=== design 1 ===
design_1/wires.png
The bar under the picture is 20 um long.
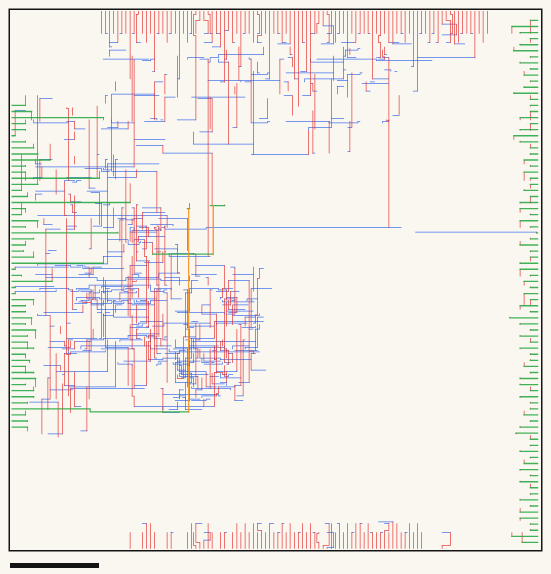
design_1/logic_types.png
The bar under the picture is 20 um long.
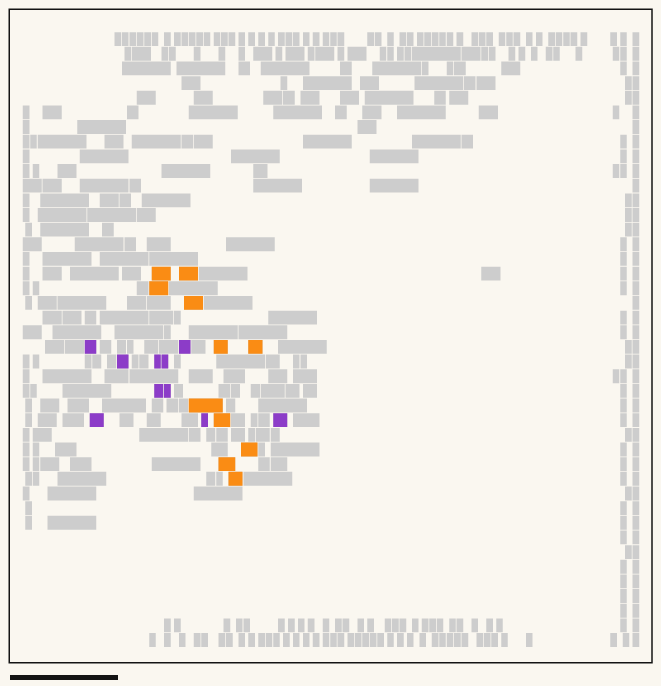
`src/rtl/muntjac_hart_ctrl_if.sv`:
```
// rtl/muntjac_hart_ctrl_if.sv - per-hart interrupt bundle between SoC sources and the hart controller
interface muntjac_hart_ctrl_if #(
   parameter int unsigned NumHarts = 4
);
   logic [NumHarts-1:0] irq_software_m_i;
   logic [NumHarts-1:0] irq_timer_m_i;
   logic [NumHarts-1:0] irq_external_m_i;
   logic [NumHarts-1:0] irq_external_s_i;
   logic [NumHarts-1:0] irq_software_m_o;
   logic [NumHarts-1:0] irq_timer_m_o;
   logic [NumHarts-1:0] irq_external_m_o;
   logic [NumHarts-1:0] irq_external_s_o;

   modport master (
      output irq_software_m_i, irq_timer_m_i, irq_external_m_i, irq_external_s_i,
      input  irq_software_m_o, irq_timer_m_o, irq_external_m_o, irq_external_s_o
   );

   modport slave (
      input  irq_software_m_i, irq_timer_m_i, irq_external_m_i, irq_external_s_i,
      output irq_software_m_o, irq_timer_m_o, irq_external_m_o, irq_external_s_o
   );
endinterface

```
`src/rtl/muntjac_hart_ctrl.sv`:
```
// rtl/muntjac_hart_ctrl.sv - staggered hart reset release, interrupt synchronisation and hart IDs
module muntjac_hart_ctrl #(
   parameter int unsigned NumHarts   = 4,
   parameter logic [63:0] HartIdBase = 64'd0,
   parameter int unsigned ReleaseGap = 8,
   parameter int unsigned SyncStages = 2
) (
   input  logic                     clk_i,
   input  logic                     rst_ni,
   input  logic                     boot_en_i,
   input  logic [NumHarts-1:0]      hart_en_i,
   muntjac_hart_ctrl_if.slave       irq_if,
   output logic [NumHarts-1:0]      hart_rst_no,
   output logic [64*NumHarts-1:0]   hart_id_o,
   output logic                     boot_done_o
);
   localparam int unsigned IdxW   = (NumHarts > 1) ? $clog2(NumHarts) : 1;
   localparam int unsigned IrqW   = 4 * NumHarts;
   localparam int unsigned Stages = (SyncStages < 2) ? 2 : SyncStages;
   localparam logic [IdxW-1:0] LastIdx = IdxW'(NumHarts - 1);
   localparam logic [7:0] GapInit = 8'((ReleaseGap == 0) ? 0 : ReleaseGap - 1);

   typedef enum logic [1:0] {IDLE, SCAN, WAIT, DONE} state_e;

   state_e              state_q;
   logic [IdxW-1:0]     idx_q;
   logic [7:0]          cnt_q;
   logic [NumHarts-1:0] mask_q;
   logic [NumHarts-1:0] hart_rst_q;
   logic                done_q;

   // Dropping boot_en outranks every transition, including a release due this cycle.
   always_ff @(posedge clk_i or negedge rst_ni) begin
      if (!rst_ni) begin
         state_q    <= IDLE;
         idx_q      <= '0;
         cnt_q      <= '0;
         mask_q     <= '0;
         hart_rst_q <= '0;
         done_q     <= 1'b0;
      end else if (!boot_en_i && state_q != IDLE) begin
         state_q    <= IDLE;
         idx_q      <= '0;
         hart_rst_q <= '0;
         done_q     <= 1'b0;
      end else begin
         case (state_q)
            IDLE: begin
               if (boot_en_i) begin
                  mask_q  <= hart_en_i;
                  idx_q   <= '0;
                  state_q <= SCAN;
               end
            end
            SCAN: begin
               if (mask_q[idx_q]) hart_rst_q[idx_q] <= 1'b1;
               if (idx_q == LastIdx) begin
                  state_q <= DONE;
                  done_q  <= 1'b1;
               end else begin
                  idx_q <= idx_q + 1'b1;
                  if (mask_q[idx_q] && ReleaseGap != 0) begin
                     state_q <= WAIT;
                     cnt_q   <= GapInit;
                  end
               end
            end
            WAIT: begin
               if (cnt_q == '0) state_q <= SCAN;
               else             cnt_q   <= cnt_q - 8'd1;
            end
            DONE: state_q <= DONE;
            default: state_q <= IDLE;
         endcase
      end
   end

   assign hart_rst_no = hart_rst_q;
   assign boot_done_o = done_q;

   logic [IrqW-1:0] irq_in;
   logic [IrqW-1:0] irq_gated;
   logic [IrqW-1:0] sync_q [Stages];

   assign irq_in = {irq_if.irq_external_s_i, irq_if.irq_external_m_i,
                    irq_if.irq_timer_m_i, irq_if.irq_software_m_i};

   always_ff @(posedge clk_i or negedge rst_ni) begin
      if (!rst_ni) begin
         for (int unsigned s = 0; s < Stages; s++) sync_q[s] <= '0;
      end else begin
         sync_q[0] <= irq_in;
         for (int unsigned s = 1; s < Stages; s++) sync_q[s] <= sync_q[s-1];
      end
   end

   // Levels held across reset show up the same cycle the hart is released.
   assign irq_gated = sync_q[Stages-1] & {4{hart_rst_q}};

   assign irq_if.irq_software_m_o = irq_gated[0*NumHarts +: NumHarts];
   assign irq_if.irq_timer_m_o    = irq_gated[1*NumHarts +: NumHarts];
   assign irq_if.irq_external_m_o = irq_gated[2*NumHarts +: NumHarts];
   assign irq_if.irq_external_s_o = irq_gated[3*NumHarts +: NumHarts];

   for (genvar i = 0; i < NumHarts; i++) begin : g_hart_id
      assign hart_id_o[64*i +: 64] = HartIdBase + 64'(i);
   end
endmodule
```
`src/flat_wrapper.sv`:
```
// flat-port wrapper written by rule: the top's interface ports become plain ports
module muntjac_hart_ctrl_flat 
#(
   parameter int unsigned NumHarts   = 4,
   parameter logic [63:0] HartIdBase = 64'd0,
   parameter int unsigned ReleaseGap = 8,
   parameter int unsigned SyncStages = 2
)
  (clk_i, rst_ni, boot_en_i, hart_en_i, hart_rst_no, hart_id_o, boot_done_o, irq_if_irq_software_m_i, irq_if_irq_timer_m_i, irq_if_irq_external_m_i, irq_if_irq_external_s_i, irq_if_irq_software_m_o, irq_if_irq_timer_m_o, irq_if_irq_external_m_o, irq_if_irq_external_s_o);
  muntjac_hart_ctrl_if #(.NumHarts(NumHarts)) irq_if_i ();
  input  logic clk_i;
  input  logic rst_ni;
  input  logic boot_en_i;
  input  logic [NumHarts-1:0] hart_en_i;
  output logic [NumHarts-1:0] hart_rst_no;
  output logic [64*NumHarts-1:0] hart_id_o;
  output logic boot_done_o;
  input wire logic [$bits(irq_if_i.irq_software_m_i)-1:0] irq_if_irq_software_m_i;
  input wire logic [$bits(irq_if_i.irq_timer_m_i)-1:0] irq_if_irq_timer_m_i;
  input wire logic [$bits(irq_if_i.irq_external_m_i)-1:0] irq_if_irq_external_m_i;
  input wire logic [$bits(irq_if_i.irq_external_s_i)-1:0] irq_if_irq_external_s_i;
  output wire logic [$bits(irq_if_i.irq_software_m_o)-1:0] irq_if_irq_software_m_o;
  output wire logic [$bits(irq_if_i.irq_timer_m_o)-1:0] irq_if_irq_timer_m_o;
  output wire logic [$bits(irq_if_i.irq_external_m_o)-1:0] irq_if_irq_external_m_o;
  output wire logic [$bits(irq_if_i.irq_external_s_o)-1:0] irq_if_irq_external_s_o;
  assign irq_if_i.irq_software_m_i = irq_if_irq_software_m_i;
  assign irq_if_i.irq_timer_m_i = irq_if_irq_timer_m_i;
  assign irq_if_i.irq_external_m_i = irq_if_irq_external_m_i;
  assign irq_if_i.irq_external_s_i = irq_if_irq_external_s_i;
  assign irq_if_irq_software_m_o = irq_if_i.irq_software_m_o;
  assign irq_if_irq_timer_m_o = irq_if_i.irq_timer_m_o;
  assign irq_if_irq_external_m_o = irq_if_i.irq_external_m_o;
  assign irq_if_irq_external_s_o = irq_if_i.irq_external_s_o;
  muntjac_hart_ctrl #(.NumHarts(NumHarts), .HartIdBase(HartIdBase), .ReleaseGap(ReleaseGap), .SyncStages(SyncStages)) u_core (.clk_i(clk_i), .rst_ni(rst_ni), .boot_en_i(boot_en_i), .hart_en_i(hart_en_i), .irq_if(irq_if_i), .hart_rst_no(hart_rst_no), .hart_id_o(hart_id_o), .boot_done_o(boot_done_o));
endmodule
```
`config.mk`:
```
export PLATFORM = sky130hd
export DESIGN_NAME = muntjac_hart_ctrl_flat
export DESIGN_NICKNAME = d
export VERILOG_FILES = /design/src/rtl/muntjac_hart_ctrl_if.sv /design/src/rtl/muntjac_hart_ctrl.sv /design/src/flat_wrapper.sv
export SDC_FILE = /design/constraint.sdc
export NUM_CORES = 1
export LEC_CHECK = 0
export CORE_AREA = 2 2 117 119
export CTS_CLUSTER_SIZE = 14
export DETAILED_ROUTE_END_ITERATION = 10
export DIE_AREA = 0 0 119 121
export PLACE_DENSITY = 0.71
export RECOVER_POWER = 25
export SLEW_MARGIN = 10
export SYNTH_ARGS = -nofsm -noshare
export SYNTH_HDL_FRONTEND = slang
export SYNTH_SLANG_ARGS = --single-unit
export TNS_END_PERCENT = 10
```
`constraint.sdc`:
```
create_clock -name clk_i -period 3.4 [get_ports clk_i]
set_input_delay 1.02 -clock clk_i [delete_from_list [all_inputs] [get_ports clk_i]]
set_output_delay 1.02 -clock clk_i [all_outputs]
set_load 0.005 [all_outputs]
```
==> impl_metrics.yaml <==
# yosys + openroad results
final_timing:
  hold_violations: 0
  worst_slack_ps: 897
  timing.final.crit_share_pct: 73.6
  whs_ps: 349
grt:
  antenna_found_initial: 0
  use_met1_pct: 7.10
  grt_pass1_vias: 1461
  grt.busiest_layer: "met2"
finish:
  syn2layout_area_growth_pct: -4.73
  final_cell_area_um2: 3780
  inverters_excl_clock: 6
  largest-register: "u_core.sync_q"
  ff_count: 53
synthesis:
  synthArstFlopShare_pct: 100
  ys_cells: 411
  synth_dominant_cell_count: "buf_4"
  synthTopCellsByArea: "buf_4, dfrtp_1, and2_1"
  synth_cells: 411
  ys_seq_elements: 53
  yosysTopAreaCell: "buf_4"
  synth.cell_area_um2: 3970
worst_setup_path:
  path_max_fanout: 10
  timing.critical_path.buf_inv: 1
  crit_type: "in2reg"
  reg2reg_depth: 6
  max_stage_delay_ps: 640
  timing.rr.start: "u_core.cnt_q[0]$_DFFE_PN0P_"
  slowest_stage: "clkdlybuf4s50_1"
  reg2reg_slack_ps: 1480
  r2r-end: "u_core.cnt_q[2]$_DFFE_PN0P_"
routing:
  drt_iter0_markers: 54
  ant_nets: 0
  drcViolationCount: 0
power:
  p_leak_nw: 1.97
  comb_power_mw: 0.507
  design_power_total_mw: 1.87
  power-top-group: "registers"
floorplan:
  chipArea_um2: 14400
  fp-utilization_pct: 30.3
outcome:
  status: "finished clean"
placement:
  dpl.cell_count: 624
  routabilityCongestion: 0.767
flow_run:
  warnings: 30
cts:
  clock_sinks: 53
About design_1/wires.png:
red -> metal 2  # wire length 2730 um
green -> metal 3  # wire length 585 um
orange -> metal 4  # wire length 56.4 um
blue -> metal 1  # wire length 1710 um
Tot GR Track Use: 6.13%
Vias: 1935
drt wl/cell: 8.04 um
final wirelength: 5080 um

About design_1/logic_types.png:
purple -> nor cells  # cells 10, where west
orange -> non-inverting ao/oa cells  # cells 11
Post-Layout Cell Count: 632
Commonest Layout Cell: conb_1
Comb/total area: 43.1%


=== design 2 ===
===== src/rtl/mod_ctr_pkg.sv =====
// mod_ctr_pkg
// Shared definitions for the modulus-N up/down counter:
//   DIR_UP / DIR_DN : encodings of the up_dn input
//   mod_chk_t       : result of sanitize_mod (legal value plus error bit)
//   sanitize_mod    : maps a requested modulus onto the legal range 1..max_n
package mod_ctr_pkg;

  localparam logic DIR_UP = 1'b1;
  localparam logic DIR_DN = 1'b0;

  typedef struct packed {
    logic        bad;
    logic [31:0] value;
  } mod_chk_t;

  // A modulus of 0, or one larger than the counter can represent, is replaced
  // by max_n and reported as bad. A modulus of 1 is legal (count pinned at 0).
  function automatic mod_chk_t sanitize_mod(input logic [31:0] val,
                                            input logic [31:0] max_n);
    mod_chk_t r;
    if (val == 32'd0 || val > max_n) begin
      r.bad   = 1'b1;
      r.value = max_n;
    end else begin
      r.bad   = 1'b0;
      r.value = val;
    end
    return r;
  endfunction

endpackage


===== src/rtl/mod_n_cfg.sv =====
// mod_n_cfg
// Modulus configuration for mod_n_updown_ctr. Holds the pending modulus and
// its flag, the modulus in effect and the sticky error flag.
// Ports:
//   clk, rst   : clock, synchronous active-high reset
//   mod_wr     : stage mod_val (sanitised) as the pending modulus
//   mod_val    : requested modulus
//   apply      : counter wraps or loads this edge; pending modulus takes effect
//   clamp_err  : counter clamped a load value this edge; sets err
//   mod_act    : modulus currently in effect
//   mod_eff    : modulus that will be in effect after this edge if apply is high
//   err        : sticky configuration error, cleared only by rst
module mod_n_cfg
  import mod_ctr_pkg::*;
#(
  parameter int MAX_N = 16,
  parameter int MW    = $clog2(MAX_N + 1)
) (
  input  logic          clk,
  input  logic          rst,
  input  logic          mod_wr,
  input  logic [MW-1:0] mod_val,
  input  logic          apply,
  input  logic          clamp_err,
  output logic [MW-1:0] mod_act,
  output logic [MW-1:0] mod_eff,
  output logic          err
);

  localparam logic [MW-1:0] MAX_MOD = MW'(MAX_N);

  logic [MW-1:0] pend;
  logic          pend_flag;
  logic [MW-1:0] mod_san;
  mod_chk_t      chk;

  assign chk     = sanitize_mod(32'(mod_val), 32'(MAX_N));
  assign mod_san = MW'(chk.value);

  // The counter needs the modulus that governs the edge it is computing, so a
  // pending value is forwarded ahead of being registered into mod_act.
  assign mod_eff = pend_flag ? pend : mod_act;

  // A strobe coincident with apply overwrites the pending register only after
  // the old pending value has been moved into mod_act, so the new one stays
  // pending for the next wrap or load.
  always_ff @(posedge clk) begin
    if (rst) begin
      mod_act   <= MAX_MOD;
      pend      <= MAX_MOD;
      pend_flag <= 1'b0;
      err       <= 1'b0;
    end else begin
      if (apply && pend_flag) begin
        mod_act <= pend;
      end
      if (mod_wr) begin
        pend      <= mod_san;
        pend_flag <= 1'b1;
      end else if (apply) begin
        pend_flag <= 1'b0;
      end
      if ((mod_wr && chk.bad) || clamp_err) begin
        err <= 1'b1;
      end
    end
  end

endmodule


===== src/rtl/mod_n_updown_ctr.sv =====
// mod_n_updown_ctr
// Up/down counter with a run-time programmable modulus.
// Ports:
//   clk, rst  : clock, synchronous active-high reset
//   en        : count enable
//   up_dn     : direction, DIR_UP counts up, DIR_DN counts down
//   load      : load load_val (clamped to mod-1) this edge; beats en
//   load_val  : value to load
//   mod_wr    : stage mod_val as the pending modulus
//   mod_val   : requested modulus
//   count     : registered count
//   tc        : one-cycle pulse alongside the count value produced by a wrap
//   mod_act   : modulus currently in effect
//   err       : sticky configuration error
module mod_n_updown_ctr
  import mod_ctr_pkg::*;
#(
  parameter int MAX_N = 16,
  parameter int WIDTH = $clog2(MAX_N),
  parameter int MW    = $clog2(MAX_N + 1)
) (
  input  logic             clk,
  input  logic             rst,
  input  logic             en,
  input  logic             up_dn,
  input  logic             load,
  input  logic [WIDTH-1:0] load_val,
  input  logic             mod_wr,
  input  logic [MW-1:0]    mod_val,
  output logic [WIDTH-1:0] count,
  output logic             tc,
  output logic [MW-1:0]    mod_act,
  output logic             err
);

  logic [MW-1:0]    mod_eff;
  logic [MW-1:0]    act_m1;
  logic [MW-1:0]    eff_m1;
  logic [MW-1:0]    count_ext;
  logic [MW-1:0]    load_ext;
  logic             at_top;
  logic             at_bot;
  logic             wrap;
  logic             clamp;
  logic             apply;
  logic [WIDTH-1:0] count_nxt;

  mod_n_cfg #(
    .MAX_N (MAX_N),
    .MW    (MW)
  ) u_cfg (
    .clk       (clk),
    .rst       (rst),
    .mod_wr    (mod_wr),
    .mod_val   (mod_val),
    .apply     (apply),
    .clamp_err (clamp),
    .mod_act   (mod_act),
    .mod_eff   (mod_eff),
    .err       (err)
  );

  // Wrap detection uses the modulus in effect now; the value written after
  // the wrap (and any load clamp) uses the modulus that takes effect on it.
  assign count_ext = MW'(count);
  assign load_ext  = MW'(load_val);
  assign act_m1    = mod_act - 1'b1;
  assign eff_m1    = mod_eff - 1'b1;
  assign at_top    = (count_ext == act_m1);
  assign at_bot    = (count == '0);
  assign wrap      = en && !load && ((up_dn == DIR_UP) ? at_top : at_bot);
  assign clamp     = load && (load_ext >= mod_eff);
  assign apply     = wrap || load;

  // Next count: load outranks en; with neither the count holds.
  always_comb begin
    count_nxt = count;
    if (load) begin
      count_nxt = clamp ? WIDTH'(eff_m1) : load_val;
    end else if (en) begin
      if (up_dn == DIR_UP) begin
        count_nxt = at_top ? '0 : count + 1'b1;
      end else if (up_dn == DIR_DN) begin
        count_nxt = at_bot ? WIDTH'(eff_m1) : count - 1'b1;
      end
    end
  end

  // tc is registered from the wrap condition so it lines up with the
  // wrapped count value; loads never raise it.
  always_ff @(posedge clk) begin
    if (rst) begin
      count <= '0;
      tc    <= 1'b0;
    end else begin
      count <= count_nxt;
      tc    <= wrap;
    end
  end

endmodule


===== config.mk =====
export PLATFORM = sky130hd
export DESIGN_NAME = mod_n_updown_ctr
export DESIGN_NICKNAME = d
export VERILOG_FILES = /design/src/rtl/mod_ctr_pkg.sv /design/src/rtl/mod_n_cfg.sv /design/src/rtl/mod_n_updown_ctr.sv
export SDC_FILE = /design/constraint.sdc
export NUM_CORES = 1
export LEC_CHECK = 0
export ABC_CLOCK_PERIOD_IN_PS = 4350
export CAP_MARGIN = 25
export CORE_ASPECT_RATIO = 0.75
export CORE_MARGIN = 1
export CORE_UTILIZATION = 55
export DETAILED_ROUTE_END_ITERATION = 6
export PLACE_DENSITY = 0.95
export SYNTH_ARGS = -nofsm -noshare
export SYNTH_HDL_FRONTEND = slang
export SYNTH_SLANG_ARGS = --single-unit

===== constraint.sdc =====
create_clock -name clk -period 4.35 [get_ports clk]
set_input_delay 0.87 -clock clk [delete_from_list [all_inputs] [get_ports clk]]
set_output_delay 0.87 -clock clk [all_outputs]
set_load 0.01 [all_outputs]

==> impl_metrics.yaml <==
# yosys + openroad results
cts:
  clock_sinks: 17
floorplan:
  die_w_um: 58.0
finish:
  regArea_um2: 340
  layout_top_cells: "clkdlybuf4s50_1, nor2_1, dfxtp_1"
  reg_top3: "u_cfg.mod_act (5), u_cfg.pend (5), count (4)"
  syn2layout_area_growth_pct: 19.6
synthesis:
  top_cell_area_share_pct: 26.3
  ys_area_um2: 1290
  yosysUniqueCellTypes: 38
  adder_share_pct: 8.70
routing:
  routed_via_density: 6.23
power:
  power-top-group: "registers"
  power_density_nw_per_um2: 238
  seqPwrFrac_pct: 48.9
  pwr.group.sequential_mw: 0.180
worst_setup_path:
  r2r-end: "count[1]$_SDFFE_PP0P_"
  crit_cells: 9
  path_max_fanout: 11
  crit_type: "reg2reg"
  cpLargestDelayFamily: "AND-OR/OR-AND gates"
  crit_path_frequent_cell: "nor2_1"
  start_kind: "flop"
outcome:
  status: "finished clean"
placement:
  dpl_cell_area_um2: 1520
grt:
  grt_usage_pct: 28.2
final_timing:
  relSlewSlack_pct: 57.9
  hold_violations: 0
  grt_setup_unrepaired: "false"
design_2/congestion.png
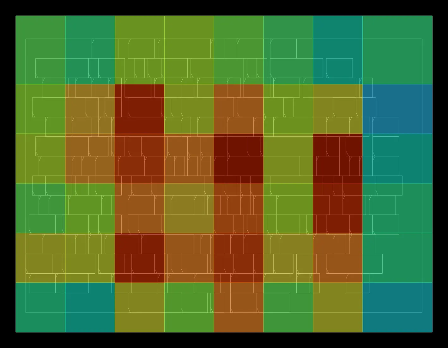
GR peak layer: met2
M2 GR Usage: 44.8%

design_2/cell_density.png
12 x 9 tiles, from dark blue (low) to red (high), 0 to 100% covered.
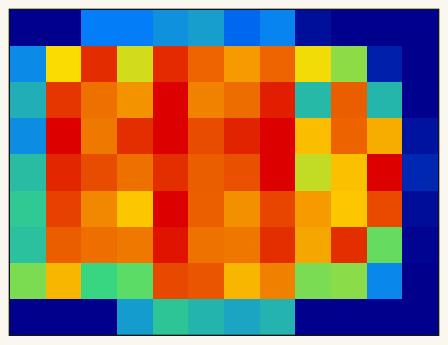
densest ninth of the die = center
fullest tile = 100%
mean over tiles = 60%
nearly empty tiles = 15%
tiles over 75% full = 52%
core area: 2100 um^2
Init Core Util: 61.5%
Util after Layout: 73.6%

design_2/logic_types.png
The bar under the picture is 20 um long.
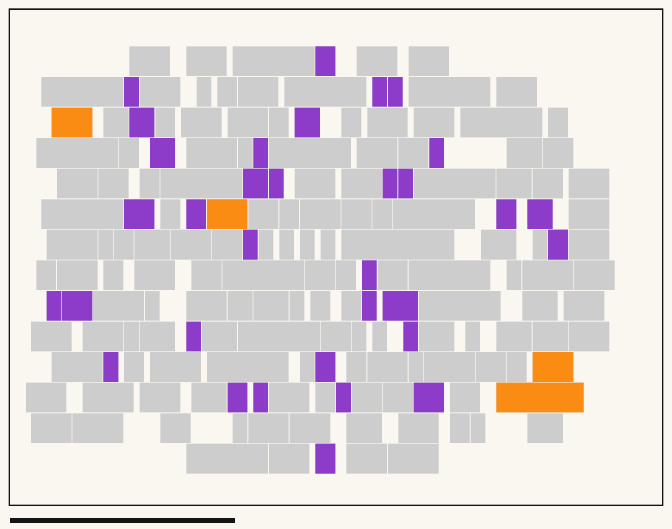
purple -> nor cells  # cells 33
orange -> non-inverting ao/oa cells  # cells 4
Commonest Layout Cell: clkdlybuf4s50_1
Post-Layout Cell Count: 199
Comb/total area: 55.8%


=== design 3 ===
design_3/congestion.png
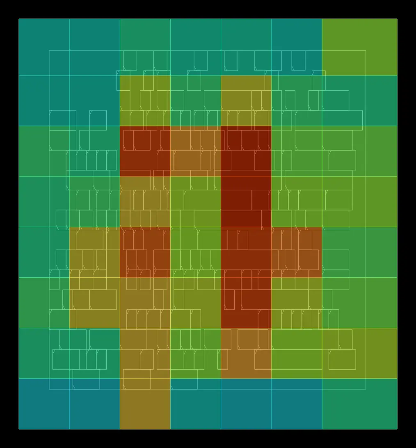
design_3/wires.png
The bar under the picture is 20 um long.
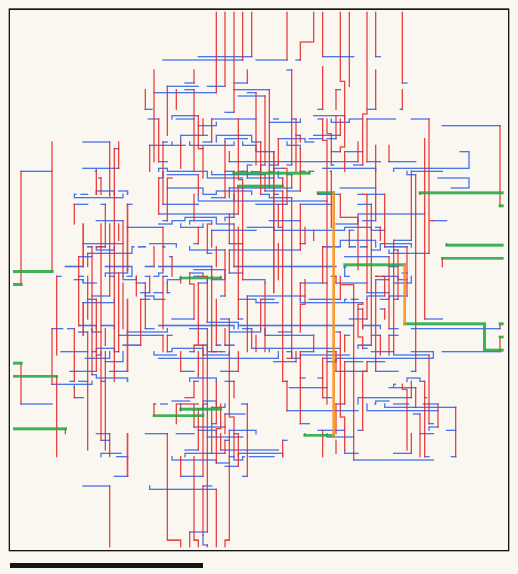
[config.mk]
export PLATFORM = sky130hd
export DESIGN_NAME = multicycle_ctrl
export DESIGN_NICKNAME = d
export VERILOG_FILES = /design/src/rtl/multicycle_ctrl.sv
export SDC_FILE = /design/constraint.sdc
export NUM_CORES = 1
export LEC_CHECK = 0
export ABC_AREA = 1
export CAP_MARGIN = 20
export CORE_ASPECT_RATIO = 1.1
export CORE_MARGIN = 4
export CORE_UTILIZATION = 45
export CTS_CLUSTER_SIZE = 14
export DETAILED_ROUTE_END_ITERATION = 10
export GPL_TIMING_DRIVEN = 0
export PLACE_DENSITY = 0.8
export SLEW_MARGIN = 5
export SYNTH_ARGS = -nofsm -noshare
export SYNTH_HDL_FRONTEND = slang
export SYNTH_SLANG_ARGS = --single-unit
[constraint.sdc]
create_clock -name clk -period 2.7 [get_ports clk]
set_input_delay 0.27 -clock clk [delete_from_list [all_inputs] [get_ports clk]]
set_output_delay 0.27 -clock clk [all_outputs]
set_load 0.05 [all_outputs]
[src/rtl/multicycle_ctrl.sv]
// Multi-cycle main controller for the MIPS-subset datapath.
// Sequences each instruction through FETCH/DECODE/EXEC/MEM/WB and drives
// every datapath control input. Architectural writes (GPR, DM, PC) happen
// only in the last state of each instruction.
//
// Optional feature: define MULTICYCLE_CTRL_PERF_EN to add the instr_cnt and
// cycle_cnt performance counter outputs.
//
// state  | meaning
// FETCH  | load IR (ir_write), all selects 0
// DECODE | classify opcode/funct into cls, selects follow the new class
// EXEC   | ALU evaluates, overflow captured into ovf_q
// MEM    | data memory access (lw read, sw write)
// WB     | GPR write-back
module multicycle_ctrl #(
    parameter logic [2:0] RESET_STATE = 3'd0
) (
    input  logic       clk,
    input  logic       rst,
    input  logic [5:0] opcode,
    input  logic [5:0] funct,
    input  logic       overflow,
    input  logic       positive,
    output logic [1:0] alu_ctl,
    output logic       ext_op,
    output logic [2:0] reg_src,
    output logic       npc_sel,
    output logic       mem_write,
    output logic       reg_write,
    output logic       alu_src,
    output logic [1:0] reg_dst,
    output logic       j_ctl,
    output logic       jr_ctl,
    output logic       pc_write,
    output logic       ir_write,
    output logic       illegal
`ifdef MULTICYCLE_CTRL_PERF_EN
    ,
    output logic [31:0] instr_cnt,
    output logic [31:0] cycle_cnt
`endif
);

    typedef enum logic [2:0] {
        S_FETCH  = 3'd0,
        S_DECODE = 3'd1,
        S_EXEC   = 3'd2,
        S_MEM    = 3'd3,
        S_WB     = 3'd4
    } state_t;

    typedef enum logic [3:0] {
        C_NOP, C_ADDU, C_SUBU, C_ORI, C_LUI, C_ADDI, C_LW,
        C_SW, C_BEQ, C_J, C_JAL, C_JR, C_ILL
    } cls_t;

    localparam logic [1:0] ALU_ADD = 2'b00;
    localparam logic [1:0] ALU_SUB = 2'b01;
    localparam logic [1:0] ALU_OR  = 2'b10;
    localparam logic [1:0] ALU_LUI = 2'b11;

    localparam logic [2:0] SRC_ALU  = 3'd0;
    localparam logic [2:0] SRC_MEM  = 3'd1;
    localparam logic [2:0] SRC_ONE  = 3'd3;
    localparam logic [2:0] SRC_PC   = 3'd4;

    localparam logic [1:0] DST_RT  = 2'd0;
    localparam logic [1:0] DST_RD  = 2'd1;
    localparam logic [1:0] DST_R30 = 2'd2;
    localparam logic [1:0] DST_R31 = 2'd3;

    state_t state_q, state_d;
    cls_t   cls_q, cls_d;
    cls_t   cls_dec, cls_cur;
    logic   ovf_q, ovf_d;
    logic   illegal_q, illegal_d;

    // The ALU "positive" flag is reserved for future branch types.
    logic unused_positive;
    assign unused_positive = positive;

    function automatic cls_t decode_cls(input logic [5:0] op, input logic [5:0] fn);
        cls_t c;
        c = C_ILL;
        case (op)
            6'b000000: begin
                case (fn)
                    6'b100001: c = C_ADDU;
                    6'b100011: c = C_SUBU;
                    6'b001000: c = C_JR;
                    default:   c = C_ILL;
                endcase
            end
            6'b001101: c = C_ORI;
            6'b001111: c = C_LUI;
            6'b001000: c = C_ADDI;
            6'b100011: c = C_LW;
            6'b101011: c = C_SW;
            6'b000100: c = C_BEQ;
            6'b000010: c = C_J;
            6'b000011: c = C_JAL;
            default:   c = C_ILL;
        endcase
        return c;
    endfunction

    // Selects must already reflect the new instruction during DECODE, before
    // cls_q has been loaded, so DECODE uses the live decode.
    always_comb begin
        cls_dec = decode_cls(opcode, funct);
        cls_cur = (state_q == S_DECODE) ? cls_dec : cls_q;
    end

    // Next-state, class latch, overflow capture and sticky illegal flag.
    always_comb begin
        state_d   = state_q;
        cls_d     = cls_q;
        ovf_d     = ovf_q;
        illegal_d = illegal_q;
        case (state_q)
            S_FETCH:  state_d = S_DECODE;
            S_DECODE: begin
                cls_d   = cls_dec;
                state_d = S_EXEC;
            end
            S_EXEC: begin
                ovf_d = overflow;
                case (cls_q)
                    C_LW, C_SW:                                   state_d = S_MEM;
                    C_ADDU, C_SUBU, C_ORI, C_LUI, C_ADDI, C_JAL:  state_d = S_WB;
                    default:                                      state_d = S_FETCH;
                endcase
                if (cls_q == C_ILL) begin
                    illegal_d = 1'b1;
                end
            end
            S_MEM:    state_d = (cls_q == C_LW) ? S_WB : S_FETCH;
            S_WB:     state_d = S_FETCH;
            default:  state_d = S_FETCH;
        endcase
    end

    // Control outputs decoded from the registered state. ir_write is gated by
    // rst so that nothing is asserted while reset is held, yet the very first
    // FETCH after release already loads the IR.
    always_comb begin
        alu_ctl   = ALU_ADD;
        ext_op    = 1'b0;
        reg_src   = SRC_ALU;
        npc_sel   = 1'b0;
        alu_src   = 1'b0;
        reg_dst   = DST_RT;
        j_ctl     = 1'b0;
        jr_ctl    = 1'b0;
        ir_write  = (state_q == S_FETCH) && rst;
        reg_write = (state_q == S_WB);
        mem_write = (state_q == S_MEM) && (cls_q == C_SW);
        pc_write  = (state_q != S_FETCH) && (state_d == S_FETCH);
        illegal   = illegal_q;
        if (state_q != S_FETCH) begin
            case (cls_cur)
                C_ADDU: begin
                    alu_ctl = ALU_ADD;
                    reg_dst = DST_RD;
                    reg_src = SRC_ALU;
                end
                C_SUBU: begin
                    alu_ctl = ALU_SUB;
                    reg_dst = DST_RD;
                    reg_src = SRC_ALU;
                end
                C_ORI: begin
                    alu_ctl = ALU_OR;
                    alu_src = 1'b1;
                    reg_dst = DST_RT;
                end
                C_LUI: begin
                    alu_ctl = ALU_LUI;
                    alu_src = 1'b1;
                    reg_dst = DST_RT;
                end
                C_ADDI: begin
                    alu_ctl = ALU_ADD;
                    ext_op  = 1'b1;
                    alu_src = 1'b1;
                    // On overflow the result is discarded and $30 is set to 1.
                    if ((state_q == S_WB) && ovf_q) begin
                        reg_dst = DST_R30;
                        reg_src = SRC_ONE;
                    end else begin
                        reg_dst = DST_RT;
                        reg_src = SRC_ALU;
                    end
                end
                C_LW: begin
                    alu_ctl = ALU_ADD;
                    ext_op  = 1'b1;
                    alu_src = 1'b1;
                    reg_dst = DST_RT;
                    reg_src = SRC_MEM;
                end
                C_SW: begin
                    alu_ctl = ALU_ADD;
                    ext_op  = 1'b1;
                    alu_src = 1'b1;
                end
                C_BEQ: begin
                    alu_ctl = ALU_SUB;
                    npc_sel = 1'b1;
                end
                C_J:   j_ctl = 1'b1;
                C_JAL: begin
                    j_ctl   = 1'b1;
                    reg_dst = DST_R31;
                    reg_src = SRC_PC;
                end
                C_JR:  jr_ctl = 1'b1;
                default: ;
            endcase
        end
    end

    // Controller state registers.
    always_ff @(posedge clk or negedge rst) begin
        if (!rst) begin
            state_q   <= state_t'(RESET_STATE);
            cls_q     <= C_NOP;
            ovf_q     <= 1'b0;
            illegal_q <= 1'b0;
        end else begin
            state_q   <= state_d;
            cls_q     <= cls_d;
            ovf_q     <= ovf_d;
            illegal_q <= illegal_d;
        end
    end

`ifdef MULTICYCLE_CTRL_PERF_EN
    logic [31:0] instr_cnt_q, instr_cnt_d;
    logic [31:0] cycle_cnt_q, cycle_cnt_d;

    // Retired-instruction and active-cycle counters, both free-wrapping.
    always_comb begin
        instr_cnt_d = instr_cnt_q + {31'd0, pc_write};
        cycle_cnt_d = cycle_cnt_q + 32'd1;
    end

    // Counter registers.
    always_ff @(posedge clk or negedge rst) begin
        if (!rst) begin
            instr_cnt_q <= 32'd0;
            cycle_cnt_q <= 32'd0;
        end else begin
            instr_cnt_q <= instr_cnt_d;
            cycle_cnt_q <= cycle_cnt_d;
        end
    end

    assign instr_cnt = instr_cnt_q;
    assign cycle_cnt = cycle_cnt_q;
`endif

endmodule

==> impl_metrics.yaml <==
# yosys + openroad results
worst_setup_path:
  worst_ep_arrival_time_ps: 2270
  crit_end: "ir_write"
  crit_start: "state_q[0]$_DFF_PN0_"
  start_kind: "flop"
  path_max_fanout: 6
finish:
  diodes: 0
  combGateArea_um2: 602
cts:
  postCtsHoldBufs: 0
  tritoncts: "built"
  numCtsBuffers: 3
synthesis:
  muxShareOfSynthArea_pct: 1.19
  yosysTopAreaCell: "dfrtp_1"
  yosysWarnings: 0
floorplan:
  fp-utilization_pct: 47.2
  core_area_um2: 2000
final_timing:
  post-route-min-period_ps: 2540
  timing.fmax_ghz: 0.393
  timing.final.crit_share_pct: 94.2
placement:
  place_ws_ps: -229
  portBuffers: 31
power:
  comb_power_mw: 0.616
outcome:
  status: "finished clean"
Notes on design_3/congestion.png above:
routing usage on met1: 18.6%
Tot GR Track Use: 17.3%
M2 GR Usage: 33.6%
drt wl/cell: 10.3 um
Util after Layout: 62.8%

Notes on design_3/wires.png above:
blue -> metal 1  # wire length 896 um
orange -> metal 4  # wire length 31.3 um
red -> metal 2  # wire length 1230 um
green -> metal 3  # wire length 85.7 um
Vias: 1075
final wirelength: 2240 um


=== design 4 ===
design_4/wires.png
The bar under the picture is 100 um long.
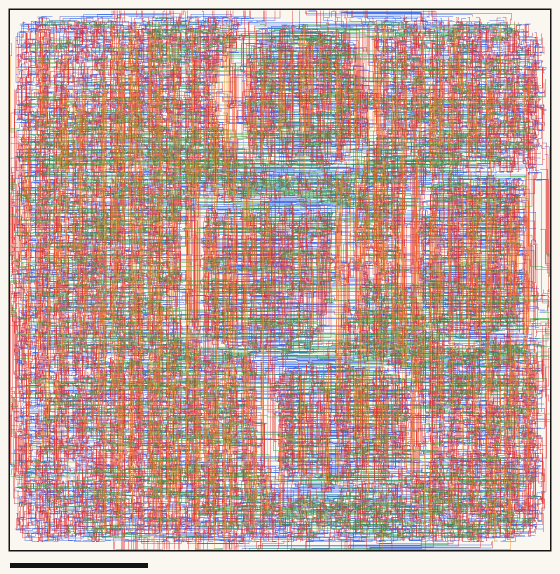
design_4/congestion.png
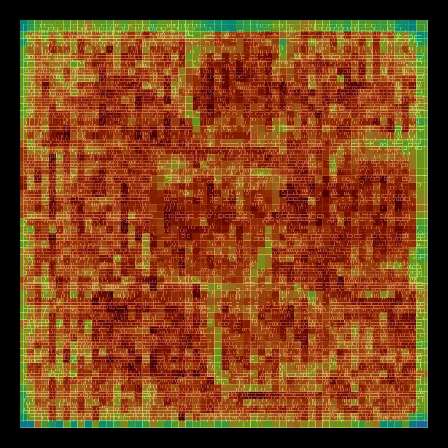
`src/rtl/aes128_key_expand_if.sv`:
```
// aes128_key_expand_if: start/key request, status and round-key read port of the key schedule engine
interface aes128_key_expand_if;
  logic         start;
  logic [127:0] key;
  logic         busy;
  logic         ready;
  logic [3:0]   rd_round;
  logic [127:0] rd_key;
  modport master (output start, key, rd_round, input busy, ready, rd_key);
  modport slave  (input start, key, rd_round, output busy, ready, rd_key);
endinterface

```
`src/rtl/aes128_key_expand.sv`:
```
// aes128_key_expand: iterative AES-128 key schedule, one round key per clock into an 11-entry register file
module aes128_key_expand (
  input logic             clk,
  input logic             rst,
  aes128_key_expand_if.slave bus
);
  typedef enum logic [1:0] {IDLE, EXPAND, DONE} state_t;
  localparam logic [0:255][7:0] SBOX = {
    128'h637c777bf26b6fc53001672bfed7ab76, 128'hca82c97dfa5947f0add4a2af9ca472c0,
    128'hb7fd9326363ff7cc34a5e5f171d83115, 128'h04c723c31896059a071280e2eb27b275,
    128'h09832c1a1b6e5aa0523bd6b329e32f84, 128'h53d100ed20fcb15b6acbbe394a4c58cf,
    128'hd0efaafb434d338545f9027f503c9fa8, 128'h51a3408f929d38f5bcb6da2110fff3d2,
    128'hcd0c13ec5f974417c4a77e3d645d1973, 128'h60814fdc222a908846eeb814de5e0bdb,
    128'he0323a0a4906245cc2d3ac629195e479, 128'he7c8376d8dd54ea96c56f4ea657aae08,
    128'hba78252e1ca6b4c6e8dd741f4bbd8b8a, 128'h703eb5664803f60e613557b986c11d9e,
    128'he1f8981169d98e949b1e87e9ce5528df, 128'h8ca1890dbfe6426841992d0fb054bb16};
  localparam logic [0:15][7:0] RCON = {
    64'h0001020408102040, 64'h801b360000000000};
  state_t       state_q, state_d;
  logic [3:0]   rc_q, rc_d;
  logic [127:0] rk_q [11];
  logic [127:0] rk_d [11];
  logic [127:0] prev;
  logic [31:0]  t, n0, n1, n2, n3;
  function automatic logic [31:0] sub_word(input logic [31:0] w);
    return {SBOX[w[31:24]], SBOX[w[23:16]], SBOX[w[15:8]], SBOX[w[7:0]]};
  endfunction
  always_comb begin
    prev = rk_q[rc_q - 4'd1];
    t  = sub_word({prev[23:0], prev[31:24]}) ^ {RCON[rc_q], 24'h0};
    n0 = prev[127:96] ^ t;
    n1 = prev[95:64] ^ n0;
    n2 = prev[63:32] ^ n1;
    n3 = prev[31:0] ^ n2;
    state_d = state_q;
    rc_d    = rc_q;
    rk_d    = rk_q;
    if (state_q == EXPAND) begin
      rk_d[rc_q] = {n0, n1, n2, n3};
      rc_d       = rc_q + 4'd1;
      state_d    = rc_q == 4'd10 ? DONE : EXPAND;
    end else if (bus.start) begin
      rk_d[0] = bus.key;
      rc_d    = 4'd1;
      state_d = EXPAND;
    end
  end
  always_ff @(posedge clk) begin
    if (rst) begin
      state_q <= IDLE;
      rc_q    <= '0;
      for (int i = 0; i < 11; i++) rk_q[i] <= '0;
    end else begin
      state_q <= state_d;
      rc_q    <= rc_d;
      rk_q    <= rk_d;
    end
  end
  assign bus.busy   = state_q == EXPAND;
  assign bus.ready  = state_q == DONE;
  assign bus.rd_key = bus.rd_round > 4'd10 ? '0 : rk_q[bus.rd_round];
endmodule

```
`src/flat_wrapper.sv`:
```
// flat-port wrapper written by rule: the top's interface ports become plain ports
module aes128_key_expand_flat 
  (clk, rst, bus_start, bus_key, bus_rd_round, bus_busy, bus_ready, bus_rd_key);
  aes128_key_expand_if bus_i ();
  input logic clk;
  input logic rst;
  input wire logic [$bits(bus_i.start)-1:0] bus_start;
  input wire logic [$bits(bus_i.key)-1:0] bus_key;
  input wire logic [$bits(bus_i.rd_round)-1:0] bus_rd_round;
  output wire logic [$bits(bus_i.busy)-1:0] bus_busy;
  output wire logic [$bits(bus_i.ready)-1:0] bus_ready;
  output wire logic [$bits(bus_i.rd_key)-1:0] bus_rd_key;
  assign bus_i.start = bus_start;
  assign bus_i.key = bus_key;
  assign bus_i.rd_round = bus_rd_round;
  assign bus_busy = bus_i.busy;
  assign bus_ready = bus_i.ready;
  assign bus_rd_key = bus_i.rd_key;
  aes128_key_expand u_core (.clk(clk), .rst(rst), .bus(bus_i));
endmodule
```
`config.mk`:
```
export PLATFORM = sky130hd
export DESIGN_NAME = aes128_key_expand_flat
export DESIGN_NICKNAME = d
export VERILOG_FILES = /design/src/rtl/aes128_key_expand_if.sv /design/src/rtl/aes128_key_expand.sv /design/src/flat_wrapper.sv
export SDC_FILE = /design/constraint.sdc
export NUM_CORES = 2
export LEC_CHECK = 0
export CORE_MARGIN = 3
export CORE_UTILIZATION = 60
export CTS_CLUSTER_DIAMETER = 100
export CTS_CLUSTER_SIZE = 24
export DETAILED_ROUTE_END_ITERATION = 16
export HOLD_SLACK_MARGIN = 0.15
export MAX_ROUTING_LAYER = met4
export PLACE_DENSITY = 0.82
export SYNTH_ARGS = -nofsm -noshare
export SYNTH_HDL_FRONTEND = slang
export SYNTH_SLANG_ARGS = --single-unit
```
`constraint.sdc`:
```
create_clock -name clk -period 10.72 [get_ports clk]
set_clock_uncertainty 0.1 [all_clocks]
set_input_delay 1.072 -clock clk [delete_from_list [all_inputs] [get_ports clk]]
set_output_delay 1.072 -clock clk [all_outputs]
set_load 0.01 [all_outputs]
```
==> impl_metrics.yaml <==
# yosys + openroad results
outcome:
  status: "finished, violations left"
  violations: "max-capacitance violations, max-slew violations"
floorplan:
  taps: 1917
  ios: 265
cts:
  numCtsBuffers: 71
  cts_buffer_depth: 3
final_timing:
  slew_viol_final: 5
  hold_violations: 0
placement:
  dpl_cell_area_um2: 90900
grt:
  antenna_found_initial: 14
  grt_pass1_vias: 86753
routing:
  ant_nets: 0
worst_setup_path:
  cpLargestDelayFamily: "AND-OR/OR-AND gates"
  start_kind: "flop"
  worstSetupEndpointType: "flop"
min_path:
  worstHoldEndpoint: "u_core.rk_q[86]$_SDFFE_PP0P_"
  hold_depth: 2
finish:
  syn2layout_area_growth_pct: 4.79
flow_run:
  drv_cap: 1
## Picture notes: design_4/wires.png
green -> metal 3  # wire length 67.6 mm
red -> metal 2  # wire length 166 mm
blue -> metal 1  # wire length 141 mm
orange -> metal 4  # wire length 40.9 mm
drt wl/cell: 35.7 um
final wirelength: 416000 um
Tot GR Track Use: 54.0%
Vias: 91746

## Picture notes: design_4/congestion.png
Util after Layout: 63.5%
M2 GR Usage: 71.8%


=== design 5 ===
design_5/clk_routes.png
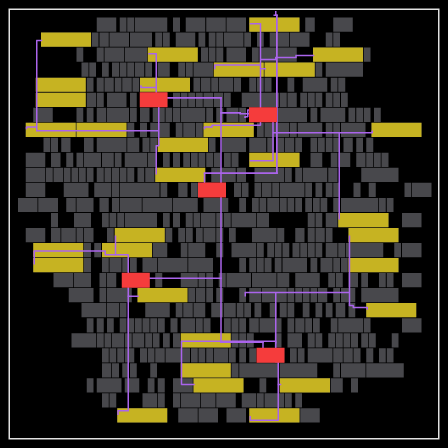
design_5/logic_types.png
The bar under the picture is 20 um long.
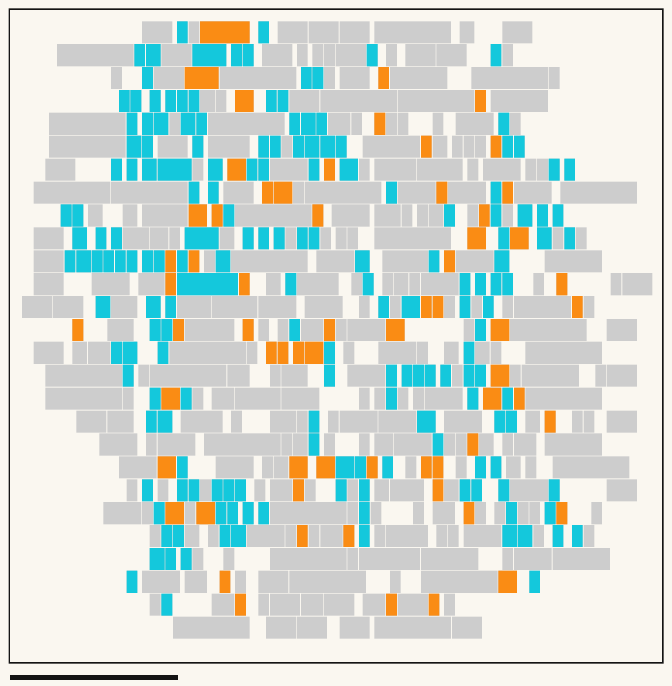
## src/rtl/decoder_scan.sv

```systemverilog
// Registered N-to-2^N decoder with one-hot / thermometer / active-low modes
// and a walking-one auto-scan with programmable per-index dwell.

module decoder_scan_lane #(
  parameter int N = 4,
  parameter int K = 0
) (
  input  logic [1:0]   mode,
  input  logic [N-1:0] sel,
  output logic         bit_o
);
  localparam logic [N-1:0] KI = N'(K);

  always_comb begin
    bit_o = (sel == KI);
    case (mode)
      2'b01:   bit_o = (KI <= sel);
      2'b10:   bit_o = (sel != KI);
      default: bit_o = (sel == KI);
    endcase
  end
endmodule

module decoder_scan #(
  parameter int N       = 4,
  parameter int DWELL_W = 4,
  parameter int OP_SIZE = 1 << N
) (
  input  logic               clk,
  input  logic               rst_n,
  input  logic               en,
  input  logic               in_valid,
  output logic               in_ready,
  input  logic [1:0]         mode,
  input  logic [N-1:0]       a,
  input  logic [DWELL_W-1:0] dwell,
  output logic [OP_SIZE-1:0] op,
  output logic [N-1:0]       idx,
  output logic               out_valid,
  output logic               scan_busy,
  output logic               scan_done
);
  localparam logic [N-1:0] LAST = '1;

  typedef enum logic {IDLE, SCAN} state_t;

  state_t               state_q, state_d;
  logic [OP_SIZE-1:0]   op_q, op_d;
  logic [N-1:0]         idx_q, idx_d;
  logic [DWELL_W-1:0]   cnt_q, cnt_d;
  logic [DWELL_W-1:0]   dw_q, dw_d;
  logic                 ov_q, ov_d;
  logic                 sd_q, sd_d;

  logic [1:0]           dec_mode;
  logic [N-1:0]         dec_sel;
  logic [OP_SIZE-1:0]   dec;

  // One decode lane per output bit; shared by static decode and scan advance.
  for (genvar k = 0; k < OP_SIZE; k++) begin : g_lane
    decoder_scan_lane #(.N(N), .K(k)) u_lane (
      .mode  (dec_mode),
      .sel   (dec_sel),
      .bit_o (dec[k])
    );
  end

  assign scan_busy = (state_q == SCAN);
  assign in_ready  = en && !scan_busy;
  assign out_valid = ov_q && en;
  assign scan_done = sd_q && en;
  assign op        = op_q;
  assign idx       = idx_q;

  always_comb begin
    state_d  = state_q;
    op_d     = op_q;
    idx_d    = idx_q;
    cnt_d    = cnt_q;
    dw_d     = dw_q;
    ov_d     = 1'b0;
    sd_d     = 1'b0;
    dec_sel  = a;
    dec_mode = mode;
    if (en) begin
      case (state_q)
        IDLE: begin
          if (in_valid) begin
            op_d  = dec;
            idx_d = a;
            ov_d  = 1'b1;
            if (mode == 2'b11) begin
              state_d = SCAN;
              cnt_d   = dwell;
              dw_d    = dwell;
            end
          end
        end
        SCAN: begin
          dec_sel  = idx_q + 1'b1;
          dec_mode = 2'b00;
          if (cnt_q != '0) begin
            cnt_d = cnt_q - 1'b1;
          end else if (idx_q != LAST) begin
            idx_d = idx_q + 1'b1;
            op_d  = dec;
            ov_d  = 1'b1;
            cnt_d = dw_q;
          end else begin
            // No wrap: the last index ends the scan instead of returning to 0.
            op_d    = '0;
            idx_d   = '0;
            sd_d    = 1'b1;
            state_d = IDLE;
          end
        end
        default: state_d = IDLE;
      endcase
    end
  end

  always_ff @(posedge clk or negedge rst_n) begin
    if (!rst_n) begin
      state_q <= IDLE;
      op_q    <= '0;
      idx_q   <= '0;
      cnt_q   <= '0;
      dw_q    <= '0;
      ov_q    <= 1'b0;
      sd_q    <= 1'b0;
    end else begin
      state_q <= state_d;
      op_q    <= op_d;
      idx_q   <= idx_d;
      cnt_q   <= cnt_d;
      dw_q    <= dw_d;
      ov_q    <= ov_d;
      sd_q    <= sd_d;
    end
  end
endmodule

```

## config.mk

```make
export PLATFORM = sky130hd
export DESIGN_NAME = decoder_scan
export DESIGN_NICKNAME = d
export VERILOG_FILES = /design/src/rtl/decoder_scan.sv
export SDC_FILE = /design/constraint.sdc
export NUM_CORES = 1
export LEC_CHECK = 0
export ABC_AREA = 1
export CAP_MARGIN = 20
export CORE_UTILIZATION = 55
export DETAILED_ROUTE_END_ITERATION = 8
export GPL_TIMING_DRIVEN = 0
export PLACE_DENSITY = 0.9
export SETUP_SLACK_MARGIN = 0.4
export SLEW_MARGIN = 10
export SYNTH_ARGS = -nofsm -noshare
export SYNTH_HDL_FRONTEND = slang
export SYNTH_HIERARCHICAL = 1
export SYNTH_SLANG_ARGS = --single-unit
```

## constraint.sdc

```tcl
create_clock -name clk -period 5.8 [get_ports clk]
set_input_delay 0.58 -clock clk [delete_from_list [all_inputs] [get_ports clk]]
set_output_delay 0.58 -clock clk [all_outputs]
set_load 0.01 [all_outputs]
```

==> impl_metrics.yaml <==
# yosys + openroad results
outcome:
  status: "finished clean"
cts:
  postCtsHoldBufs: 0
  cts_resized: 0
  cts_buffer_depth: 2
synthesis:
  muxShareOfSynthArea_pct: 0
  top_cells_by_count: "nand2_1, inv_1, nor2_1, ha_1, dfrtp_1"
  yosysWarnings: 6
finish:
  dominant_cells: "logic gates"
  regArea_um2: 776
  final_cell_area_um2: 3760
placement:
  dpl.cell_count: 585
flow_run:
  warnings: 41
worst_setup_path:
  r2r-end: "op[5]$_DFFE_PN0P_"
  crit_start: "en"
final_timing:
  slew_viol_final: 0
  worst_slew_pin_slew_ps: 882
routing:
  routed.top_layer: "met4"
  firstDrtPassIters: 4
floorplan:
  dieHeight_um: 77.4
grt:
  use_met1_pct: 26.3
Notes on design_5/clk_routes.png above:
red -> clock drivers  # count 5
yellow -> flip-flops  # count 31
purple -> clock wires  # length 466 um
routed clock nets = 6
Layout Skew: 11.1 ps
clock share of power: 12.5%

Notes on design_5/logic_types.png above:
orange -> nor cells  # cells 64
cyan -> nand cells  # cells 174
Comb/total area: 50.0%
Post-Layout Cell Count: 593


=== design 6 ===
design_6/clk_routes.png
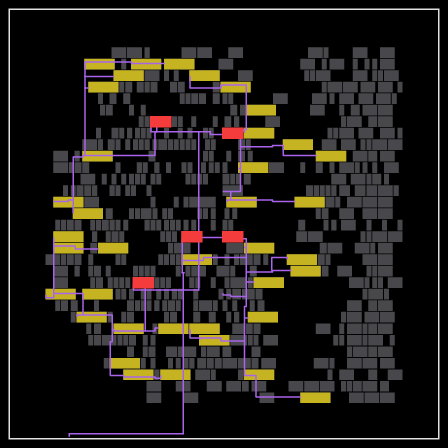
design_6/congestion.png
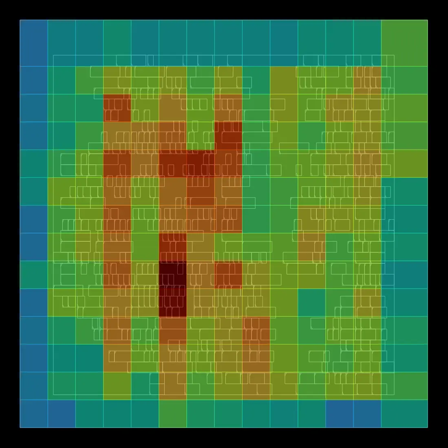
==> config.mk <==
export PLATFORM = sky130hd
export DESIGN_NAME = pipeline_ctrl_unit_flat
export DESIGN_NICKNAME = d
export VERILOG_FILES = /design/src/rtl/pipeline_ctrl_unit_if.sv /design/src/rtl/pipeline_ctrl_unit.sv /design/src/flat_wrapper.sv
export SDC_FILE = /design/constraint.sdc
export NUM_CORES = 1
export LEC_CHECK = 0
export ABC_AREA = 1
export CAP_MARGIN = 20
export CORE_MARGIN = 8
export CORE_UTILIZATION = 34
export DETAILED_ROUTE_END_ITERATION = 8
export PLACE_DENSITY_LB_ADDON = 0.25
export SYNTH_ARGS = -nofsm -noshare
export SYNTH_HDL_FRONTEND = slang
export SYNTH_SLANG_ARGS = --single-unit
==> constraint.sdc <==
create_clock -name clk -period 3.3 [get_ports clk]
set_input_delay 0.33 -clock clk [delete_from_list [all_inputs] [get_ports clk]]
set_output_delay 0.33 -clock clk [all_outputs]
set_load 0.03 [all_outputs]
==> src/rtl/pipeline_ctrl_unit_if.sv <==
// pipeline_ctrl_unit_if: hazard/control bundle between the datapath and the pipeline control unit
//   datapath -> ctrl : id_unlock, if_busy, ex_busy, am_busy, am_exception, am_exception_pc
//   ctrl -> datapath : if/id/ex/am_stall, id/ex/am/wb_valid, flush, pc_load, pc_load_addr
interface pipeline_ctrl_unit_if;
   logic        id_unlock;
   logic        if_busy;
   logic        ex_busy;
   logic        am_busy;
   logic        am_exception;
   logic [31:0] am_exception_pc;
   logic        if_stall;
   logic        id_stall;
   logic        ex_stall;
   logic        am_stall;
   logic        id_valid;
   logic        ex_valid;
   logic        am_valid;
   logic        wb_valid;
   logic        flush;
   logic        pc_load;
   logic [31:0] pc_load_addr;
   modport master (
      output id_unlock, if_busy, ex_busy, am_busy, am_exception, am_exception_pc,
      input  if_stall, id_stall, ex_stall, am_stall, id_valid, ex_valid, am_valid, wb_valid,
             flush, pc_load, pc_load_addr
   );
   modport slave (
      input  id_unlock, if_busy, ex_busy, am_busy, am_exception, am_exception_pc,
      output if_stall, id_stall, ex_stall, am_stall, id_valid, ex_valid, am_valid, wb_valid,
             flush, pc_load, pc_load_addr
   );
endinterface

==> src/rtl/pipeline_ctrl_unit.sv <==
// pipeline_ctrl_unit: stall/bubble/flush control and stage-valid tracking for the 5-stage IF/ID/EX/AM/WB core
//   clk, rst  : core clock, synchronous active-high reset
//   p         : slave side of pipeline_ctrl_unit_if (busy/interlock/exception in; stalls, valids, flush, PC redirect out)
//   stall_cnt : saturating count of cycles with if_stall asserted
module pipeline_ctrl_unit #(
   parameter int          CNT_W    = 32,
   parameter logic [31:0] RESET_PC = 32'hBFC0_0000
) (
   input  logic             clk,
   input  logic             rst,
   pipeline_ctrl_unit_if.slave p,
   output logic [CNT_W-1:0] stall_cnt
);
   typedef enum logic {RUN, DISCARD} state_t;
   state_t state, state_n;
   logic boot, exc, c_am, c_ex, c_id, c_if;
   logic id_v, ex_v, am_v, wb_v;
   logic id_n, ex_n, am_n, wb_n;
   logic if_s, id_s, ex_s, am_s;
   always_ff @(posedge clk) begin
      if (rst) begin
         state     <= RUN;
         boot      <= 1'b1;
         {id_v, ex_v, am_v, wb_v} <= 4'b0;
         stall_cnt <= '0;
      end else begin
         state <= state_n;
         boot  <= 1'b0;
         {id_v, ex_v, am_v, wb_v} <= {id_n, ex_n, am_n, wb_n};
         if (if_s && !(&stall_cnt)) stall_cnt <= stall_cnt + CNT_W'(1);
      end
   end
   always_comb begin
      exc  = p.am_exception & am_v;
      c_am = p.am_busy & am_v;
      c_ex = p.ex_busy & ex_v;
      c_id = ~p.id_unlock & id_v;
      c_if = p.if_busy | (state == DISCARD);
      // each cause stalls its own stage and everything upstream; an exception overrides all stalls
      am_s = ~exc & c_am;
      ex_s = ~exc & (c_am | c_ex);
      id_s = ~exc & (c_am | c_ex | c_id);
      if_s = ~exc & (c_am | c_ex | c_id | c_if);
      // a stalled stage holds; a running stage behind a stalled one takes a bubble; IF running means a fetch landed
      id_n = exc ? 1'b0 : id_s ? id_v : ~if_s;
      ex_n = exc ? 1'b0 : ex_s ? ex_v : (id_s ? 1'b0 : id_v);
      am_n = exc ? 1'b0 : am_s ? am_v : (ex_s ? 1'b0 : ex_v);
      wb_n = exc ? 1'b0 : am_s ? 1'b0 : am_v;
      // an outstanding fetch at flush time returns a word from the squashed path, which must be dropped
      state_n = exc ? ((p.if_busy || state == DISCARD) ? DISCARD : RUN)
                    : ((state == DISCARD && p.if_busy) ? DISCARD : RUN);
   end
   assign p.if_stall     = if_s;
   assign p.id_stall     = id_s;
   assign p.ex_stall     = ex_s;
   assign p.am_stall     = am_s;
   assign p.id_valid     = id_v;
   assign p.ex_valid     = ex_v;
   assign p.am_valid     = am_v;
   assign p.wb_valid     = wb_v;
   assign p.flush        = exc;
   assign p.pc_load      = exc | boot;
   assign p.pc_load_addr = exc ? p.am_exception_pc : RESET_PC;
endmodule

==> src/flat_wrapper.sv <==
// flat-port wrapper written by rule: the top's interface ports become plain ports
module pipeline_ctrl_unit_flat 
#(
   parameter int          CNT_W    = 32,
   parameter logic [31:0] RESET_PC = 32'hBFC0_0000
)
  (clk, rst, stall_cnt, p_id_unlock, p_if_busy, p_ex_busy, p_am_busy, p_am_exception, p_am_exception_pc, p_if_stall, p_id_stall, p_ex_stall, p_am_stall, p_id_valid, p_ex_valid, p_am_valid, p_wb_valid, p_flush, p_pc_load, p_pc_load_addr);
  pipeline_ctrl_unit_if p_i ();
  input  logic clk;
  input  logic rst;
  output logic [CNT_W-1:0] stall_cnt;
  input wire logic [$bits(p_i.id_unlock)-1:0] p_id_unlock;
  input wire logic [$bits(p_i.if_busy)-1:0] p_if_busy;
  input wire logic [$bits(p_i.ex_busy)-1:0] p_ex_busy;
  input wire logic [$bits(p_i.am_busy)-1:0] p_am_busy;
  input wire logic [$bits(p_i.am_exception)-1:0] p_am_exception;
  input wire logic [$bits(p_i.am_exception_pc)-1:0] p_am_exception_pc;
  output wire logic [$bits(p_i.if_stall)-1:0] p_if_stall;
  output wire logic [$bits(p_i.id_stall)-1:0] p_id_stall;
  output wire logic [$bits(p_i.ex_stall)-1:0] p_ex_stall;
  output wire logic [$bits(p_i.am_stall)-1:0] p_am_stall;
  output wire logic [$bits(p_i.id_valid)-1:0] p_id_valid;
  output wire logic [$bits(p_i.ex_valid)-1:0] p_ex_valid;
  output wire logic [$bits(p_i.am_valid)-1:0] p_am_valid;
  output wire logic [$bits(p_i.wb_valid)-1:0] p_wb_valid;
  output wire logic [$bits(p_i.flush)-1:0] p_flush;
  output wire logic [$bits(p_i.pc_load)-1:0] p_pc_load;
  output wire logic [$bits(p_i.pc_load_addr)-1:0] p_pc_load_addr;
  assign p_i.id_unlock = p_id_unlock;
  assign p_i.if_busy = p_if_busy;
  assign p_i.ex_busy = p_ex_busy;
  assign p_i.am_busy = p_am_busy;
  assign p_i.am_exception = p_am_exception;
  assign p_i.am_exception_pc = p_am_exception_pc;
  assign p_if_stall = p_i.if_stall;
  assign p_id_stall = p_i.id_stall;
  assign p_ex_stall = p_i.ex_stall;
  assign p_am_stall = p_i.am_stall;
  assign p_id_valid = p_i.id_valid;
  assign p_ex_valid = p_i.ex_valid;
  assign p_am_valid = p_i.am_valid;
  assign p_wb_valid = p_i.wb_valid;
  assign p_flush = p_i.flush;
  assign p_pc_load = p_i.pc_load;
  assign p_pc_load_addr = p_i.pc_load_addr;
  pipeline_ctrl_unit #(.CNT_W(CNT_W), .RESET_PC(RESET_PC)) u_core (.clk(clk), .rst(rst), .p(p_i), .stall_cnt(stall_cnt));
endmodule
==> impl_metrics.yaml <==
# yosys + openroad results
finish:
  largest-register: "u_core.stall_cnt"
  layout_top_cells: "nand2_1, clkdlybuf4s50_1, nor2_1"
  regArea_um2: 761
  multi_input_comb_cells: 323
  clock_area_share_pct: 2.44
  sh_seq_area_pct: 20.3
  nFillCells: 735
  clock_buffers: 7
  final-nonclk-buf-share_pct: 30.7
power:
  power_density_nw_per_um2: 263
  comb_power_mw: 0.181
  switching_share_pct: 26.9
final_timing:
  slew_viol_final: 0
  timing.final.crit_share_pct: 72.6
  whs_ps: 482
  worst_slack_ps: 904
  grt_setup_unrepaired: "false"
outcome:
  status: "finished clean"
cts:
  cts_resized: 0
  postCtsHoldBufs: 0
  numCtsBuffers: 5
synthesis:
  yosysUniqueCellTypes: 27
  top_logic_kind: "simple AND/OR/NAND/NOR gates"
  synth_cells: 424
  synth_dominant_cell_count: "nand2_1"
  floorplan.nets: 464
  synthXorXnorAreaFrac_pct: 2.48
routing:
  met3_length_um: 598
  wl_per_cell_um: 12.7
  drcViolationCount: 0
worst_setup_path:
  timing.rr.start: "u_core.stall_cnt[0]$_SDFFE_PP0P_"
  crit_start: "p_am_exception"
grt:
  grt-ovfl-total: 0
  grt_use_met3_pct: 3.30
  grt_pass1_wl_um: 12600
placement:
  portBuffers: 112
  hpwl_um: 6500
floorplan:
  rows: 31
  core_area_um2: 7140
min_path:
  hold_depth: 2
  worstHoldEndpoint: "u_core.state$_SDFF_PP0_"
flow_run:
  warnings: 26
About design_6/clk_routes.png:
yellow -> flip-flops  # count 38
red -> clock drivers  # count 5
purple -> clock wires  # length 553 um
routed clock nets = 6
Clock group: 0.333 mW
worst skew pair latency: 290 ps
Layout Skew: 6.42 ps
clock share of power: 33.8%

About design_6/congestion.png:
Util after Layout: 52.5%
GR peak layer: met2
M2 GR Usage: 26.4%
Tot GR Track Use: 15.3%


=== design 7 ===
design_7/cell_density.png
7 x 7 tiles, from dark blue (low) to red (high), 0 to 100% covered.
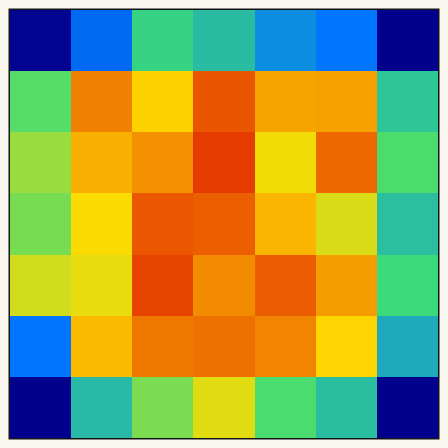
design_7/congestion.png
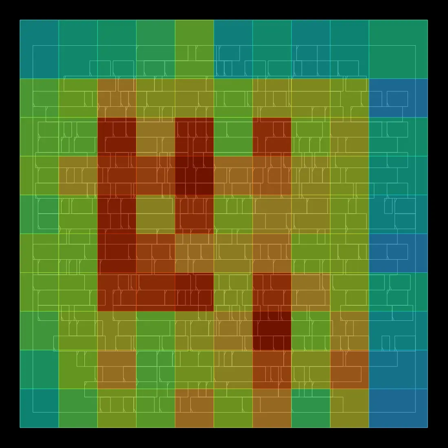
<file path="src/rtl/vga_timing_gen.sv">
// Parameterised VGA raster timing generator: pixel/line counters, sync and
// visible-region decode with an optional pixel-enable delay line on the decode.
module vga_timing_gen #(
    parameter int          H_ACTIVE   = 640,
    parameter int          H_FP       = 16,
    parameter int          H_SYNC     = 96,
    parameter int          H_BP       = 48,
    parameter int          V_ACTIVE   = 480,
    parameter int          V_FP       = 10,
    parameter int          V_SYNC     = 2,
    parameter int          V_BP       = 33,
    parameter bit          H_POL      = 1'b0,
    parameter bit          V_POL      = 1'b0,
    parameter int          SYNC_DELAY = 1,
    parameter int unsigned COL_W      = 10,
    parameter int unsigned ROW_W      = 10
) (
    input  logic             clk,
    input  logic             rst,
    input  logic             pixEn,
    input  logic             run,
    output logic             hSync,
    output logic             vSync,
    output logic             displayActive,
    output logic [COL_W-1:0] column,
    output logic [ROW_W-1:0] row,
    output logic             lineStart,
    output logic             frameStart,
    output logic [7:0]       frameCount
);

    localparam int HT           = H_ACTIVE + H_FP + H_SYNC + H_BP;
    localparam int VT           = V_ACTIVE + V_FP + V_SYNC + V_BP;
    localparam int H_SYNC_START = H_ACTIVE + H_FP;
    localparam int H_SYNC_END   = H_SYNC_START + H_SYNC;
    localparam int V_SYNC_START = V_ACTIVE + V_FP;
    localparam int V_SYNC_END   = V_SYNC_START + V_SYNC;

    logic [COL_W-1:0] h_count;
    logic [ROW_W-1:0] v_count;
    logic             h_last;
    logic             v_last;
    logic             at_origin;
    logic [2:0]       dec;

    // Decode kept active-high as {hs, vs, active}; polarity applied at the pins.
    logic [SYNC_DELAY:0][2:0] pipe;
    logic [SYNC_DELAY:0][2:0] pipe_next;

    always_comb begin
        h_last    = (int'(h_count) == HT - 1);
        v_last    = (int'(v_count) == VT - 1);
        at_origin = (h_count == '0) && (v_count == '0);
        dec[2]    = (int'(h_count) >= H_SYNC_START) && (int'(h_count) < H_SYNC_END);
        dec[1]    = (int'(v_count) >= V_SYNC_START) && (int'(v_count) < V_SYNC_END);
        dec[0]    = (int'(h_count) < H_ACTIVE) && (int'(v_count) < V_ACTIVE);
    end

    generate
        if (SYNC_DELAY > 0) begin : g_delay
            assign pipe_next = {pipe[SYNC_DELAY-1:0], dec};
        end else begin : g_no_delay
            assign pipe_next = dec;
        end
    endgenerate

    always_ff @(posedge clk or negedge rst) begin
        if (!rst) begin
            h_count    <= '0;
            v_count    <= '0;
            column     <= '0;
            row        <= '0;
            lineStart  <= 1'b0;
            frameStart <= 1'b0;
            frameCount <= 8'd0;
            pipe       <= '0;
        end else if (!run) begin
            // Idle clears everything except the frame tally.
            h_count    <= '0;
            v_count    <= '0;
            column     <= '0;
            row        <= '0;
            lineStart  <= 1'b0;
            frameStart <= 1'b0;
            pipe       <= '0;
        end else if (pixEn) begin
            column     <= h_count;
            row        <= v_count;
            lineStart  <= (h_count == '0);
            frameStart <= at_origin;
            if (at_origin) begin
                frameCount <= frameCount + 8'd1;
            end
            pipe <= pipe_next;
            if (h_last) begin
                h_count <= '0;
                v_count <= v_last ? '0 : v_count + 1'b1;
            end else begin
                h_count <= h_count + 1'b1;
            end
        end else begin
            lineStart  <= 1'b0;
            frameStart <= 1'b0;
        end
    end

    assign hSync         = pipe[SYNC_DELAY][2] ^ ~H_POL;
    assign vSync         = pipe[SYNC_DELAY][1] ^ ~V_POL;
    assign displayActive = pipe[SYNC_DELAY][0];

endmodule

</file>
<file path="config.mk">
export PLATFORM = sky130hd
export DESIGN_NAME = vga_timing_gen
export DESIGN_NICKNAME = d
export VERILOG_FILES = /design/src/rtl/vga_timing_gen.sv
export SDC_FILE = /design/constraint.sdc
export NUM_CORES = 1
export LEC_CHECK = 0
export CAP_MARGIN = 20
export CORE_MARGIN = 2
export CORE_UTILIZATION = 59
export DETAILED_ROUTE_END_ITERATION = 8
export PLACE_DENSITY = 0.91
export REMOVE_ABC_BUFFERS = 1
export SETUP_SLACK_MARGIN = 0.05
export SLEW_MARGIN = 20
export SYNTH_ARGS = -nofsm -noshare
export SYNTH_HDL_FRONTEND = slang
export SYNTH_SLANG_ARGS = --single-unit
</file>
<file path="constraint.sdc">
create_clock -name clk -period 2.8 [get_ports clk]
set_input_delay 0.56 -clock clk [delete_from_list [all_inputs] [get_ports clk]]
set_output_delay 0.56 -clock clk [all_outputs]
set_load 0.05 [all_outputs]
</file>
==> impl_metrics.yaml <==
# yosys + openroad results
cts:
  tritoncts: "built"
  cts_resized: 0
  clkSlewWorstSetupHoldPaths_ps: 100
  clk_latency_ps: 320
  root_buffer: "clkbuf_8"
  postCtsSetupBuffers: 0
finish:
  drive_gt1_share_pct: 10.3
  ff_count: 56
  final-nonclk-buf-share_pct: 12.0
  regArea_um2: 1400
  inverters_excl_clock: 12
  sh_seq_area_pct: 42.7
  final_cells: 344
  clock_buffers: 5
  syn2layout_area_growth_pct: 18.5
synthesis:
  ys_seq_elements: 56
  ys_sh_aoi_pct: 8.89
  synth_dominant_cell_count: "dfrtp_1"
  yosysUniqueCellTypes: 51
  ys_sh_simple_pct: 19.7
  synthXorXnorAreaFrac_pct: 3.79
final_timing:
  grt_setup_unrepaired: "false"
  timing.fmax_ghz: 0.457
  hold_violations: 0
  worst_slack_ps: 614
  timing.final.crit_share_pct: 78.1
  whs_ps: 270
placement:
  dpl.cell_count: 336
  portBuffers: 36
  hpwl_um: 3830
  place_ws_ps: 618
  routabilityCongestion: 0.888
floorplan:
  chipArea_um2: 5260
  ios: 37
  die_w_um: 72.5
worst_setup_path:
  slowest_stage: "clkdlybuf4s50_1"
  cpLargestDelayFamily: "buffers and inverters"
  crit_start: "frameCount[3]$_DFFE_PN0P_"
outcome:
  status: "finished clean"
grt:
  antenna_found_initial: 0
  grt_pass1_vias: 1979
  grt_use_met3_pct: 5.28
  grt_max_degree: 33
routing:
  firstDrtPassIters: 4
  routed-via-count: 2074
  routed.top_layer: "met4"
  met3_length_um: 317
  routed_via_density: 6.03
power:
  p_leak_nw: 1.54
  pwr.group.sequential_mw: 0.908
  comb_power_mw: 0.364
  seqPwrFrac_pct: 50.3
  irDropWorstVdd_mv: 0.400
flow_run:
  warnings: 28
min_path:
  hp-class: "in2async"
About design_7/cell_density.png:
mean over tiles = 61%
tiles over 75% full = 43%
nearly empty tiles = 8.2%
fullest tile = 93%
densest ninth of the die = center
core area: 4440 um^2
Init Core Util: 62.4%
Util after Layout: 73.9%

About design_7/congestion.png:
drt wl/cell: 16.4 um
Tot GR Track Use: 23.6%
routing usage on met1: 32.0%
M2 GR Usage: 36.0%
GR peak layer: met2


=== design 8 ===
`src/rtl/sccb_master.sv`:
```
// sccb_master - SCCB (OV7670-class) camera-control master with XCLK generator.
//
// Runs one register transaction per accepted start pulse:
//   write: START, {id,0}+X, sub_addr byte(s)+X, wr_data+X, STOP
//   read : START, {id,0}+X, sub_addr byte(s)+X, STOP, GAP,
//          START, {id,1}+X, 8 read bits, NA, STOP
// Every bus state lasts four SIOC quarters of CLK_DIV clk cycles each.
//
// Ports:
//   clk, DEVRST_N          system clock, asynchronous active-low reset
//   start, rw              request pulse (taken only when idle), 0=write 1=read
//   dev_id, sub_addr       7-bit slave ID, register address (MSB byte first)
//   wr_data                write data byte
//   busy, done             transaction in progress, one-cycle completion pulse
//   rd_data, ack_err       read result, sticky "X-bit sampled high" flag
//   sio_c                  SIOC pin
//   sio_d_out, sio_d_oe    SIOD drive value and enable (tristate lives above)
//   sio_d_in               SIOD pad input (asynchronous)
//   xclk                   free-running camera clock, f_clk/XCLK_DIV
module sccb_master #(
  parameter int CLK_DIV    = 125,
  parameter int ADDR_BYTES = 1,
  parameter int XCLK_DIV   = 2
) (
  input  logic                    clk,
  input  logic                    DEVRST_N,
  input  logic                    start,
  input  logic                    rw,
  input  logic [6:0]              dev_id,
  input  logic [8*ADDR_BYTES-1:0] sub_addr,
  input  logic [7:0]              wr_data,
  output logic                    busy,
  output logic                    done,
  output logic [7:0]              rd_data,
  output logic                    ack_err,
  output logic                    sio_c,
  output logic                    sio_d_out,
  output logic                    sio_d_oe,
  input  logic                    sio_d_in,
  output logic                    xclk
);

  localparam int QW = (CLK_DIV > 1) ? $clog2(CLK_DIV) : 1;
  localparam int XH = XCLK_DIV / 2;
  localparam int XW = (XH > 1) ? $clog2(XH) : 1;

  typedef enum logic [3:0] {
    S_IDLE, S_START, S_TXBIT, S_XBIT, S_RXBIT, S_NA, S_STOP, S_GAP, S_DONE
  } state_t;

  state_t                  state, state_nx;
  logic [QW-1:0]           qcnt;
  logic [1:0]              quarter;
  logic                    tick, q_end, accept;
  logic                    rw_q;
  logic [6:0]              id_q;
  logic [8*ADDR_BYTES-1:0] sub_q;
  logic [7:0]              wr_q;
  logic [2:0]              bit_cnt;
  logic [1:0]              byte_idx, last_idx;
  logic                    second;   // in the read phase after the GAP
  logic [1:0]              sync;
  logic [7:0]              cur_byte;
  logic [XW-1:0]           xcnt;

  assign busy     = (state != S_IDLE);
  assign done     = (state == S_DONE);
  assign accept   = start && (state == S_IDLE);
  assign tick     = (state != S_IDLE) && (state != S_DONE) && (qcnt == QW'(CLK_DIV - 1));
  assign q_end    = tick && (quarter == 2'd3);
  assign last_idx = rw_q ? 2'(ADDR_BYTES) : 2'(ADDR_BYTES + 1);

  // Byte on the bus: index 0 is the device address, then sub-address bytes
  // MSB first, then write data. The post-GAP phase always sends {id,1}.
  always_comb begin
    cur_byte = wr_q;
    if (second) begin
      cur_byte = {id_q, 1'b1};
    end else if (byte_idx == 2'd0) begin
      cur_byte = {id_q, 1'b0};
    end else begin
      for (int unsigned i = 0; i < ADDR_BYTES; i++) begin
        if (byte_idx == 2'(i + 1)) cur_byte = sub_q[8*(ADDR_BYTES-1-i) +: 8];
      end
    end
  end

  always_ff @(posedge clk or negedge DEVRST_N) begin
    if (!DEVRST_N) state <= S_IDLE;
    else           state <= state_nx;
  end

  always_comb begin
    state_nx  = state;
    sio_c     = 1'b1;
    sio_d_out = 1'b1;
    sio_d_oe  = 1'b1;
    case (state)
      S_IDLE:  if (start) state_nx = S_START;
      S_START: begin
        sio_c     = (quarter != 2'd3);
        sio_d_out = ~quarter[1];
        if (q_end) state_nx = S_TXBIT;
      end
      S_TXBIT: begin
        sio_c     = quarter[1];
        sio_d_out = cur_byte[~bit_cnt];
        if (q_end && bit_cnt == 3'd7) state_nx = S_XBIT;
      end
      S_XBIT: begin
        sio_c    = quarter[1];
        sio_d_oe = 1'b0;
        if (q_end) begin
          if (second)                    state_nx = S_RXBIT;
          else if (byte_idx == last_idx) state_nx = S_STOP;
          else                           state_nx = S_TXBIT;
        end
      end
      S_RXBIT: begin
        sio_c    = quarter[1];
        sio_d_oe = 1'b0;
        if (q_end && bit_cnt == 3'd7) state_nx = S_NA;
      end
      S_NA: begin
        sio_c = quarter[1];
        if (q_end) state_nx = S_STOP;
      end
      S_STOP: begin
        sio_c     = (quarter != 2'd0);
        sio_d_out = (quarter == 2'd3);
        if (q_end) state_nx = (rw_q && !second) ? S_GAP : S_DONE;
      end
      S_GAP:   if (q_end) state_nx = S_START;
      S_DONE:  state_nx = S_IDLE;
      default: state_nx = S_IDLE;
    endcase
  end

  // Quarter timebase; quarter wraps naturally since every timed state is 4 long.
  always_ff @(posedge clk or negedge DEVRST_N) begin
    if (!DEVRST_N) begin
      qcnt    <= '0;
      quarter <= '0;
    end else if (state == S_IDLE || state == S_DONE) begin
      qcnt    <= '0;
      quarter <= '0;
    end else if (tick) begin
      qcnt    <= '0;
      quarter <= quarter + 2'd1;
    end else begin
      qcnt    <= qcnt + QW'(1);
    end
  end

  always_ff @(posedge clk or negedge DEVRST_N) begin
    if (!DEVRST_N) sync <= '1;
    else           sync <= {sync[0], sio_d_in};
  end

  always_ff @(posedge clk or negedge DEVRST_N) begin
    if (!DEVRST_N) begin
      rw_q     <= 1'b0;
      id_q     <= '0;
      sub_q    <= '0;
      wr_q     <= '0;
      bit_cnt  <= '0;
      byte_idx <= '0;
      second   <= 1'b0;
      rd_data  <= '0;
      ack_err  <= 1'b0;
    end else if (accept) begin
      rw_q     <= rw;
      id_q     <= dev_id;
      sub_q    <= sub_addr;
      wr_q     <= wr_data;
      bit_cnt  <= '0;
      byte_idx <= '0;
      second   <= 1'b0;
      rd_data  <= '0;
      ack_err  <= 1'b0;
    end else begin
      // SIOD is sampled on the tick that ends Q2, mid SIOC-high.
      if (tick && quarter == 2'd2) begin
        if (state == S_XBIT && sync[1]) ack_err <= 1'b1;
        if (state == S_RXBIT)           rd_data <= {rd_data[6:0], sync[1]};
      end
      if (q_end) begin
        case (state)
          S_TXBIT, S_RXBIT: bit_cnt  <= bit_cnt + 3'd1;
          S_XBIT:           byte_idx <= byte_idx + 2'd1;
          S_GAP:            second   <= 1'b1;
          default: ;
        endcase
      end
    end
  end

  always_ff @(posedge clk or negedge DEVRST_N) begin
    if (!DEVRST_N) begin
      xcnt <= '0;
      xclk <= 1'b0;
    end else if (xcnt == XW'(XH - 1)) begin
      xcnt <= '0;
      xclk <= ~xclk;
    end else begin
      xcnt <= xcnt + XW'(1);
    end
  end

endmodule

```
`config.mk`:
```
export PLATFORM = sky130hd
export DESIGN_NAME = sccb_master
export DESIGN_NICKNAME = d
export VERILOG_FILES = /design/src/rtl/sccb_master.sv
export SDC_FILE = /design/constraint.sdc
export NUM_CORES = 1
export LEC_CHECK = 0
export ABC_AREA = 1
export CAP_MARGIN = 30
export CORE_AREA = 2 2 74 76
export CTS_BUF_LIST = sky130_fd_sc_hd__clkbuf_4
export CTS_CLUSTER_SIZE = 24
export DETAILED_ROUTE_END_ITERATION = 7
export DIE_AREA = 0 0 76 78
export PLACE_DENSITY = 0.81
export SYNTH_ARGS = -nofsm -noshare
export SYNTH_HDL_FRONTEND = slang
export SYNTH_SLANG_ARGS = --single-unit
```
`constraint.sdc`:
```
create_clock -name clk -period 2.4 [get_ports clk]
set_input_delay 0.72 -clock clk [delete_from_list [all_inputs] [get_ports clk]]
set_output_delay 0.72 -clock clk [all_outputs]
set_load 0.1 [all_outputs]
```
design_8/congestion.png
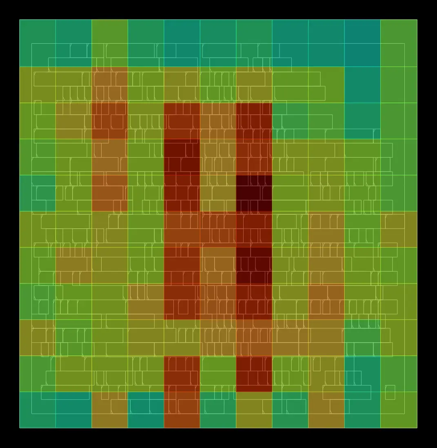
Tot GR Track Use: 22.0%
Util after Layout: 72.8%
M3 GR Usage: 4.42%
GR peak layer: met2
drt wl/cell: 13.2 um

design_8/wires.png
The bar under the picture is 20 um long.
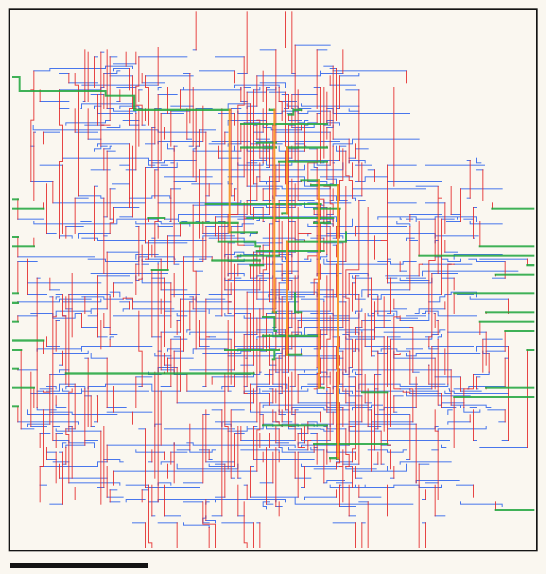
red -> metal 2  # wire length 3050 um
blue -> metal 1  # wire length 2850 um
orange -> metal 4  # wire length 142 um
green -> metal 3  # wire length 363 um
final wirelength: 6410 um
Vias: 2501

==> impl_metrics.yaml <==
# yosys + openroad results
outcome:
  status: "finished, violations left"
  violations: "negative setup slack"
power:
  p_leak_nw: 1.83
  irDropWorstVdd_mv: 1.41
grt:
  grt_pass1_wl_um: 10700
  grt_pass1_vias: 2423
  antenna_found_initial: 0
synthesis:
  ys_area_um2: 2810
  synthTopCellsByArea: "dfrtp_1, nand2_1, inv_1"
  adder_share_pct: 4.01
  ys_seq_share_pct: 49.1
  yosysWarnings: 0
  ff_type: "dfrtp_1"
  ys_seq_elements: 55
placement:
  routabilityCongestion: 0.875
  hpwl_um: 4290
worst_setup_path:
  crit_start: "byte_idx[0]$_DFFE_PN0P_"
  start_kind: "flop"
  reg2reg_depth: 8
  path_cells: "buf_6, ha_4, buf_6, o211ai_1, nand2_1, nand3_1, nand3_1, nand3_2, nand2_2, buf_12"
finish:
  lay_top_count: "nand2_1"
  inverters_excl_clock: 52
  final-nonclk-buf-share_pct: 16.5
  reg_top3: "rd_data (8), sub_q (8), wr_q (8)"
  sh_seq_area_pct: 37.6
  n_all_buffers: 58
  combGateArea_um2: 1340
routing:
  wl_met2_um: 3050
  drt_iter0_markers: 124
  drcViolationCount: 0
min_path:
  hp-class: "in2async"
final_timing:
  timing.fmax_ghz: 0.361
  worst_slack_ps: -374
  fin_skew_ps: 26.0
  fin_setup_tns_ps: -374
  timing.final.crit_share_pct: 116
  setup_viol: 1
  hold_violations: 0
floorplan:
  taps: 70
  fp-utilization_pct: 55.7
  ios: 43
  chipArea_um2: 5930
cts:
  postCtsHoldBufs: 0
  clock_sinks: 55
  htreeDepth: 2

=== design 9 ===
design_9/cell_density.png
13 x 10 tiles, from dark blue (low) to red (high), 0 to 100% covered.
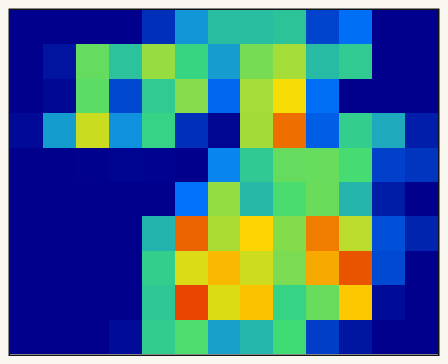
File: src/rtl/uart_rx_buf_ctrl.sv
// Receive-side buffer for a UART: show-ahead FIFO of {stop_err, parity_err, data},
// occupancy FSM, sticky overrun flag, saturating frame/error counters and parity config.
module uart_rx_buf_ctrl #(
  parameter int unsigned DEPTH    = 4,
  parameter bit          DROP_ERR = 1'b0
) (
  input  logic                     i_clk,
  input  logic                     i_rst,
  input  logic [7:0]               i_rx_data,
  input  logic                     i_rx_valid,
  input  logic                     i_rx_parity_error,
  input  logic                     i_rx_stop_error,
  input  logic                     i_cfg_wr,
  input  logic                     i_cfg_parity_en,
  output logic                     o_parity_en,
  output logic [7:0]               o_rd_data,
  output logic                     o_rd_perr,
  output logic                     o_rd_serr,
  output logic                     o_rd_valid,
  input  logic                     i_rd_ready,
  output logic [$clog2(DEPTH):0]   o_level,
  output logic                     o_full,
  output logic                     o_empty,
  output logic                     o_overrun,
  input  logic                     i_clr_status,
  output logic [7:0]               o_frame_cnt,
  output logic [7:0]               o_err_cnt
);
  localparam int unsigned AW = $clog2(DEPTH);
  localparam int unsigned LW = AW + 1;

  typedef enum logic [1:0] {StIdle, StActive, StFull} state_t;

  state_t          r_state;
  logic [9:0]      r_mem [DEPTH];
  logic [AW-1:0]   r_wr_ptr;
  logic [AW-1:0]   r_rd_ptr;
  logic [LW-1:0]   r_level;
  logic [LW-1:0]   w_level_nxt;
  logic            r_rd_valid;
  logic            r_overrun;
  logic            r_parity_en;
  logic [7:0]      r_frame_cnt;
  logic [7:0]      r_err_cnt;
  logic            w_full;
  logic            w_pop;
  logic            w_push;
  logic            w_err;
  logic            w_ovr_set;

  assign w_full = (r_state == StFull);
  assign w_err  = i_rx_parity_error | i_rx_stop_error;
  assign w_pop  = r_rd_valid & i_rd_ready;
  // A pop in the same cycle frees the slot, so a full FIFO can still accept.
  assign w_push    = i_rx_valid & (~w_full | w_pop) & ~(DROP_ERR & w_err);
  assign w_ovr_set = i_rx_valid & w_full & ~w_pop;

  always_comb begin
    w_level_nxt = r_level;
    if (w_push && !w_pop) begin
      w_level_nxt = r_level + LW'(1);
    end else if (!w_push && w_pop) begin
      w_level_nxt = r_level - LW'(1);
    end
  end

  always_ff @(posedge i_clk) begin
    if (w_push) begin
      r_mem[r_wr_ptr] <= {i_rx_stop_error, i_rx_parity_error, i_rx_data};
    end
  end

  always_ff @(posedge i_clk or posedge i_rst) begin
    if (i_rst) begin
      r_state    <= StIdle;
      r_wr_ptr   <= '0;
      r_rd_ptr   <= '0;
      r_level    <= '0;
      r_rd_valid <= 1'b0;
    end else begin
      if (w_push) r_wr_ptr <= r_wr_ptr + AW'(1);
      if (w_pop)  r_rd_ptr <= r_rd_ptr + AW'(1);
      r_level    <= w_level_nxt;
      r_rd_valid <= (w_level_nxt != '0);
      if (w_level_nxt == '0) begin
        r_state <= StIdle;
      end else if (w_level_nxt == LW'(DEPTH)) begin
        r_state <= StFull;
      end else begin
        r_state <= StActive;
      end
    end
  end

  always_ff @(posedge i_clk or posedge i_rst) begin
    if (i_rst) begin
      r_overrun   <= 1'b0;
      r_frame_cnt <= '0;
      r_err_cnt   <= '0;
      r_parity_en <= 1'b0;
    end else begin
      if (i_clr_status) begin
        r_overrun   <= 1'b0;
        r_frame_cnt <= '0;
        r_err_cnt   <= '0;
      end else begin
        if (w_ovr_set) r_overrun <= 1'b1;
        if (i_rx_valid && r_frame_cnt != 8'hFF) r_frame_cnt <= r_frame_cnt + 8'd1;
        if (i_rx_valid && w_err && r_err_cnt != 8'hFF) r_err_cnt <= r_err_cnt + 8'd1;
      end
      if (i_cfg_wr) r_parity_en <= i_cfg_parity_en;
    end
  end

  assign {o_rd_serr, o_rd_perr, o_rd_data} = r_mem[r_rd_ptr];
  assign o_rd_valid  = r_rd_valid;
  assign o_level     = r_level;
  assign o_full      = w_full;
  assign o_empty     = (r_state == StIdle);
  assign o_overrun   = r_overrun;
  assign o_frame_cnt = r_frame_cnt;
  assign o_err_cnt   = r_err_cnt;
  assign o_parity_en = r_parity_en;

endmodule

File: config.mk
export PLATFORM = sky130hd
export DESIGN_NAME = uart_rx_buf_ctrl
export DESIGN_NICKNAME = d
export VERILOG_FILES = /design/src/rtl/uart_rx_buf_ctrl.sv
export SDC_FILE = /design/constraint.sdc
export NUM_CORES = 1
export LEC_CHECK = 0
export CAP_MARGIN = 10
export CORE_ASPECT_RATIO = 0.8
export CORE_MARGIN = 1.5
export CORE_UTILIZATION = 23
export CTS_CLUSTER_DIAMETER = 150
export DETAILED_ROUTE_END_ITERATION = 7
export HOLD_SLACK_MARGIN = 0.15
export SLEW_MARGIN = 25
export SYNTH_ARGS = -nofsm -noshare
export SYNTH_HDL_FRONTEND = slang
export SYNTH_SLANG_ARGS = --single-unit
File: constraint.sdc
create_clock -name i_clk -period 2.2 [get_ports i_clk]
set_input_delay 0.44 -clock i_clk [delete_from_list [all_inputs] [get_ports i_clk]]
set_output_delay 0.44 -clock i_clk [all_outputs]
set_load 0.005 [all_outputs]
==> impl_metrics.yaml <==
# yosys + openroad results
outcome:
  status: "finished clean"
grt:
  grt_pass1_wl_um: 9760
  grt-ovfl-total: 0
  grt.busiest_layer: "met2"
  grt_max_degree: 29
  gr-usage-met2_pct: 14.4
cts:
  root_buffer: "clkbuf_16"
  tritoncts: "built"
  clk_latency_ps: 320
  cts_buffer_depth: 2
  clock_sinks: 68
  cts_resized: 15
synthesis:
  edf_count: 40
  ys_sh_simple_pct: 9.87
  ys_area_um2: 2970
  ys_seq_share_pct: 64.1
  adder_share_pct: 3.38
  synthXorXnorAreaFrac_pct: 2.95
  yosysUniqueCellTypes: 44
  ys_cells: 204
  ys_sh_aoi_pct: 7.64
  syn_area_per_cell_um2: 14.5
finish:
  nets: 301
  final-nonclk-buf-share_pct: 16.2
  dominant_cells: "flip-flops and latches"
  sh_seq_area_pct: 46.1
  diodes: 0
  largest_reg_flops: 40
  final_cells: 452
  drive_gt1_share_pct: 18.5
  layout_top_cells: "clkdlybuf4s50_1, edfxtp_1, dfrtp_1"
  sh_comb_area_pct: 23.8
placement:
  dpl_cell_area_um2: 3780
  routabilityCongestion: 0.780
worst_setup_path:
  worstSetupEndpointType: "output port"
  max_stage_delay_ps: 500
  path_max_fanout: 5
  timing.rr.start: "o_frame_cnt[0]$_DFFE_PP0P_"
  path_cells: "buf_6, buf_4, mux4_2, clkdlybuf4s15_1"
final_timing:
  post-route-min-period_ps: 2120
  worst_slack_ps: 83.7
floorplan:
  rows: 36
power:
  p_clk_share_pct: 33.7
  design_power_total_mw: 4.54
routing:
  ant_nets: 0
About design_9/cell_density.png:
mean over tiles = 29%
densest ninth of the die = south
fullest tile = 92%
emptiest ninth of the die = south-west
core area: 12400 um^2
Util after Layout: 33.3%
Init Core Util: 23.9%


=== design 10 ===
### config.mk
export PLATFORM = sky130hd
export DESIGN_NAME = uart_rx_fifo
export DESIGN_NICKNAME = d
export VERILOG_FILES = /design/src/rtl/uart_rx_fifo.sv
export SDC_FILE = /design/constraint.sdc
export NUM_CORES = 1
export LEC_CHECK = 0
export CAP_MARGIN = 20
export CELL_PAD_IN_SITES_DETAIL_PLACEMENT = 1
export CELL_PAD_IN_SITES_GLOBAL_PLACEMENT = 1
export CORE_UTILIZATION = 46
export CTS_CLUSTER_SIZE = 30
export DETAILED_ROUTE_END_ITERATION = 16
export PLACE_DENSITY_LB_ADDON = 0.1
export SETUP_SLACK_MARGIN = 0.3
export SLEW_MARGIN = 20
export SYNTH_ARGS = -nofsm -noshare
export SYNTH_HDL_FRONTEND = slang
export SYNTH_SLANG_ARGS = --single-unit
### constraint.sdc
create_clock -name clk -period 3.2 [get_ports clk]
set_input_delay 0.32 -clock clk [delete_from_list [all_inputs] [get_ports clk]]
set_output_delay 0.32 -clock clk [all_outputs]
set_load 0.05 [all_outputs]
### src/rtl/uart_rx_fifo.sv
// uart_rx_fifo: UART receiver with start-bit glitch rejection and framing check, feeding a
// first-word-fall-through receive FIFO. Define UART_RX_PARITY_EN to add a parity bit per frame.
module uart_rx_fifo #(
  parameter int DATA_BITS  = 8,
  parameter int FIFO_DEPTH = 4,
  parameter int BAUD_W     = 12
) (
  input  logic                        clk,
  input  logic                        rst_n,
  input  logic                        RX,
  input  logic [BAUD_W-1:0]           baud_div,
  input  logic                        rd_en,
  input  logic                        clr_err,
  output logic [DATA_BITS-1:0]        rx_data,
  output logic                        rdy,
  output logic [$clog2(FIFO_DEPTH):0] fifo_cnt,
  output logic                        frm_err,
  output logic                        ovr_err
`ifdef UART_RX_PARITY_EN
  ,
  input  logic                        par_odd,
  output logic                        par_err
`endif
);
  localparam int PTR_W = $clog2(FIFO_DEPTH);
  localparam int CNT_W = PTR_W + 1;
  localparam int IDX_W = $clog2(DATA_BITS);
  localparam logic [IDX_W-1:0]  LAST_IDX = IDX_W'(DATA_BITS - 1);
  localparam logic [IDX_W-1:0]  IDX_ONE  = IDX_W'(1);
  localparam logic [CNT_W-1:0]  FULL_CNT = CNT_W'(FIFO_DEPTH);
  localparam logic [CNT_W-1:0]  CNT_ONE  = CNT_W'(1);
  localparam logic [PTR_W-1:0]  PTR_ONE  = PTR_W'(1);
  localparam logic [BAUD_W-1:0] BAUD_ONE = BAUD_W'(1);

  typedef enum logic [2:0] {IDLE, START, DATA, PARITY, STOP} state_t;
`ifdef UART_RX_PARITY_EN
  localparam state_t AFTER_DATA = PARITY;
`else
  localparam state_t AFTER_DATA = STOP;
`endif

  state_t               state_q, state_d;
  logic                 rx_s1_q, rx_s1_d, rx_s2_q, rx_s2_d, rx_s;
  logic [BAUD_W-1:0]    baud_cnt_q, baud_cnt_d, div_q, div_d;
  logic [IDX_W-1:0]     idx_q, idx_d;
  logic [DATA_BITS-1:0] shift_q, shift_d;
  logic [DATA_BITS-1:0] mem_q [FIFO_DEPTH];
  logic [PTR_W-1:0]     wr_ptr_q, wr_ptr_d, rd_ptr_q, rd_ptr_d;
  logic [CNT_W-1:0]     cnt_q, cnt_d;
  logic                 frm_err_q, frm_err_d, ovr_err_q, ovr_err_d;
  logic                 expiry, frame_done, stop_ok, parity_ok, good_frame, frm_evt;
  logic                 push, pop, full, ovr_evt;
`ifdef UART_RX_PARITY_EN
  logic                 par_odd_q, par_odd_d, par_bit_q, par_bit_d, par_err_q, par_err_d;
  assign parity_ok = (((^shift_q) ^ par_bit_q) == par_odd_q);
`else
  assign parity_ok = 1'b1;
`endif

  assign rx_s   = rx_s2_q;
  assign expiry = (baud_cnt_q == '0);

  // State register
  always_ff @(posedge clk) begin
    if (!rst_n) state_q <= IDLE;
    else        state_q <= state_d;
  end

  // Next-state logic
  always_comb begin
    state_d = state_q;
    case (state_q)
      IDLE:    if (!rx_s) state_d = START;
      START:   if (expiry) state_d = rx_s ? IDLE : DATA;
      DATA:    if (expiry && idx_q == LAST_IDX) state_d = AFTER_DATA;
      PARITY:  if (expiry) state_d = STOP;
      STOP:    if (expiry) state_d = IDLE;
      default: state_d = IDLE;
    endcase
  end

  // Per-state datapath and frame-completion outputs
  always_comb begin
    rx_s1_d    = RX;
    rx_s2_d    = rx_s1_q;
    baud_cnt_d = expiry ? (div_q - BAUD_ONE) : (baud_cnt_q - BAUD_ONE);
    div_d      = div_q;
    idx_d      = idx_q;
    shift_d    = shift_q;
    frame_done = 1'b0;
    stop_ok    = 1'b0;
`ifdef UART_RX_PARITY_EN
    par_odd_d  = par_odd_q;
    par_bit_d  = par_bit_q;
`endif
    case (state_q)
      IDLE: begin
        // Divisor/half-bit load track the inputs while idle; last value is kept at frame start.
        baud_cnt_d = (baud_div >> 1) - BAUD_ONE;
        div_d      = baud_div;
        idx_d      = '0;
`ifdef UART_RX_PARITY_EN
        par_odd_d  = par_odd;
`endif
      end
      DATA: begin
        if (expiry) begin
          shift_d = {rx_s, shift_q[DATA_BITS-1:1]};
          idx_d   = idx_q + IDX_ONE;
        end
      end
      PARITY: begin
`ifdef UART_RX_PARITY_EN
        if (expiry) par_bit_d = rx_s;
`endif
      end
      STOP: begin
        frame_done = expiry;
        stop_ok    = rx_s;
      end
      default: ;
    endcase
  end

  assign good_frame = frame_done & stop_ok & parity_ok;
  assign frm_evt    = frame_done & ~stop_ok;

  always_comb begin
    pop      = rd_en & rdy;
    full     = (cnt_q == FULL_CNT);
    push     = good_frame & (~full | pop);
    ovr_evt  = good_frame & full & ~pop;
    wr_ptr_d = push ? (wr_ptr_q + PTR_ONE) : wr_ptr_q;
    rd_ptr_d = pop ? (rd_ptr_q + PTR_ONE) : rd_ptr_q;
    cnt_d    = cnt_q;
    if (push && !pop)      cnt_d = cnt_q + CNT_ONE;
    else if (pop && !push) cnt_d = cnt_q - CNT_ONE;
    frm_err_d = (frm_err_q & ~clr_err) | frm_evt;
    ovr_err_d = (ovr_err_q & ~clr_err) | ovr_evt;
`ifdef UART_RX_PARITY_EN
    par_err_d = (par_err_q & ~clr_err) | (frame_done & stop_ok & ~parity_ok);
`endif
  end

  always_ff @(posedge clk) begin
    if (!rst_n) begin
      rx_s1_q    <= 1'b1;
      rx_s2_q    <= 1'b1;
      baud_cnt_q <= '0;
      idx_q      <= '0;
      wr_ptr_q   <= '0;
      rd_ptr_q   <= '0;
      cnt_q      <= '0;
      frm_err_q  <= 1'b0;
      ovr_err_q  <= 1'b0;
`ifdef UART_RX_PARITY_EN
      par_err_q  <= 1'b0;
`endif
    end else begin
      rx_s1_q    <= rx_s1_d;
      rx_s2_q    <= rx_s2_d;
      baud_cnt_q <= baud_cnt_d;
      idx_q      <= idx_d;
      wr_ptr_q   <= wr_ptr_d;
      rd_ptr_q   <= rd_ptr_d;
      cnt_q      <= cnt_d;
      frm_err_q  <= frm_err_d;
      ovr_err_q  <= ovr_err_d;
`ifdef UART_RX_PARITY_EN
      par_err_q  <= par_err_d;
`endif
    end
  end

  // Data-only storage; validity is tracked by the reset control state above.
  always_ff @(posedge clk) begin
    div_q   <= div_d;
    shift_q <= shift_d;
`ifdef UART_RX_PARITY_EN
    par_odd_q <= par_odd_d;
    par_bit_q <= par_bit_d;
`endif
    if (push) mem_q[wr_ptr_q] <= shift_q;
  end

  assign rdy      = (cnt_q != '0);
  assign fifo_cnt = cnt_q;
  assign rx_data  = rdy ? mem_q[rd_ptr_q] : '0;
  assign frm_err  = frm_err_q;
  assign ovr_err  = ovr_err_q;
`ifdef UART_RX_PARITY_EN
  assign par_err  = par_err_q;
`endif
endmodule

design_10/congestion.png
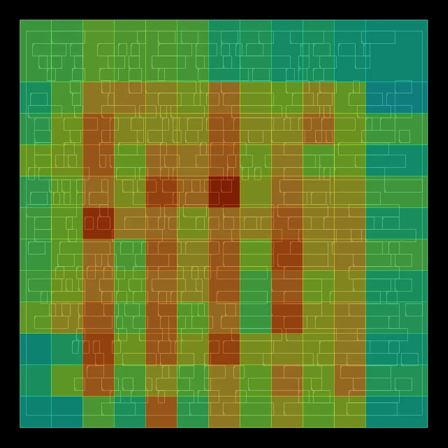
M3 GR Usage: 4.16%
GR peak layer: met2
Util after Layout: 56.8%
M2 GR Usage: 34.8%
routing usage on met1: 28.4%

design_10/cell_density.png
9 x 9 tiles, from dark blue (low) to red (high), 0 to 100% covered.
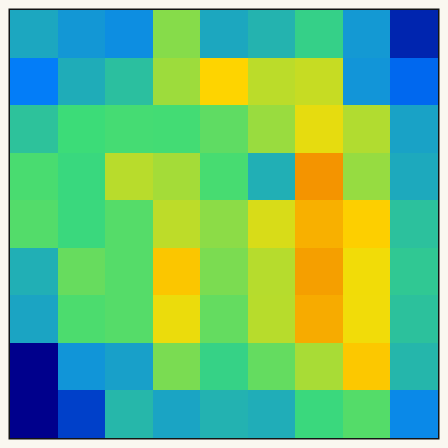
emptiest ninth of the die = south-west
fullest tile = 83%
mean over tiles = 50%
tiles over 75% full = 9.9%
Init Core Util: 48.0%
core area: 7330 um^2

==> impl_metrics.yaml <==
# yosys + openroad results
outcome:
  status: "finished clean"
finish:
  n_all_buffers: 38
  reg_top3: "mem_q (32), baud_cnt_q (12), div_q (12)"
  sh_seq_area_pct: 52.5
  layout_top_cells: "edfxtp_1, nor2_1, dfxtp_1, clkdlybuf4s50_1, a21oi_1"
  syn2layout_area_growth_pct: 18.2
  clock_area_share_pct: 4.39
  final-nonclk-buf-share_pct: 8.66
  nFillCells: 757
  combGateArea_um2: 1280
grt:
  grt-ovfl-total: 0
  grt_max_degree: 26
  grt_usage_pct: 21.2
synthesis:
  muxShareOfSynthArea_pct: 7.60
  yosysUniqueCellTypes: 52
  ys_seq_share_pct: 62.0
  top_cell_area_share_pct: 44.3
  yosysWarnings: 0
  top_cells_by_count: "edfxtp_1, nor2_1, dfxtp_1, a21oi_1, nand2_1"
  ys_seq_elements: 83
  ys_sh_simple_pct: 14.1
power:
  p_int_mw: 1.76
  comb_power_mw: 0.785
  p_leak_nw: 1.47
  irDropWorstVdd_mv: 0.223
  power_density_nw_per_um2: 656
  seqPwrFrac_pct: 45.2
cts:
  tritoncts: "built"
  cts_resized: 0
  root_buffer: "clkbuf_8"
  clkSlewWorstSetupHoldPaths_ps: 90
routing:
  firstDrtPassIters: 6
  wirelength_um: 7630
final_timing:
  whs_ps: 422
  timing.final.crit_share_pct: 87.0
  worst_slew_pin_slew_ps: 521
  hold_violations: 0
worst_setup_path:
  reg2reg_depth: 7
  crit_end: "baud_cnt_q[11]$_SDFF_PN0_"
  worst_ep_arrival_time_ps: 3070
  reg2reg_slack_ps: 420
  timing.critical_path.buf_inv: 1
  cpLargestDelayFamily: "simple AND/OR/NAND/NOR gates"
flow_run:
  warnings: 30
floorplan:
  chipArea_um2: 8010
  rows: 31
  ios: 31
  die_w_um: 89.5
placement:
  portBuffers: 30
  place_ws_ps: 347
design_10/logic_types.png
The bar under the picture is 20 um long.
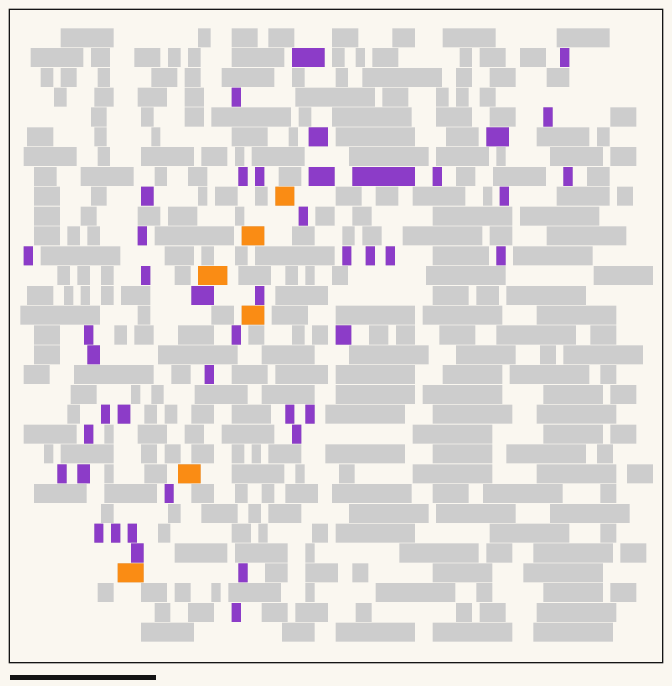
purple -> nor cells  # cells 44, where widely spread
orange -> non-inverting ao/oa cells  # cells 6
Commonest Layout Cell: edfxtp_1
Post-Layout Cell Count: 423
Comb/total area: 30.8%


=== design 11 ===
design_11/congestion.png
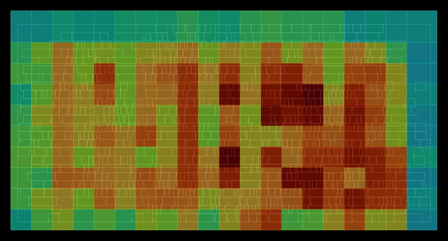
design_11/clk_routes.png
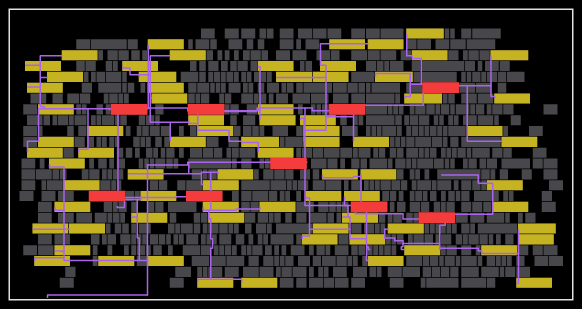
design_11/logic_types.png
The bar under the picture is 50 um long.
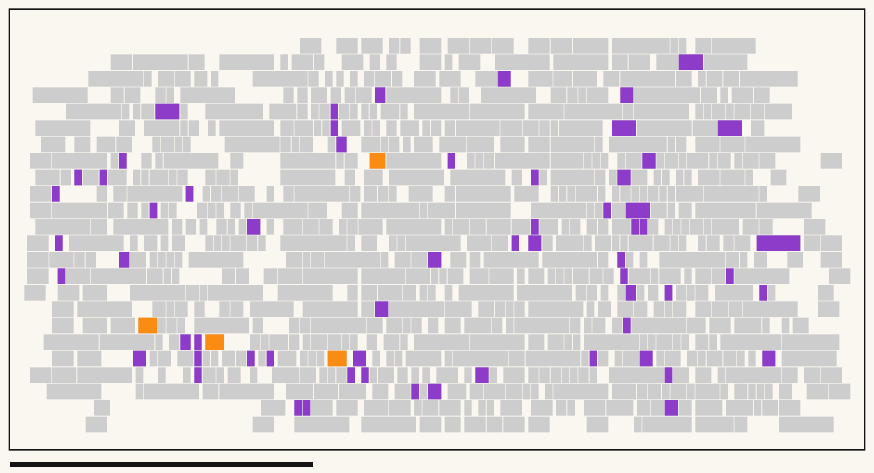
File: config.mk
export PLATFORM = sky130hd
export DESIGN_NAME = burst_traffic_master
export DESIGN_NICKNAME = d
export VERILOG_FILES = /design/src/rtl/burst_traffic_master.sv
export SDC_FILE = /design/constraint.sdc
export NUM_CORES = 1
export LEC_CHECK = 0
export ABC_AREA = 1
export CORE_ASPECT_RATIO = 0.5
export CORE_MARGIN = 2
export CORE_UTILIZATION = 50
export CTS_CLUSTER_SIZE = 20
export DETAILED_ROUTE_END_ITERATION = 6
export HOLD_SLACK_MARGIN = 0.08
export PLACE_DENSITY = 0.83
export SETUP_SLACK_MARGIN = 0.02
export SYNTH_ARGS = -nofsm -noshare
export SYNTH_HDL_FRONTEND = slang
export SYNTH_SLANG_ARGS = --single-unit
File: constraint.sdc
create_clock -name wclk -period 2 [get_ports wclk]
set_input_delay 0.4 -clock wclk [delete_from_list [all_inputs] [get_ports wclk]]
set_output_delay 0.4 -clock wclk [all_outputs]
set_load 0.01 [all_outputs]
File: src/rtl/burst_traffic_master.sv
// burst_traffic_master: write-side traffic generator for async FIFO benches.
// Ports: wclk/wreset_n; start, mode, num_words, burst_len, gap_len, full in;
//        valid, data_in, busy, done, sent_count out.
module burst_traffic_master #(
    parameter int                    DATA_WIDTH = 8,
    parameter int                    CNT_WIDTH  = 16,
    parameter int                    LEN_WIDTH  = 8,
    parameter logic [DATA_WIDTH-1:0] LFSR_TAPS  = 'hB8,
    parameter logic [DATA_WIDTH-1:0] LFSR_SEED  = 1
) (
    input  logic                  wclk,
    input  logic                  wreset_n,
    input  logic                  start,
    input  logic [1:0]            mode,
    input  logic [CNT_WIDTH-1:0]  num_words,
    input  logic [LEN_WIDTH-1:0]  burst_len,
    input  logic [LEN_WIDTH-1:0]  gap_len,
    input  logic                  full,
    output logic                  valid,
    output logic [DATA_WIDTH-1:0] data_in,
    output logic                  busy,
    output logic                  done,
    output logic [CNT_WIDTH-1:0]  sent_count
);

    // An all-zero LFSR state would lock up, so a zero seed becomes 1.
    localparam logic [DATA_WIDTH-1:0] SEED =
        (LFSR_SEED == '0) ? DATA_WIDTH'(1) : LFSR_SEED;

    typedef enum logic [1:0] {
        S_IDLE,
        S_BURST,
        S_GAP,
        S_DONE
    } state_t;

    state_t                r_state;
    state_t                w_next;
    logic [DATA_WIDTH-1:0] r_data;
    logic [CNT_WIDTH-1:0]  r_sent;
    logic [CNT_WIDTH-1:0]  r_num;
    logic [LEN_WIDTH-1:0]  r_bcnt;
    logic [LEN_WIDTH-1:0]  r_gcnt;
    logic [LEN_WIDTH-1:0]  r_blen;
    logic [LEN_WIDTH-1:0]  r_glen;
    logic [1:0]            r_mode;

    logic                  w_accept;
    logic                  w_last;
    logic                  w_burst_end;
    logic [CNT_WIDTH:0]    w_sent_p1;
    logic [LEN_WIDTH:0]    w_bcnt_p1;

    // Mode 3 falls into the incrementing default.
    function automatic logic [DATA_WIDTH-1:0] f_first(
        input logic [1:0] m
    );
        case (m)
            2'd1:    f_first = SEED;
            2'd2:    f_first = DATA_WIDTH'(1);
            default: f_first = '0;
        endcase
    endfunction

    function automatic logic [DATA_WIDTH-1:0] f_next(
        input logic [1:0]            m,
        input logic [DATA_WIDTH-1:0] x
    );
        case (m)
            2'd1:    f_next = (x >> 1) ^ (x[0] ? LFSR_TAPS : '0);
            2'd2:    f_next = {x[DATA_WIDTH-2:0], x[DATA_WIDTH-1]};
            default: f_next = x + DATA_WIDTH'(1);
        endcase
    endfunction

    // Widened compares so the +1 cannot wrap into a false match.
    assign w_accept    = (r_state == S_BURST) && !full;
    assign w_sent_p1   = {1'b0, r_sent} + (CNT_WIDTH+1)'(1);
    assign w_last      = (w_sent_p1 == {1'b0, r_num});
    assign w_bcnt_p1   = {1'b0, r_bcnt} + (LEN_WIDTH+1)'(1);
    assign w_burst_end = (r_blen != '0) &&
                         (w_bcnt_p1 == {1'b0, r_blen});

    always_comb begin
        w_next = r_state;
        unique case (r_state)
            S_IDLE, S_DONE: begin
                if (start) begin
                    w_next = (num_words == '0) ? S_DONE : S_BURST;
                end
            end
            S_BURST: begin
                if (w_accept) begin
                    if (w_last) begin
                        w_next = S_DONE;
                    end else if (w_burst_end && r_glen != '0) begin
                        w_next = S_GAP;
                    end
                end
            end
            S_GAP: begin
                if (r_gcnt <= LEN_WIDTH'(1)) begin
                    w_next = S_BURST;
                end
            end
        endcase
    end

    always_ff @(posedge wclk or negedge wreset_n) begin
        if (!wreset_n) begin
            r_state <= S_IDLE;
            r_data  <= '0;
            r_sent  <= '0;
            r_num   <= '0;
            r_bcnt  <= '0;
            r_gcnt  <= '0;
            r_blen  <= '0;
            r_glen  <= '0;
            r_mode  <= '0;
        end else begin
            r_state <= w_next;
            unique case (r_state)
                S_IDLE, S_DONE: begin
                    if (start) begin
                        r_mode <= mode;
                        r_num  <= num_words;
                        r_blen <= burst_len;
                        r_glen <= gap_len;
                        r_sent <= '0;
                        r_bcnt <= '0;
                        r_gcnt <= '0;
                        r_data <= f_first(mode);
                    end
                end
                S_BURST: begin
                    if (w_accept) begin
                        if (r_sent != '1) begin
                            r_sent <= r_sent + CNT_WIDTH'(1);
                        end
                        r_data <= f_next(r_mode, r_data);
                        // Counter wraps at burst end whether or not a gap follows.
                        if (w_burst_end) begin
                            r_bcnt <= '0;
                        end else begin
                            r_bcnt <= r_bcnt + LEN_WIDTH'(1);
                        end
                        if (w_next == S_GAP) begin
                            r_gcnt <= r_glen;
                        end
                    end
                end
                S_GAP: begin
                    r_gcnt <= r_gcnt - LEN_WIDTH'(1);
                end
            endcase
        end
    end

    assign valid      = (r_state == S_BURST);
    assign busy       = (r_state == S_BURST) || (r_state == S_GAP);
    assign done       = (r_state == S_DONE);
    assign data_in    = r_data;
    assign sent_count = r_sent;

endmodule

==> impl_metrics.yaml <==
# yosys + openroad results
outcome:
  status: "finished, violations left"
  violations: "negative setup slack"
floorplan:
  core_area_um2: 8920
worst_setup_path:
  worstSetupEndpointType: "flop"
  r2r-end: "r_gcnt[0]$_DFFE_PN0P_"
synthesis:
  ys_cells: 611
  synthXorXnorAreaFrac_pct: 2.53
  top_logic_kind: "simple AND/OR/NAND/NOR gates"
routing:
  firstDrtPassIters: 7
  wirelength_um: 14500
final_timing:
  setup_viol: 17
  worst_slack_ps: -537
finish:
  combGateArea_um2: 2730
  final-nonclk-buf-share_pct: 21.6
grt:
  grt_use_met3_pct: 6.60
About design_11/congestion.png:
drt wl/cell: 16.2 um
Tot GR Track Use: 28.1%
M2 GR Usage: 48.5%
GR peak layer: met2

About design_11/clk_routes.png:
yellow -> flip-flops  # count 76
purple -> clock wires  # length 1020 um
red -> clock drivers  # count 9
routed clock nets = 10
flops lie = widely spread
Layout Skew: 5.12 ps
worst skew pair latency: 340 ps
Clock group: 1.85 mW
clock share of power: 19.5%

About design_11/logic_types.png:
orange -> non-inverting ao/oa cells  # cells 4
purple -> nor cells  # cells 61
Commonest Layout Cell: nand2_1
Comb/total area: 39.2%
Post-Layout Cell Count: 893


=== design 12 ===
**src/rtl/armleocpu_jtag_dtm.sv**
```systemverilog
`default_nettype none
// ============================================================================
// Module   : armleocpu_jtag_dtm
// Purpose  : RISC-V JTAG Debug Transport Module. Implements the DTMCS and
//            DMI data registers behind an external TAP controller and turns
//            DMI scans into request/response transactions on the DMI bus.
// Ports    : clk, rst_n            - clock, synchronous active-low reset
//            ir_i                  - current TAP instruction
//            capture_i/shift_i/update_i - one-cycle DR state pulses
//            trst_ni               - one-cycle active-low test-logic reset
//            td_i / tdo_o          - serial data in / out
//            dmi_req_*             - DMI request channel (valid/ready)
//            dmi_resp_*            - DMI response channel (valid/ready)
// Revision : 1.0 - initial release
// ============================================================================
module armleocpu_jtag_dtm #(
  parameter int ABITS     = 7,
  parameter int IR_LENGTH = 5
) (
  input  logic                 clk,
  input  logic                 rst_n,
  input  logic [IR_LENGTH-1:0] ir_i,
  input  logic                 capture_i,
  input  logic                 shift_i,
  input  logic                 update_i,
  input  logic                 trst_ni,
  input  logic                 td_i,
  output logic                 tdo_o,
  output logic                 dmi_req_valid_o,
  input  logic                 dmi_req_ready_i,
  output logic [ABITS-1:0]     dmi_req_addr_o,
  output logic [31:0]          dmi_req_data_o,
  output logic [1:0]           dmi_req_op_o,
  input  logic                 dmi_resp_valid_i,
  output logic                 dmi_resp_ready_o,
  input  logic [31:0]          dmi_resp_data_i,
  input  logic [1:0]           dmi_resp_op_i
);

  localparam int                   SRW       = ABITS + 34;
  localparam logic [IR_LENGTH-1:0] IR_DTMCS  = IR_LENGTH'(5'h10);
  localparam logic [IR_LENGTH-1:0] IR_DMI    = IR_LENGTH'(5'h11);
  localparam logic [5:0]           ABITS_FLD = 6'(ABITS);

  typedef enum logic [1:0] {
    ST_IDLE  = 2'd0,
    ST_REQ   = 2'd1,
    ST_RSP   = 2'd2,
    ST_DRAIN = 2'd3
  } state_t;

  state_t           state;
  state_t           state_nxt;
  logic [SRW-1:0]   sr;
  logic [1:0]       sticky;
  logic [ABITS-1:0] addr_q;
  logic [31:0]      wdata_q;
  logic [31:0]      rdata_q;
  logic [1:0]       op_q;

  logic        sel_dtmcs;
  logic        sel_dmi;
  logic        busy;
  logic        hardreset;
  logic        abort;
  logic        dmi_accept;
  logic        resp_accept;
  logic [31:0] dtmcs_word;
  logic        req_valid;
  logic        resp_ready;

  assign sel_dtmcs = (ir_i == IR_DTMCS);
  assign sel_dmi   = (ir_i == IR_DMI);

  // Busy is taken from the state register, so a scan that coincides with
  // response acceptance still sees the transaction as outstanding.
  assign busy      = (state != ST_IDLE);

  assign hardreset = update_i && sel_dtmcs && sr[17];
  assign abort     = hardreset || !trst_ni;

  assign dmi_accept = update_i && sel_dmi && trst_ni && !busy &&
                      (sticky == 2'd0) &&
                      ((sr[1:0] == 2'd1) || (sr[1:0] == 2'd2));

  assign resp_accept = dmi_resp_valid_i && (state == ST_RSP);

  // {zeros, dmihardreset, dmireset, 0, idle=1, dmistat, abits, version=1}
  assign dtmcs_word = {14'b0, 1'b0, 1'b0, 1'b0, 3'd1, sticky, ABITS_FLD, 4'd1};

  assign tdo_o = (sel_dtmcs || sel_dmi) ? sr[0] : 1'b0;

  assign dmi_req_valid_o  = req_valid;
  assign dmi_resp_ready_o = resp_ready;
  assign dmi_req_addr_o   = addr_q;
  assign dmi_req_data_o   = wdata_q;
  assign dmi_req_op_o     = op_q;

  // --------------------------------------------------------------------------
  // Transaction FSM
  // --------------------------------------------------------------------------
  always_ff @(posedge clk) begin
    if (!rst_n) begin
      state <= ST_IDLE;
    end else begin
      state <= state_nxt;
    end
  end

  always_comb begin
    state_nxt  = state;
    req_valid  = 1'b0;
    resp_ready = 1'b0;
    case (state)
      ST_IDLE: begin
        if (dmi_accept) begin
          state_nxt = ST_REQ;
        end
      end
      ST_REQ: begin
        req_valid = 1'b1;
        // A request accepted in the same cycle as an abort is already on the
        // bus, so its response still has to be drained.
        if (dmi_req_ready_i) begin
          state_nxt = abort ? ST_DRAIN : ST_RSP;
        end else if (abort) begin
          state_nxt = ST_IDLE;
        end
      end
      ST_RSP: begin
        resp_ready = 1'b1;
        if (dmi_resp_valid_i) begin
          state_nxt = ST_IDLE;
        end else if (abort) begin
          state_nxt = ST_DRAIN;
        end
      end
      ST_DRAIN: begin
        resp_ready = 1'b1;
        if (dmi_resp_valid_i) begin
          state_nxt = ST_IDLE;
        end
      end
      default: begin
        state_nxt = ST_IDLE;
      end
    endcase
  end

  // --------------------------------------------------------------------------
  // Shift register, sticky error and transaction registers
  // --------------------------------------------------------------------------
  always_ff @(posedge clk) begin
    if (!rst_n) begin
      sr      <= '0;
      sticky  <= 2'd0;
      addr_q  <= '0;
      wdata_q <= 32'd0;
      rdata_q <= 32'd0;
      op_q    <= 2'd0;
    end else begin
      if (resp_accept) begin
        rdata_q <= dmi_resp_data_i;
        if ((dmi_resp_op_i != 2'd0) && (sticky == 2'd0)) begin
          sticky <= 2'd2;
        end
      end

      // Later assignments override the response-error update above, so a
      // busy hit or an explicit clear in the same cycle takes precedence.
      if (!trst_ni) begin
        sticky <= 2'd0;
        sr     <= '0;
      end else if (capture_i) begin
        if (sel_dtmcs) begin
          sr <= {{(SRW-32){1'b0}}, dtmcs_word};
        end else if (sel_dmi) begin
          sr <= {addr_q, rdata_q, (busy ? 2'd3 : sticky)};
          if (busy && (sticky == 2'd0)) begin
            sticky <= 2'd3;
          end
        end
      end else if (shift_i) begin
        if (sel_dmi) begin
          sr <= {td_i, sr[SRW-1:1]};
        end else if (sel_dtmcs) begin
          sr[31:0] <= {td_i, sr[31:1]};
        end
      end else if (update_i) begin
        if (sel_dtmcs) begin
          if (sr[16] || sr[17]) begin
            sticky <= 2'd0;
          end
          if (sr[17]) begin
            sr <= '0;
          end
        end else if (sel_dmi) begin
          if (busy) begin
            if (sticky == 2'd0) begin
              sticky <= 2'd3;
            end
          end else if (dmi_accept) begin
            addr_q  <= sr[SRW-1:34];
            wdata_q <= sr[33:2];
            op_q    <= sr[1:0];
          end
        end
      end
    end
  end

endmodule
`default_nettype wire

```
**config.mk**
```make
export PLATFORM = sky130hd
export DESIGN_NAME = armleocpu_jtag_dtm
export DESIGN_NICKNAME = d
export VERILOG_FILES = /design/src/rtl/armleocpu_jtag_dtm.sv
export SDC_FILE = /design/constraint.sdc
export NUM_CORES = 1
export LEC_CHECK = 0
export CORE_ASPECT_RATIO = 1.75
export CORE_MARGIN = 4
export CORE_UTILIZATION = 50
export DETAILED_ROUTE_END_ITERATION = 8
export PLACE_DENSITY_LB_ADDON = 0.2
export SYNTH_ARGS = -nofsm -noshare
export SYNTH_HDL_FRONTEND = slang
export SYNTH_SLANG_ARGS = --single-unit
```
**constraint.sdc**
```tcl
create_clock -name clk -period 2.8 [get_ports clk]
set_input_delay 0.28 -clock clk [delete_from_list [all_inputs] [get_ports clk]]
set_output_delay 0.28 -clock clk [all_outputs]
set_load 0.1 [all_outputs]
```
==> impl_metrics.yaml <==
# yosys + openroad results
outcome:
  status: "finished clean"
power:
  irDropWorstVdd_mv: 0.486
  pwr.group.sequential_mw: 1.69
  seqPwrFrac_pct: 41.2
cts:
  root_buffer: "clkbuf_16"
  cts_resized: 0
  tritoncts: "built"
  postCtsSetupBuffers: 0
  postCtsHoldBufs: 0
  clock_sinks: 118
worst_setup_path:
  timing.rr.start: "sr[17]$_SDFFE_PN0P_"
  crit_end: "sr[21]$_SDFFE_PN0P_"
  reg2reg_depth: 4
  crit_type: "in2reg"
  cp.required_ps: 3090
  timing.critical_path.buf_inv: 1
  slowest_stage: "or4b_4"
  max_stage_delay_ps: 640
grt:
  grt_usage_pct: 25.0
  grt_pass1_vias: 4564
finish:
  syn2layout_area_growth_pct: 30.9
  final_cell_area_um2: 6330
  dominant_cells: "flip-flops and latches"
  final-nonclk-buf-share_pct: 15.3
  post-route-util_pct: 66.8
  clock_area_share_pct: 9.67
  largest-register: "sr"
  n_all_buffers: 108
  regArea_um2: 2360
  nets: 714
  combGateArea_um2: 2220
final_timing:
  setup_viol: 0
  fin_setup_tns_ps: 0
placement:
  portBuffers: 91
  dpl_cell_area_um2: 5710
  dpl.cell_count: 769
synthesis:
  synthArstFlopShare_pct: 0
  yosysWarnings: 0
  yosysUniqueCellTypes: 47
  synth.cell_area_um2: 4830
routing:
  routed.top_layer: "met4"
  met1_length_um: 5380
  met3_length_um: 868
  firstDrtPassIters: 5
min_path:
  hold_start: "dmi_resp_data_i[31]"
flow_run:
  warnings: 26
floorplan:
  ios: 92
design_12/clk_routes.png
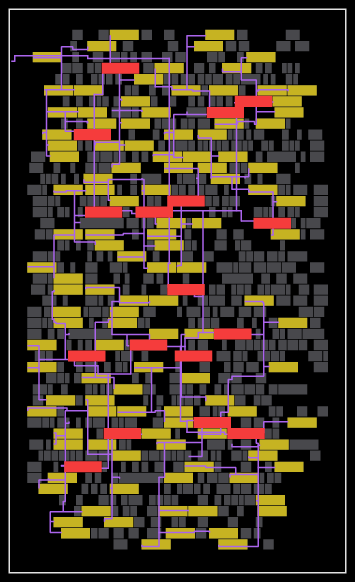
yellow -> flip-flops  # count 118
red -> clock drivers  # count 17
purple -> clock wires  # length 1450 um
flops lie = widely spread
routed clock nets = 18
worst skew pair latency: 410 ps
Layout Skew: 4.65 ps
Clock group: 2.23 mW
clock share of power: 54.3%

design_12/logic_types.png
The bar under the picture is 20 um long.
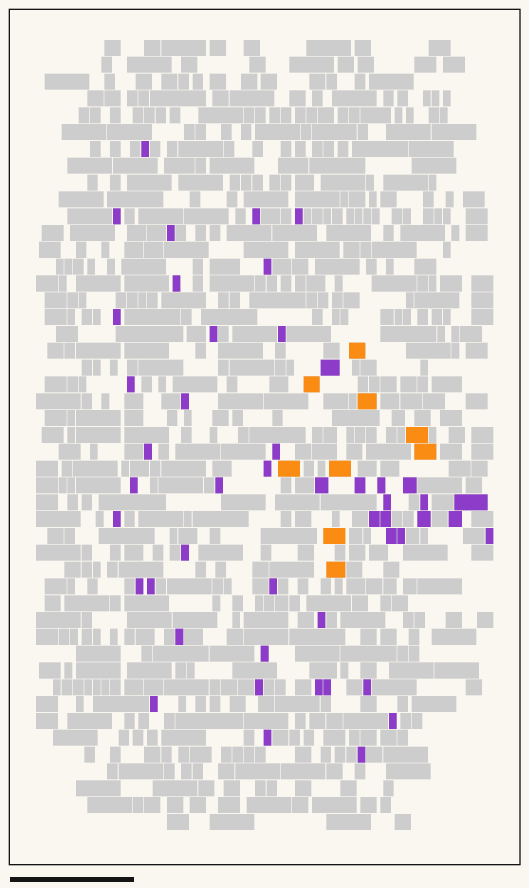
purple -> nor cells  # cells 48
orange -> non-inverting ao/oa cells  # cells 9
Comb/total area: 35.1%
Commonest Layout Cell: dfxtp_1
Post-Layout Cell Count: 801

design_12/congestion.png
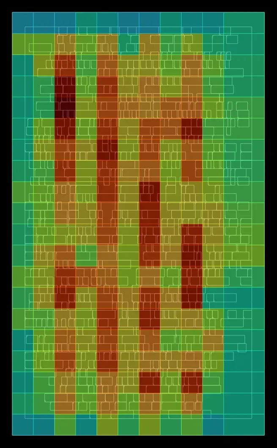
drt wl/cell: 17.2 um
M3 GR Usage: 5.73%



==> screenshots <==
Metal layers overlaid.
picture 1
The bar under the picture is 20 um long.
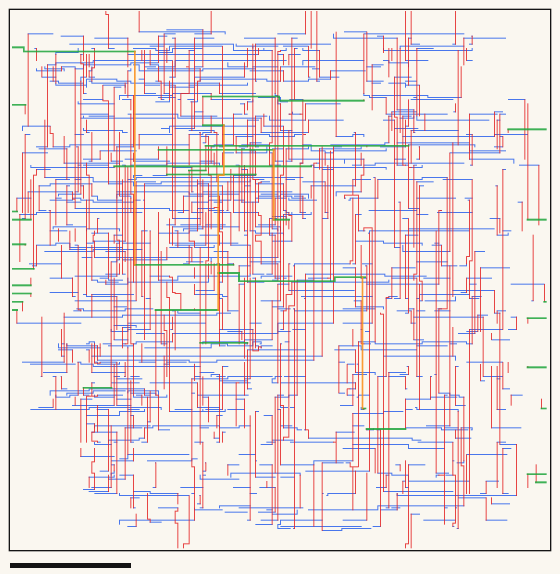
picture 2
The bar under the picture is 20 um long.
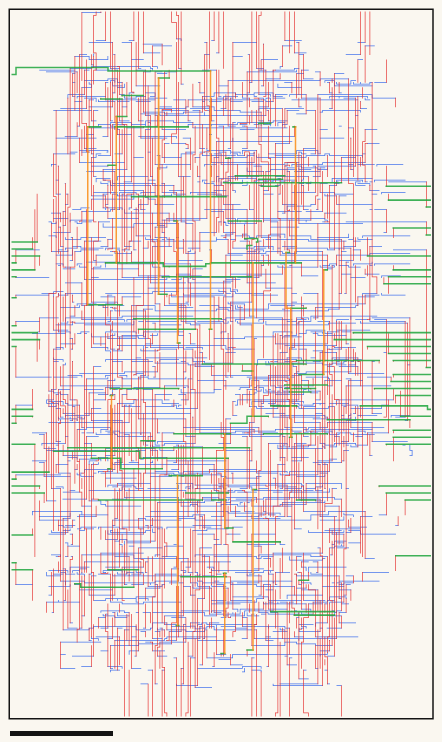
picture 3
The bar under the picture is 20 um long.
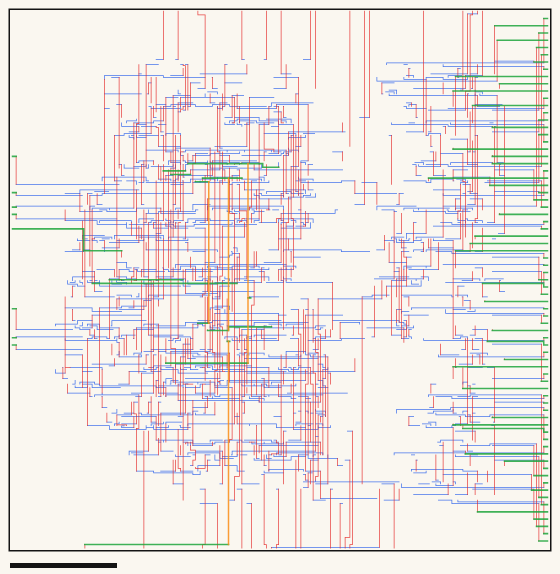
picture 4
The bar under the picture is 20 um long.
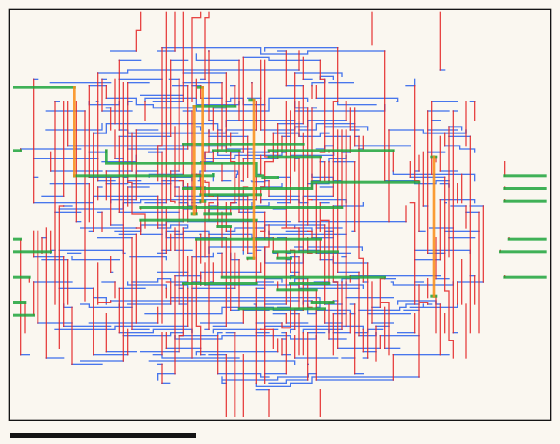
picture 5
The bar under the picture is 50 um long.
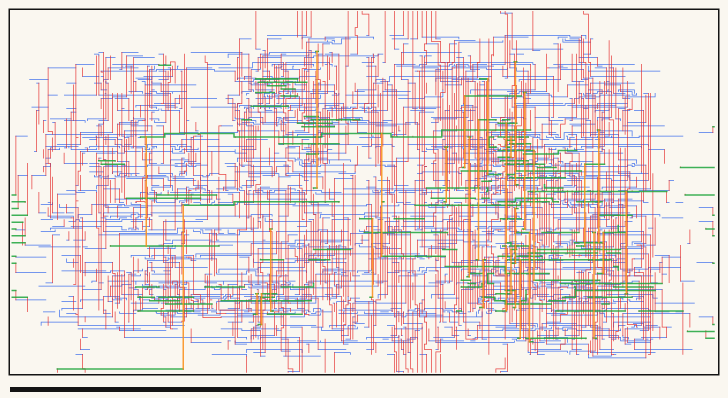
picture 6
The bar under the picture is 20 um long.
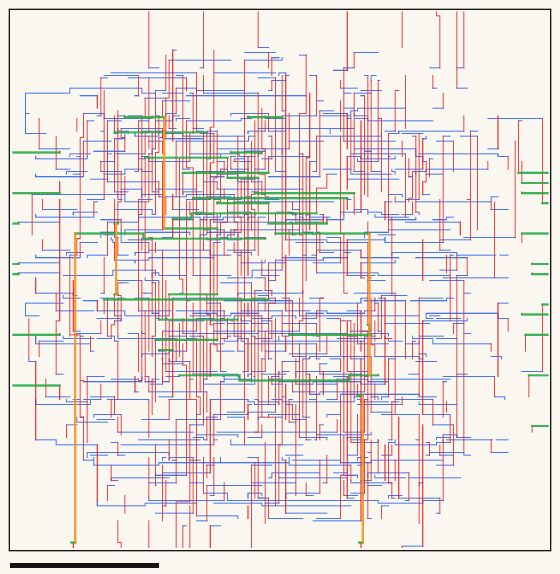
design 12: picture 2
design 11: picture 5
design 7: picture 6
design 2: picture 4
design 6: picture 3
design 10: picture 1
Of these, smallest die: picture 4
Of these, least wire: picture 4


==> gallery <==
Placement density heat map.
Plate I
10 x 10 tiles, from dark blue (low) to red (high), 0 to 100% covered.
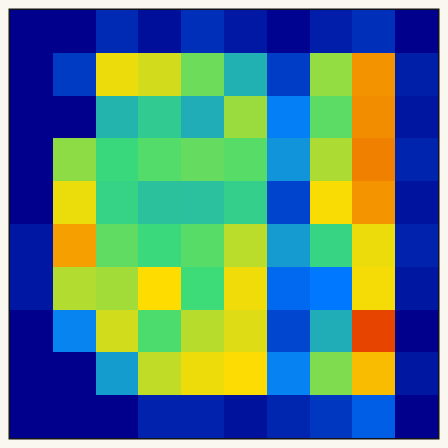
Plate II
14 x 7 tiles, from dark blue (low) to red (high), 0 to 100% covered.
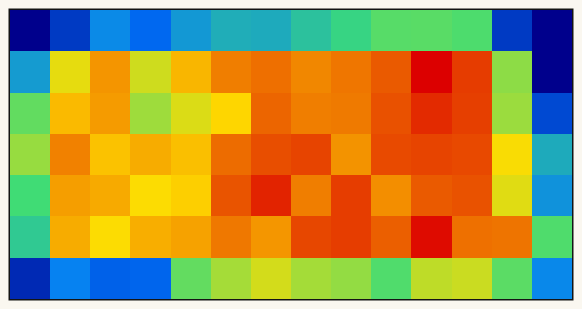
Plate III
8 x 14 tiles, from dark blue (low) to red (high), 0 to 100% covered.
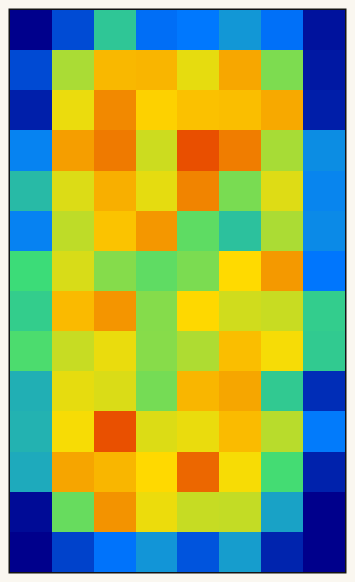
Plate IV
8 x 8 tiles, from dark blue (low) to red (high), 0 to 100% covered.
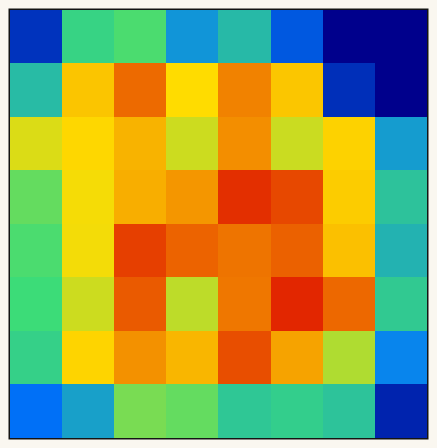
Plate V
39 x 39 tiles, from dark blue (low) to red (high), 0 to 100% covered.
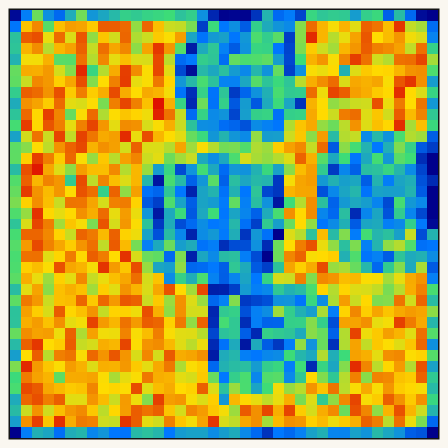
Plate VI
10 x 11 tiles, from dark blue (low) to red (high), 0 to 100% covered.
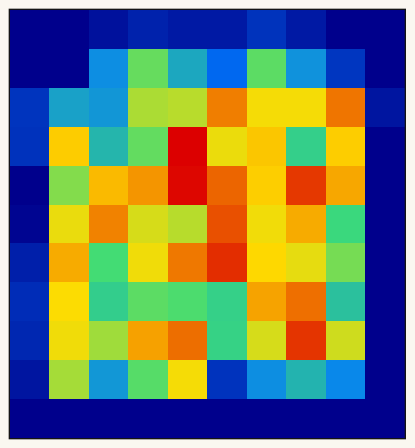
The one with the lowest utilization is Plate I.
design 4 -> Plate V
design 6 -> Plate I
design 11 -> Plate II
design 8 -> Plate IV
design 12 -> Plate III
design 3 -> Plate VI

Power and IR drop assume default switching activity.
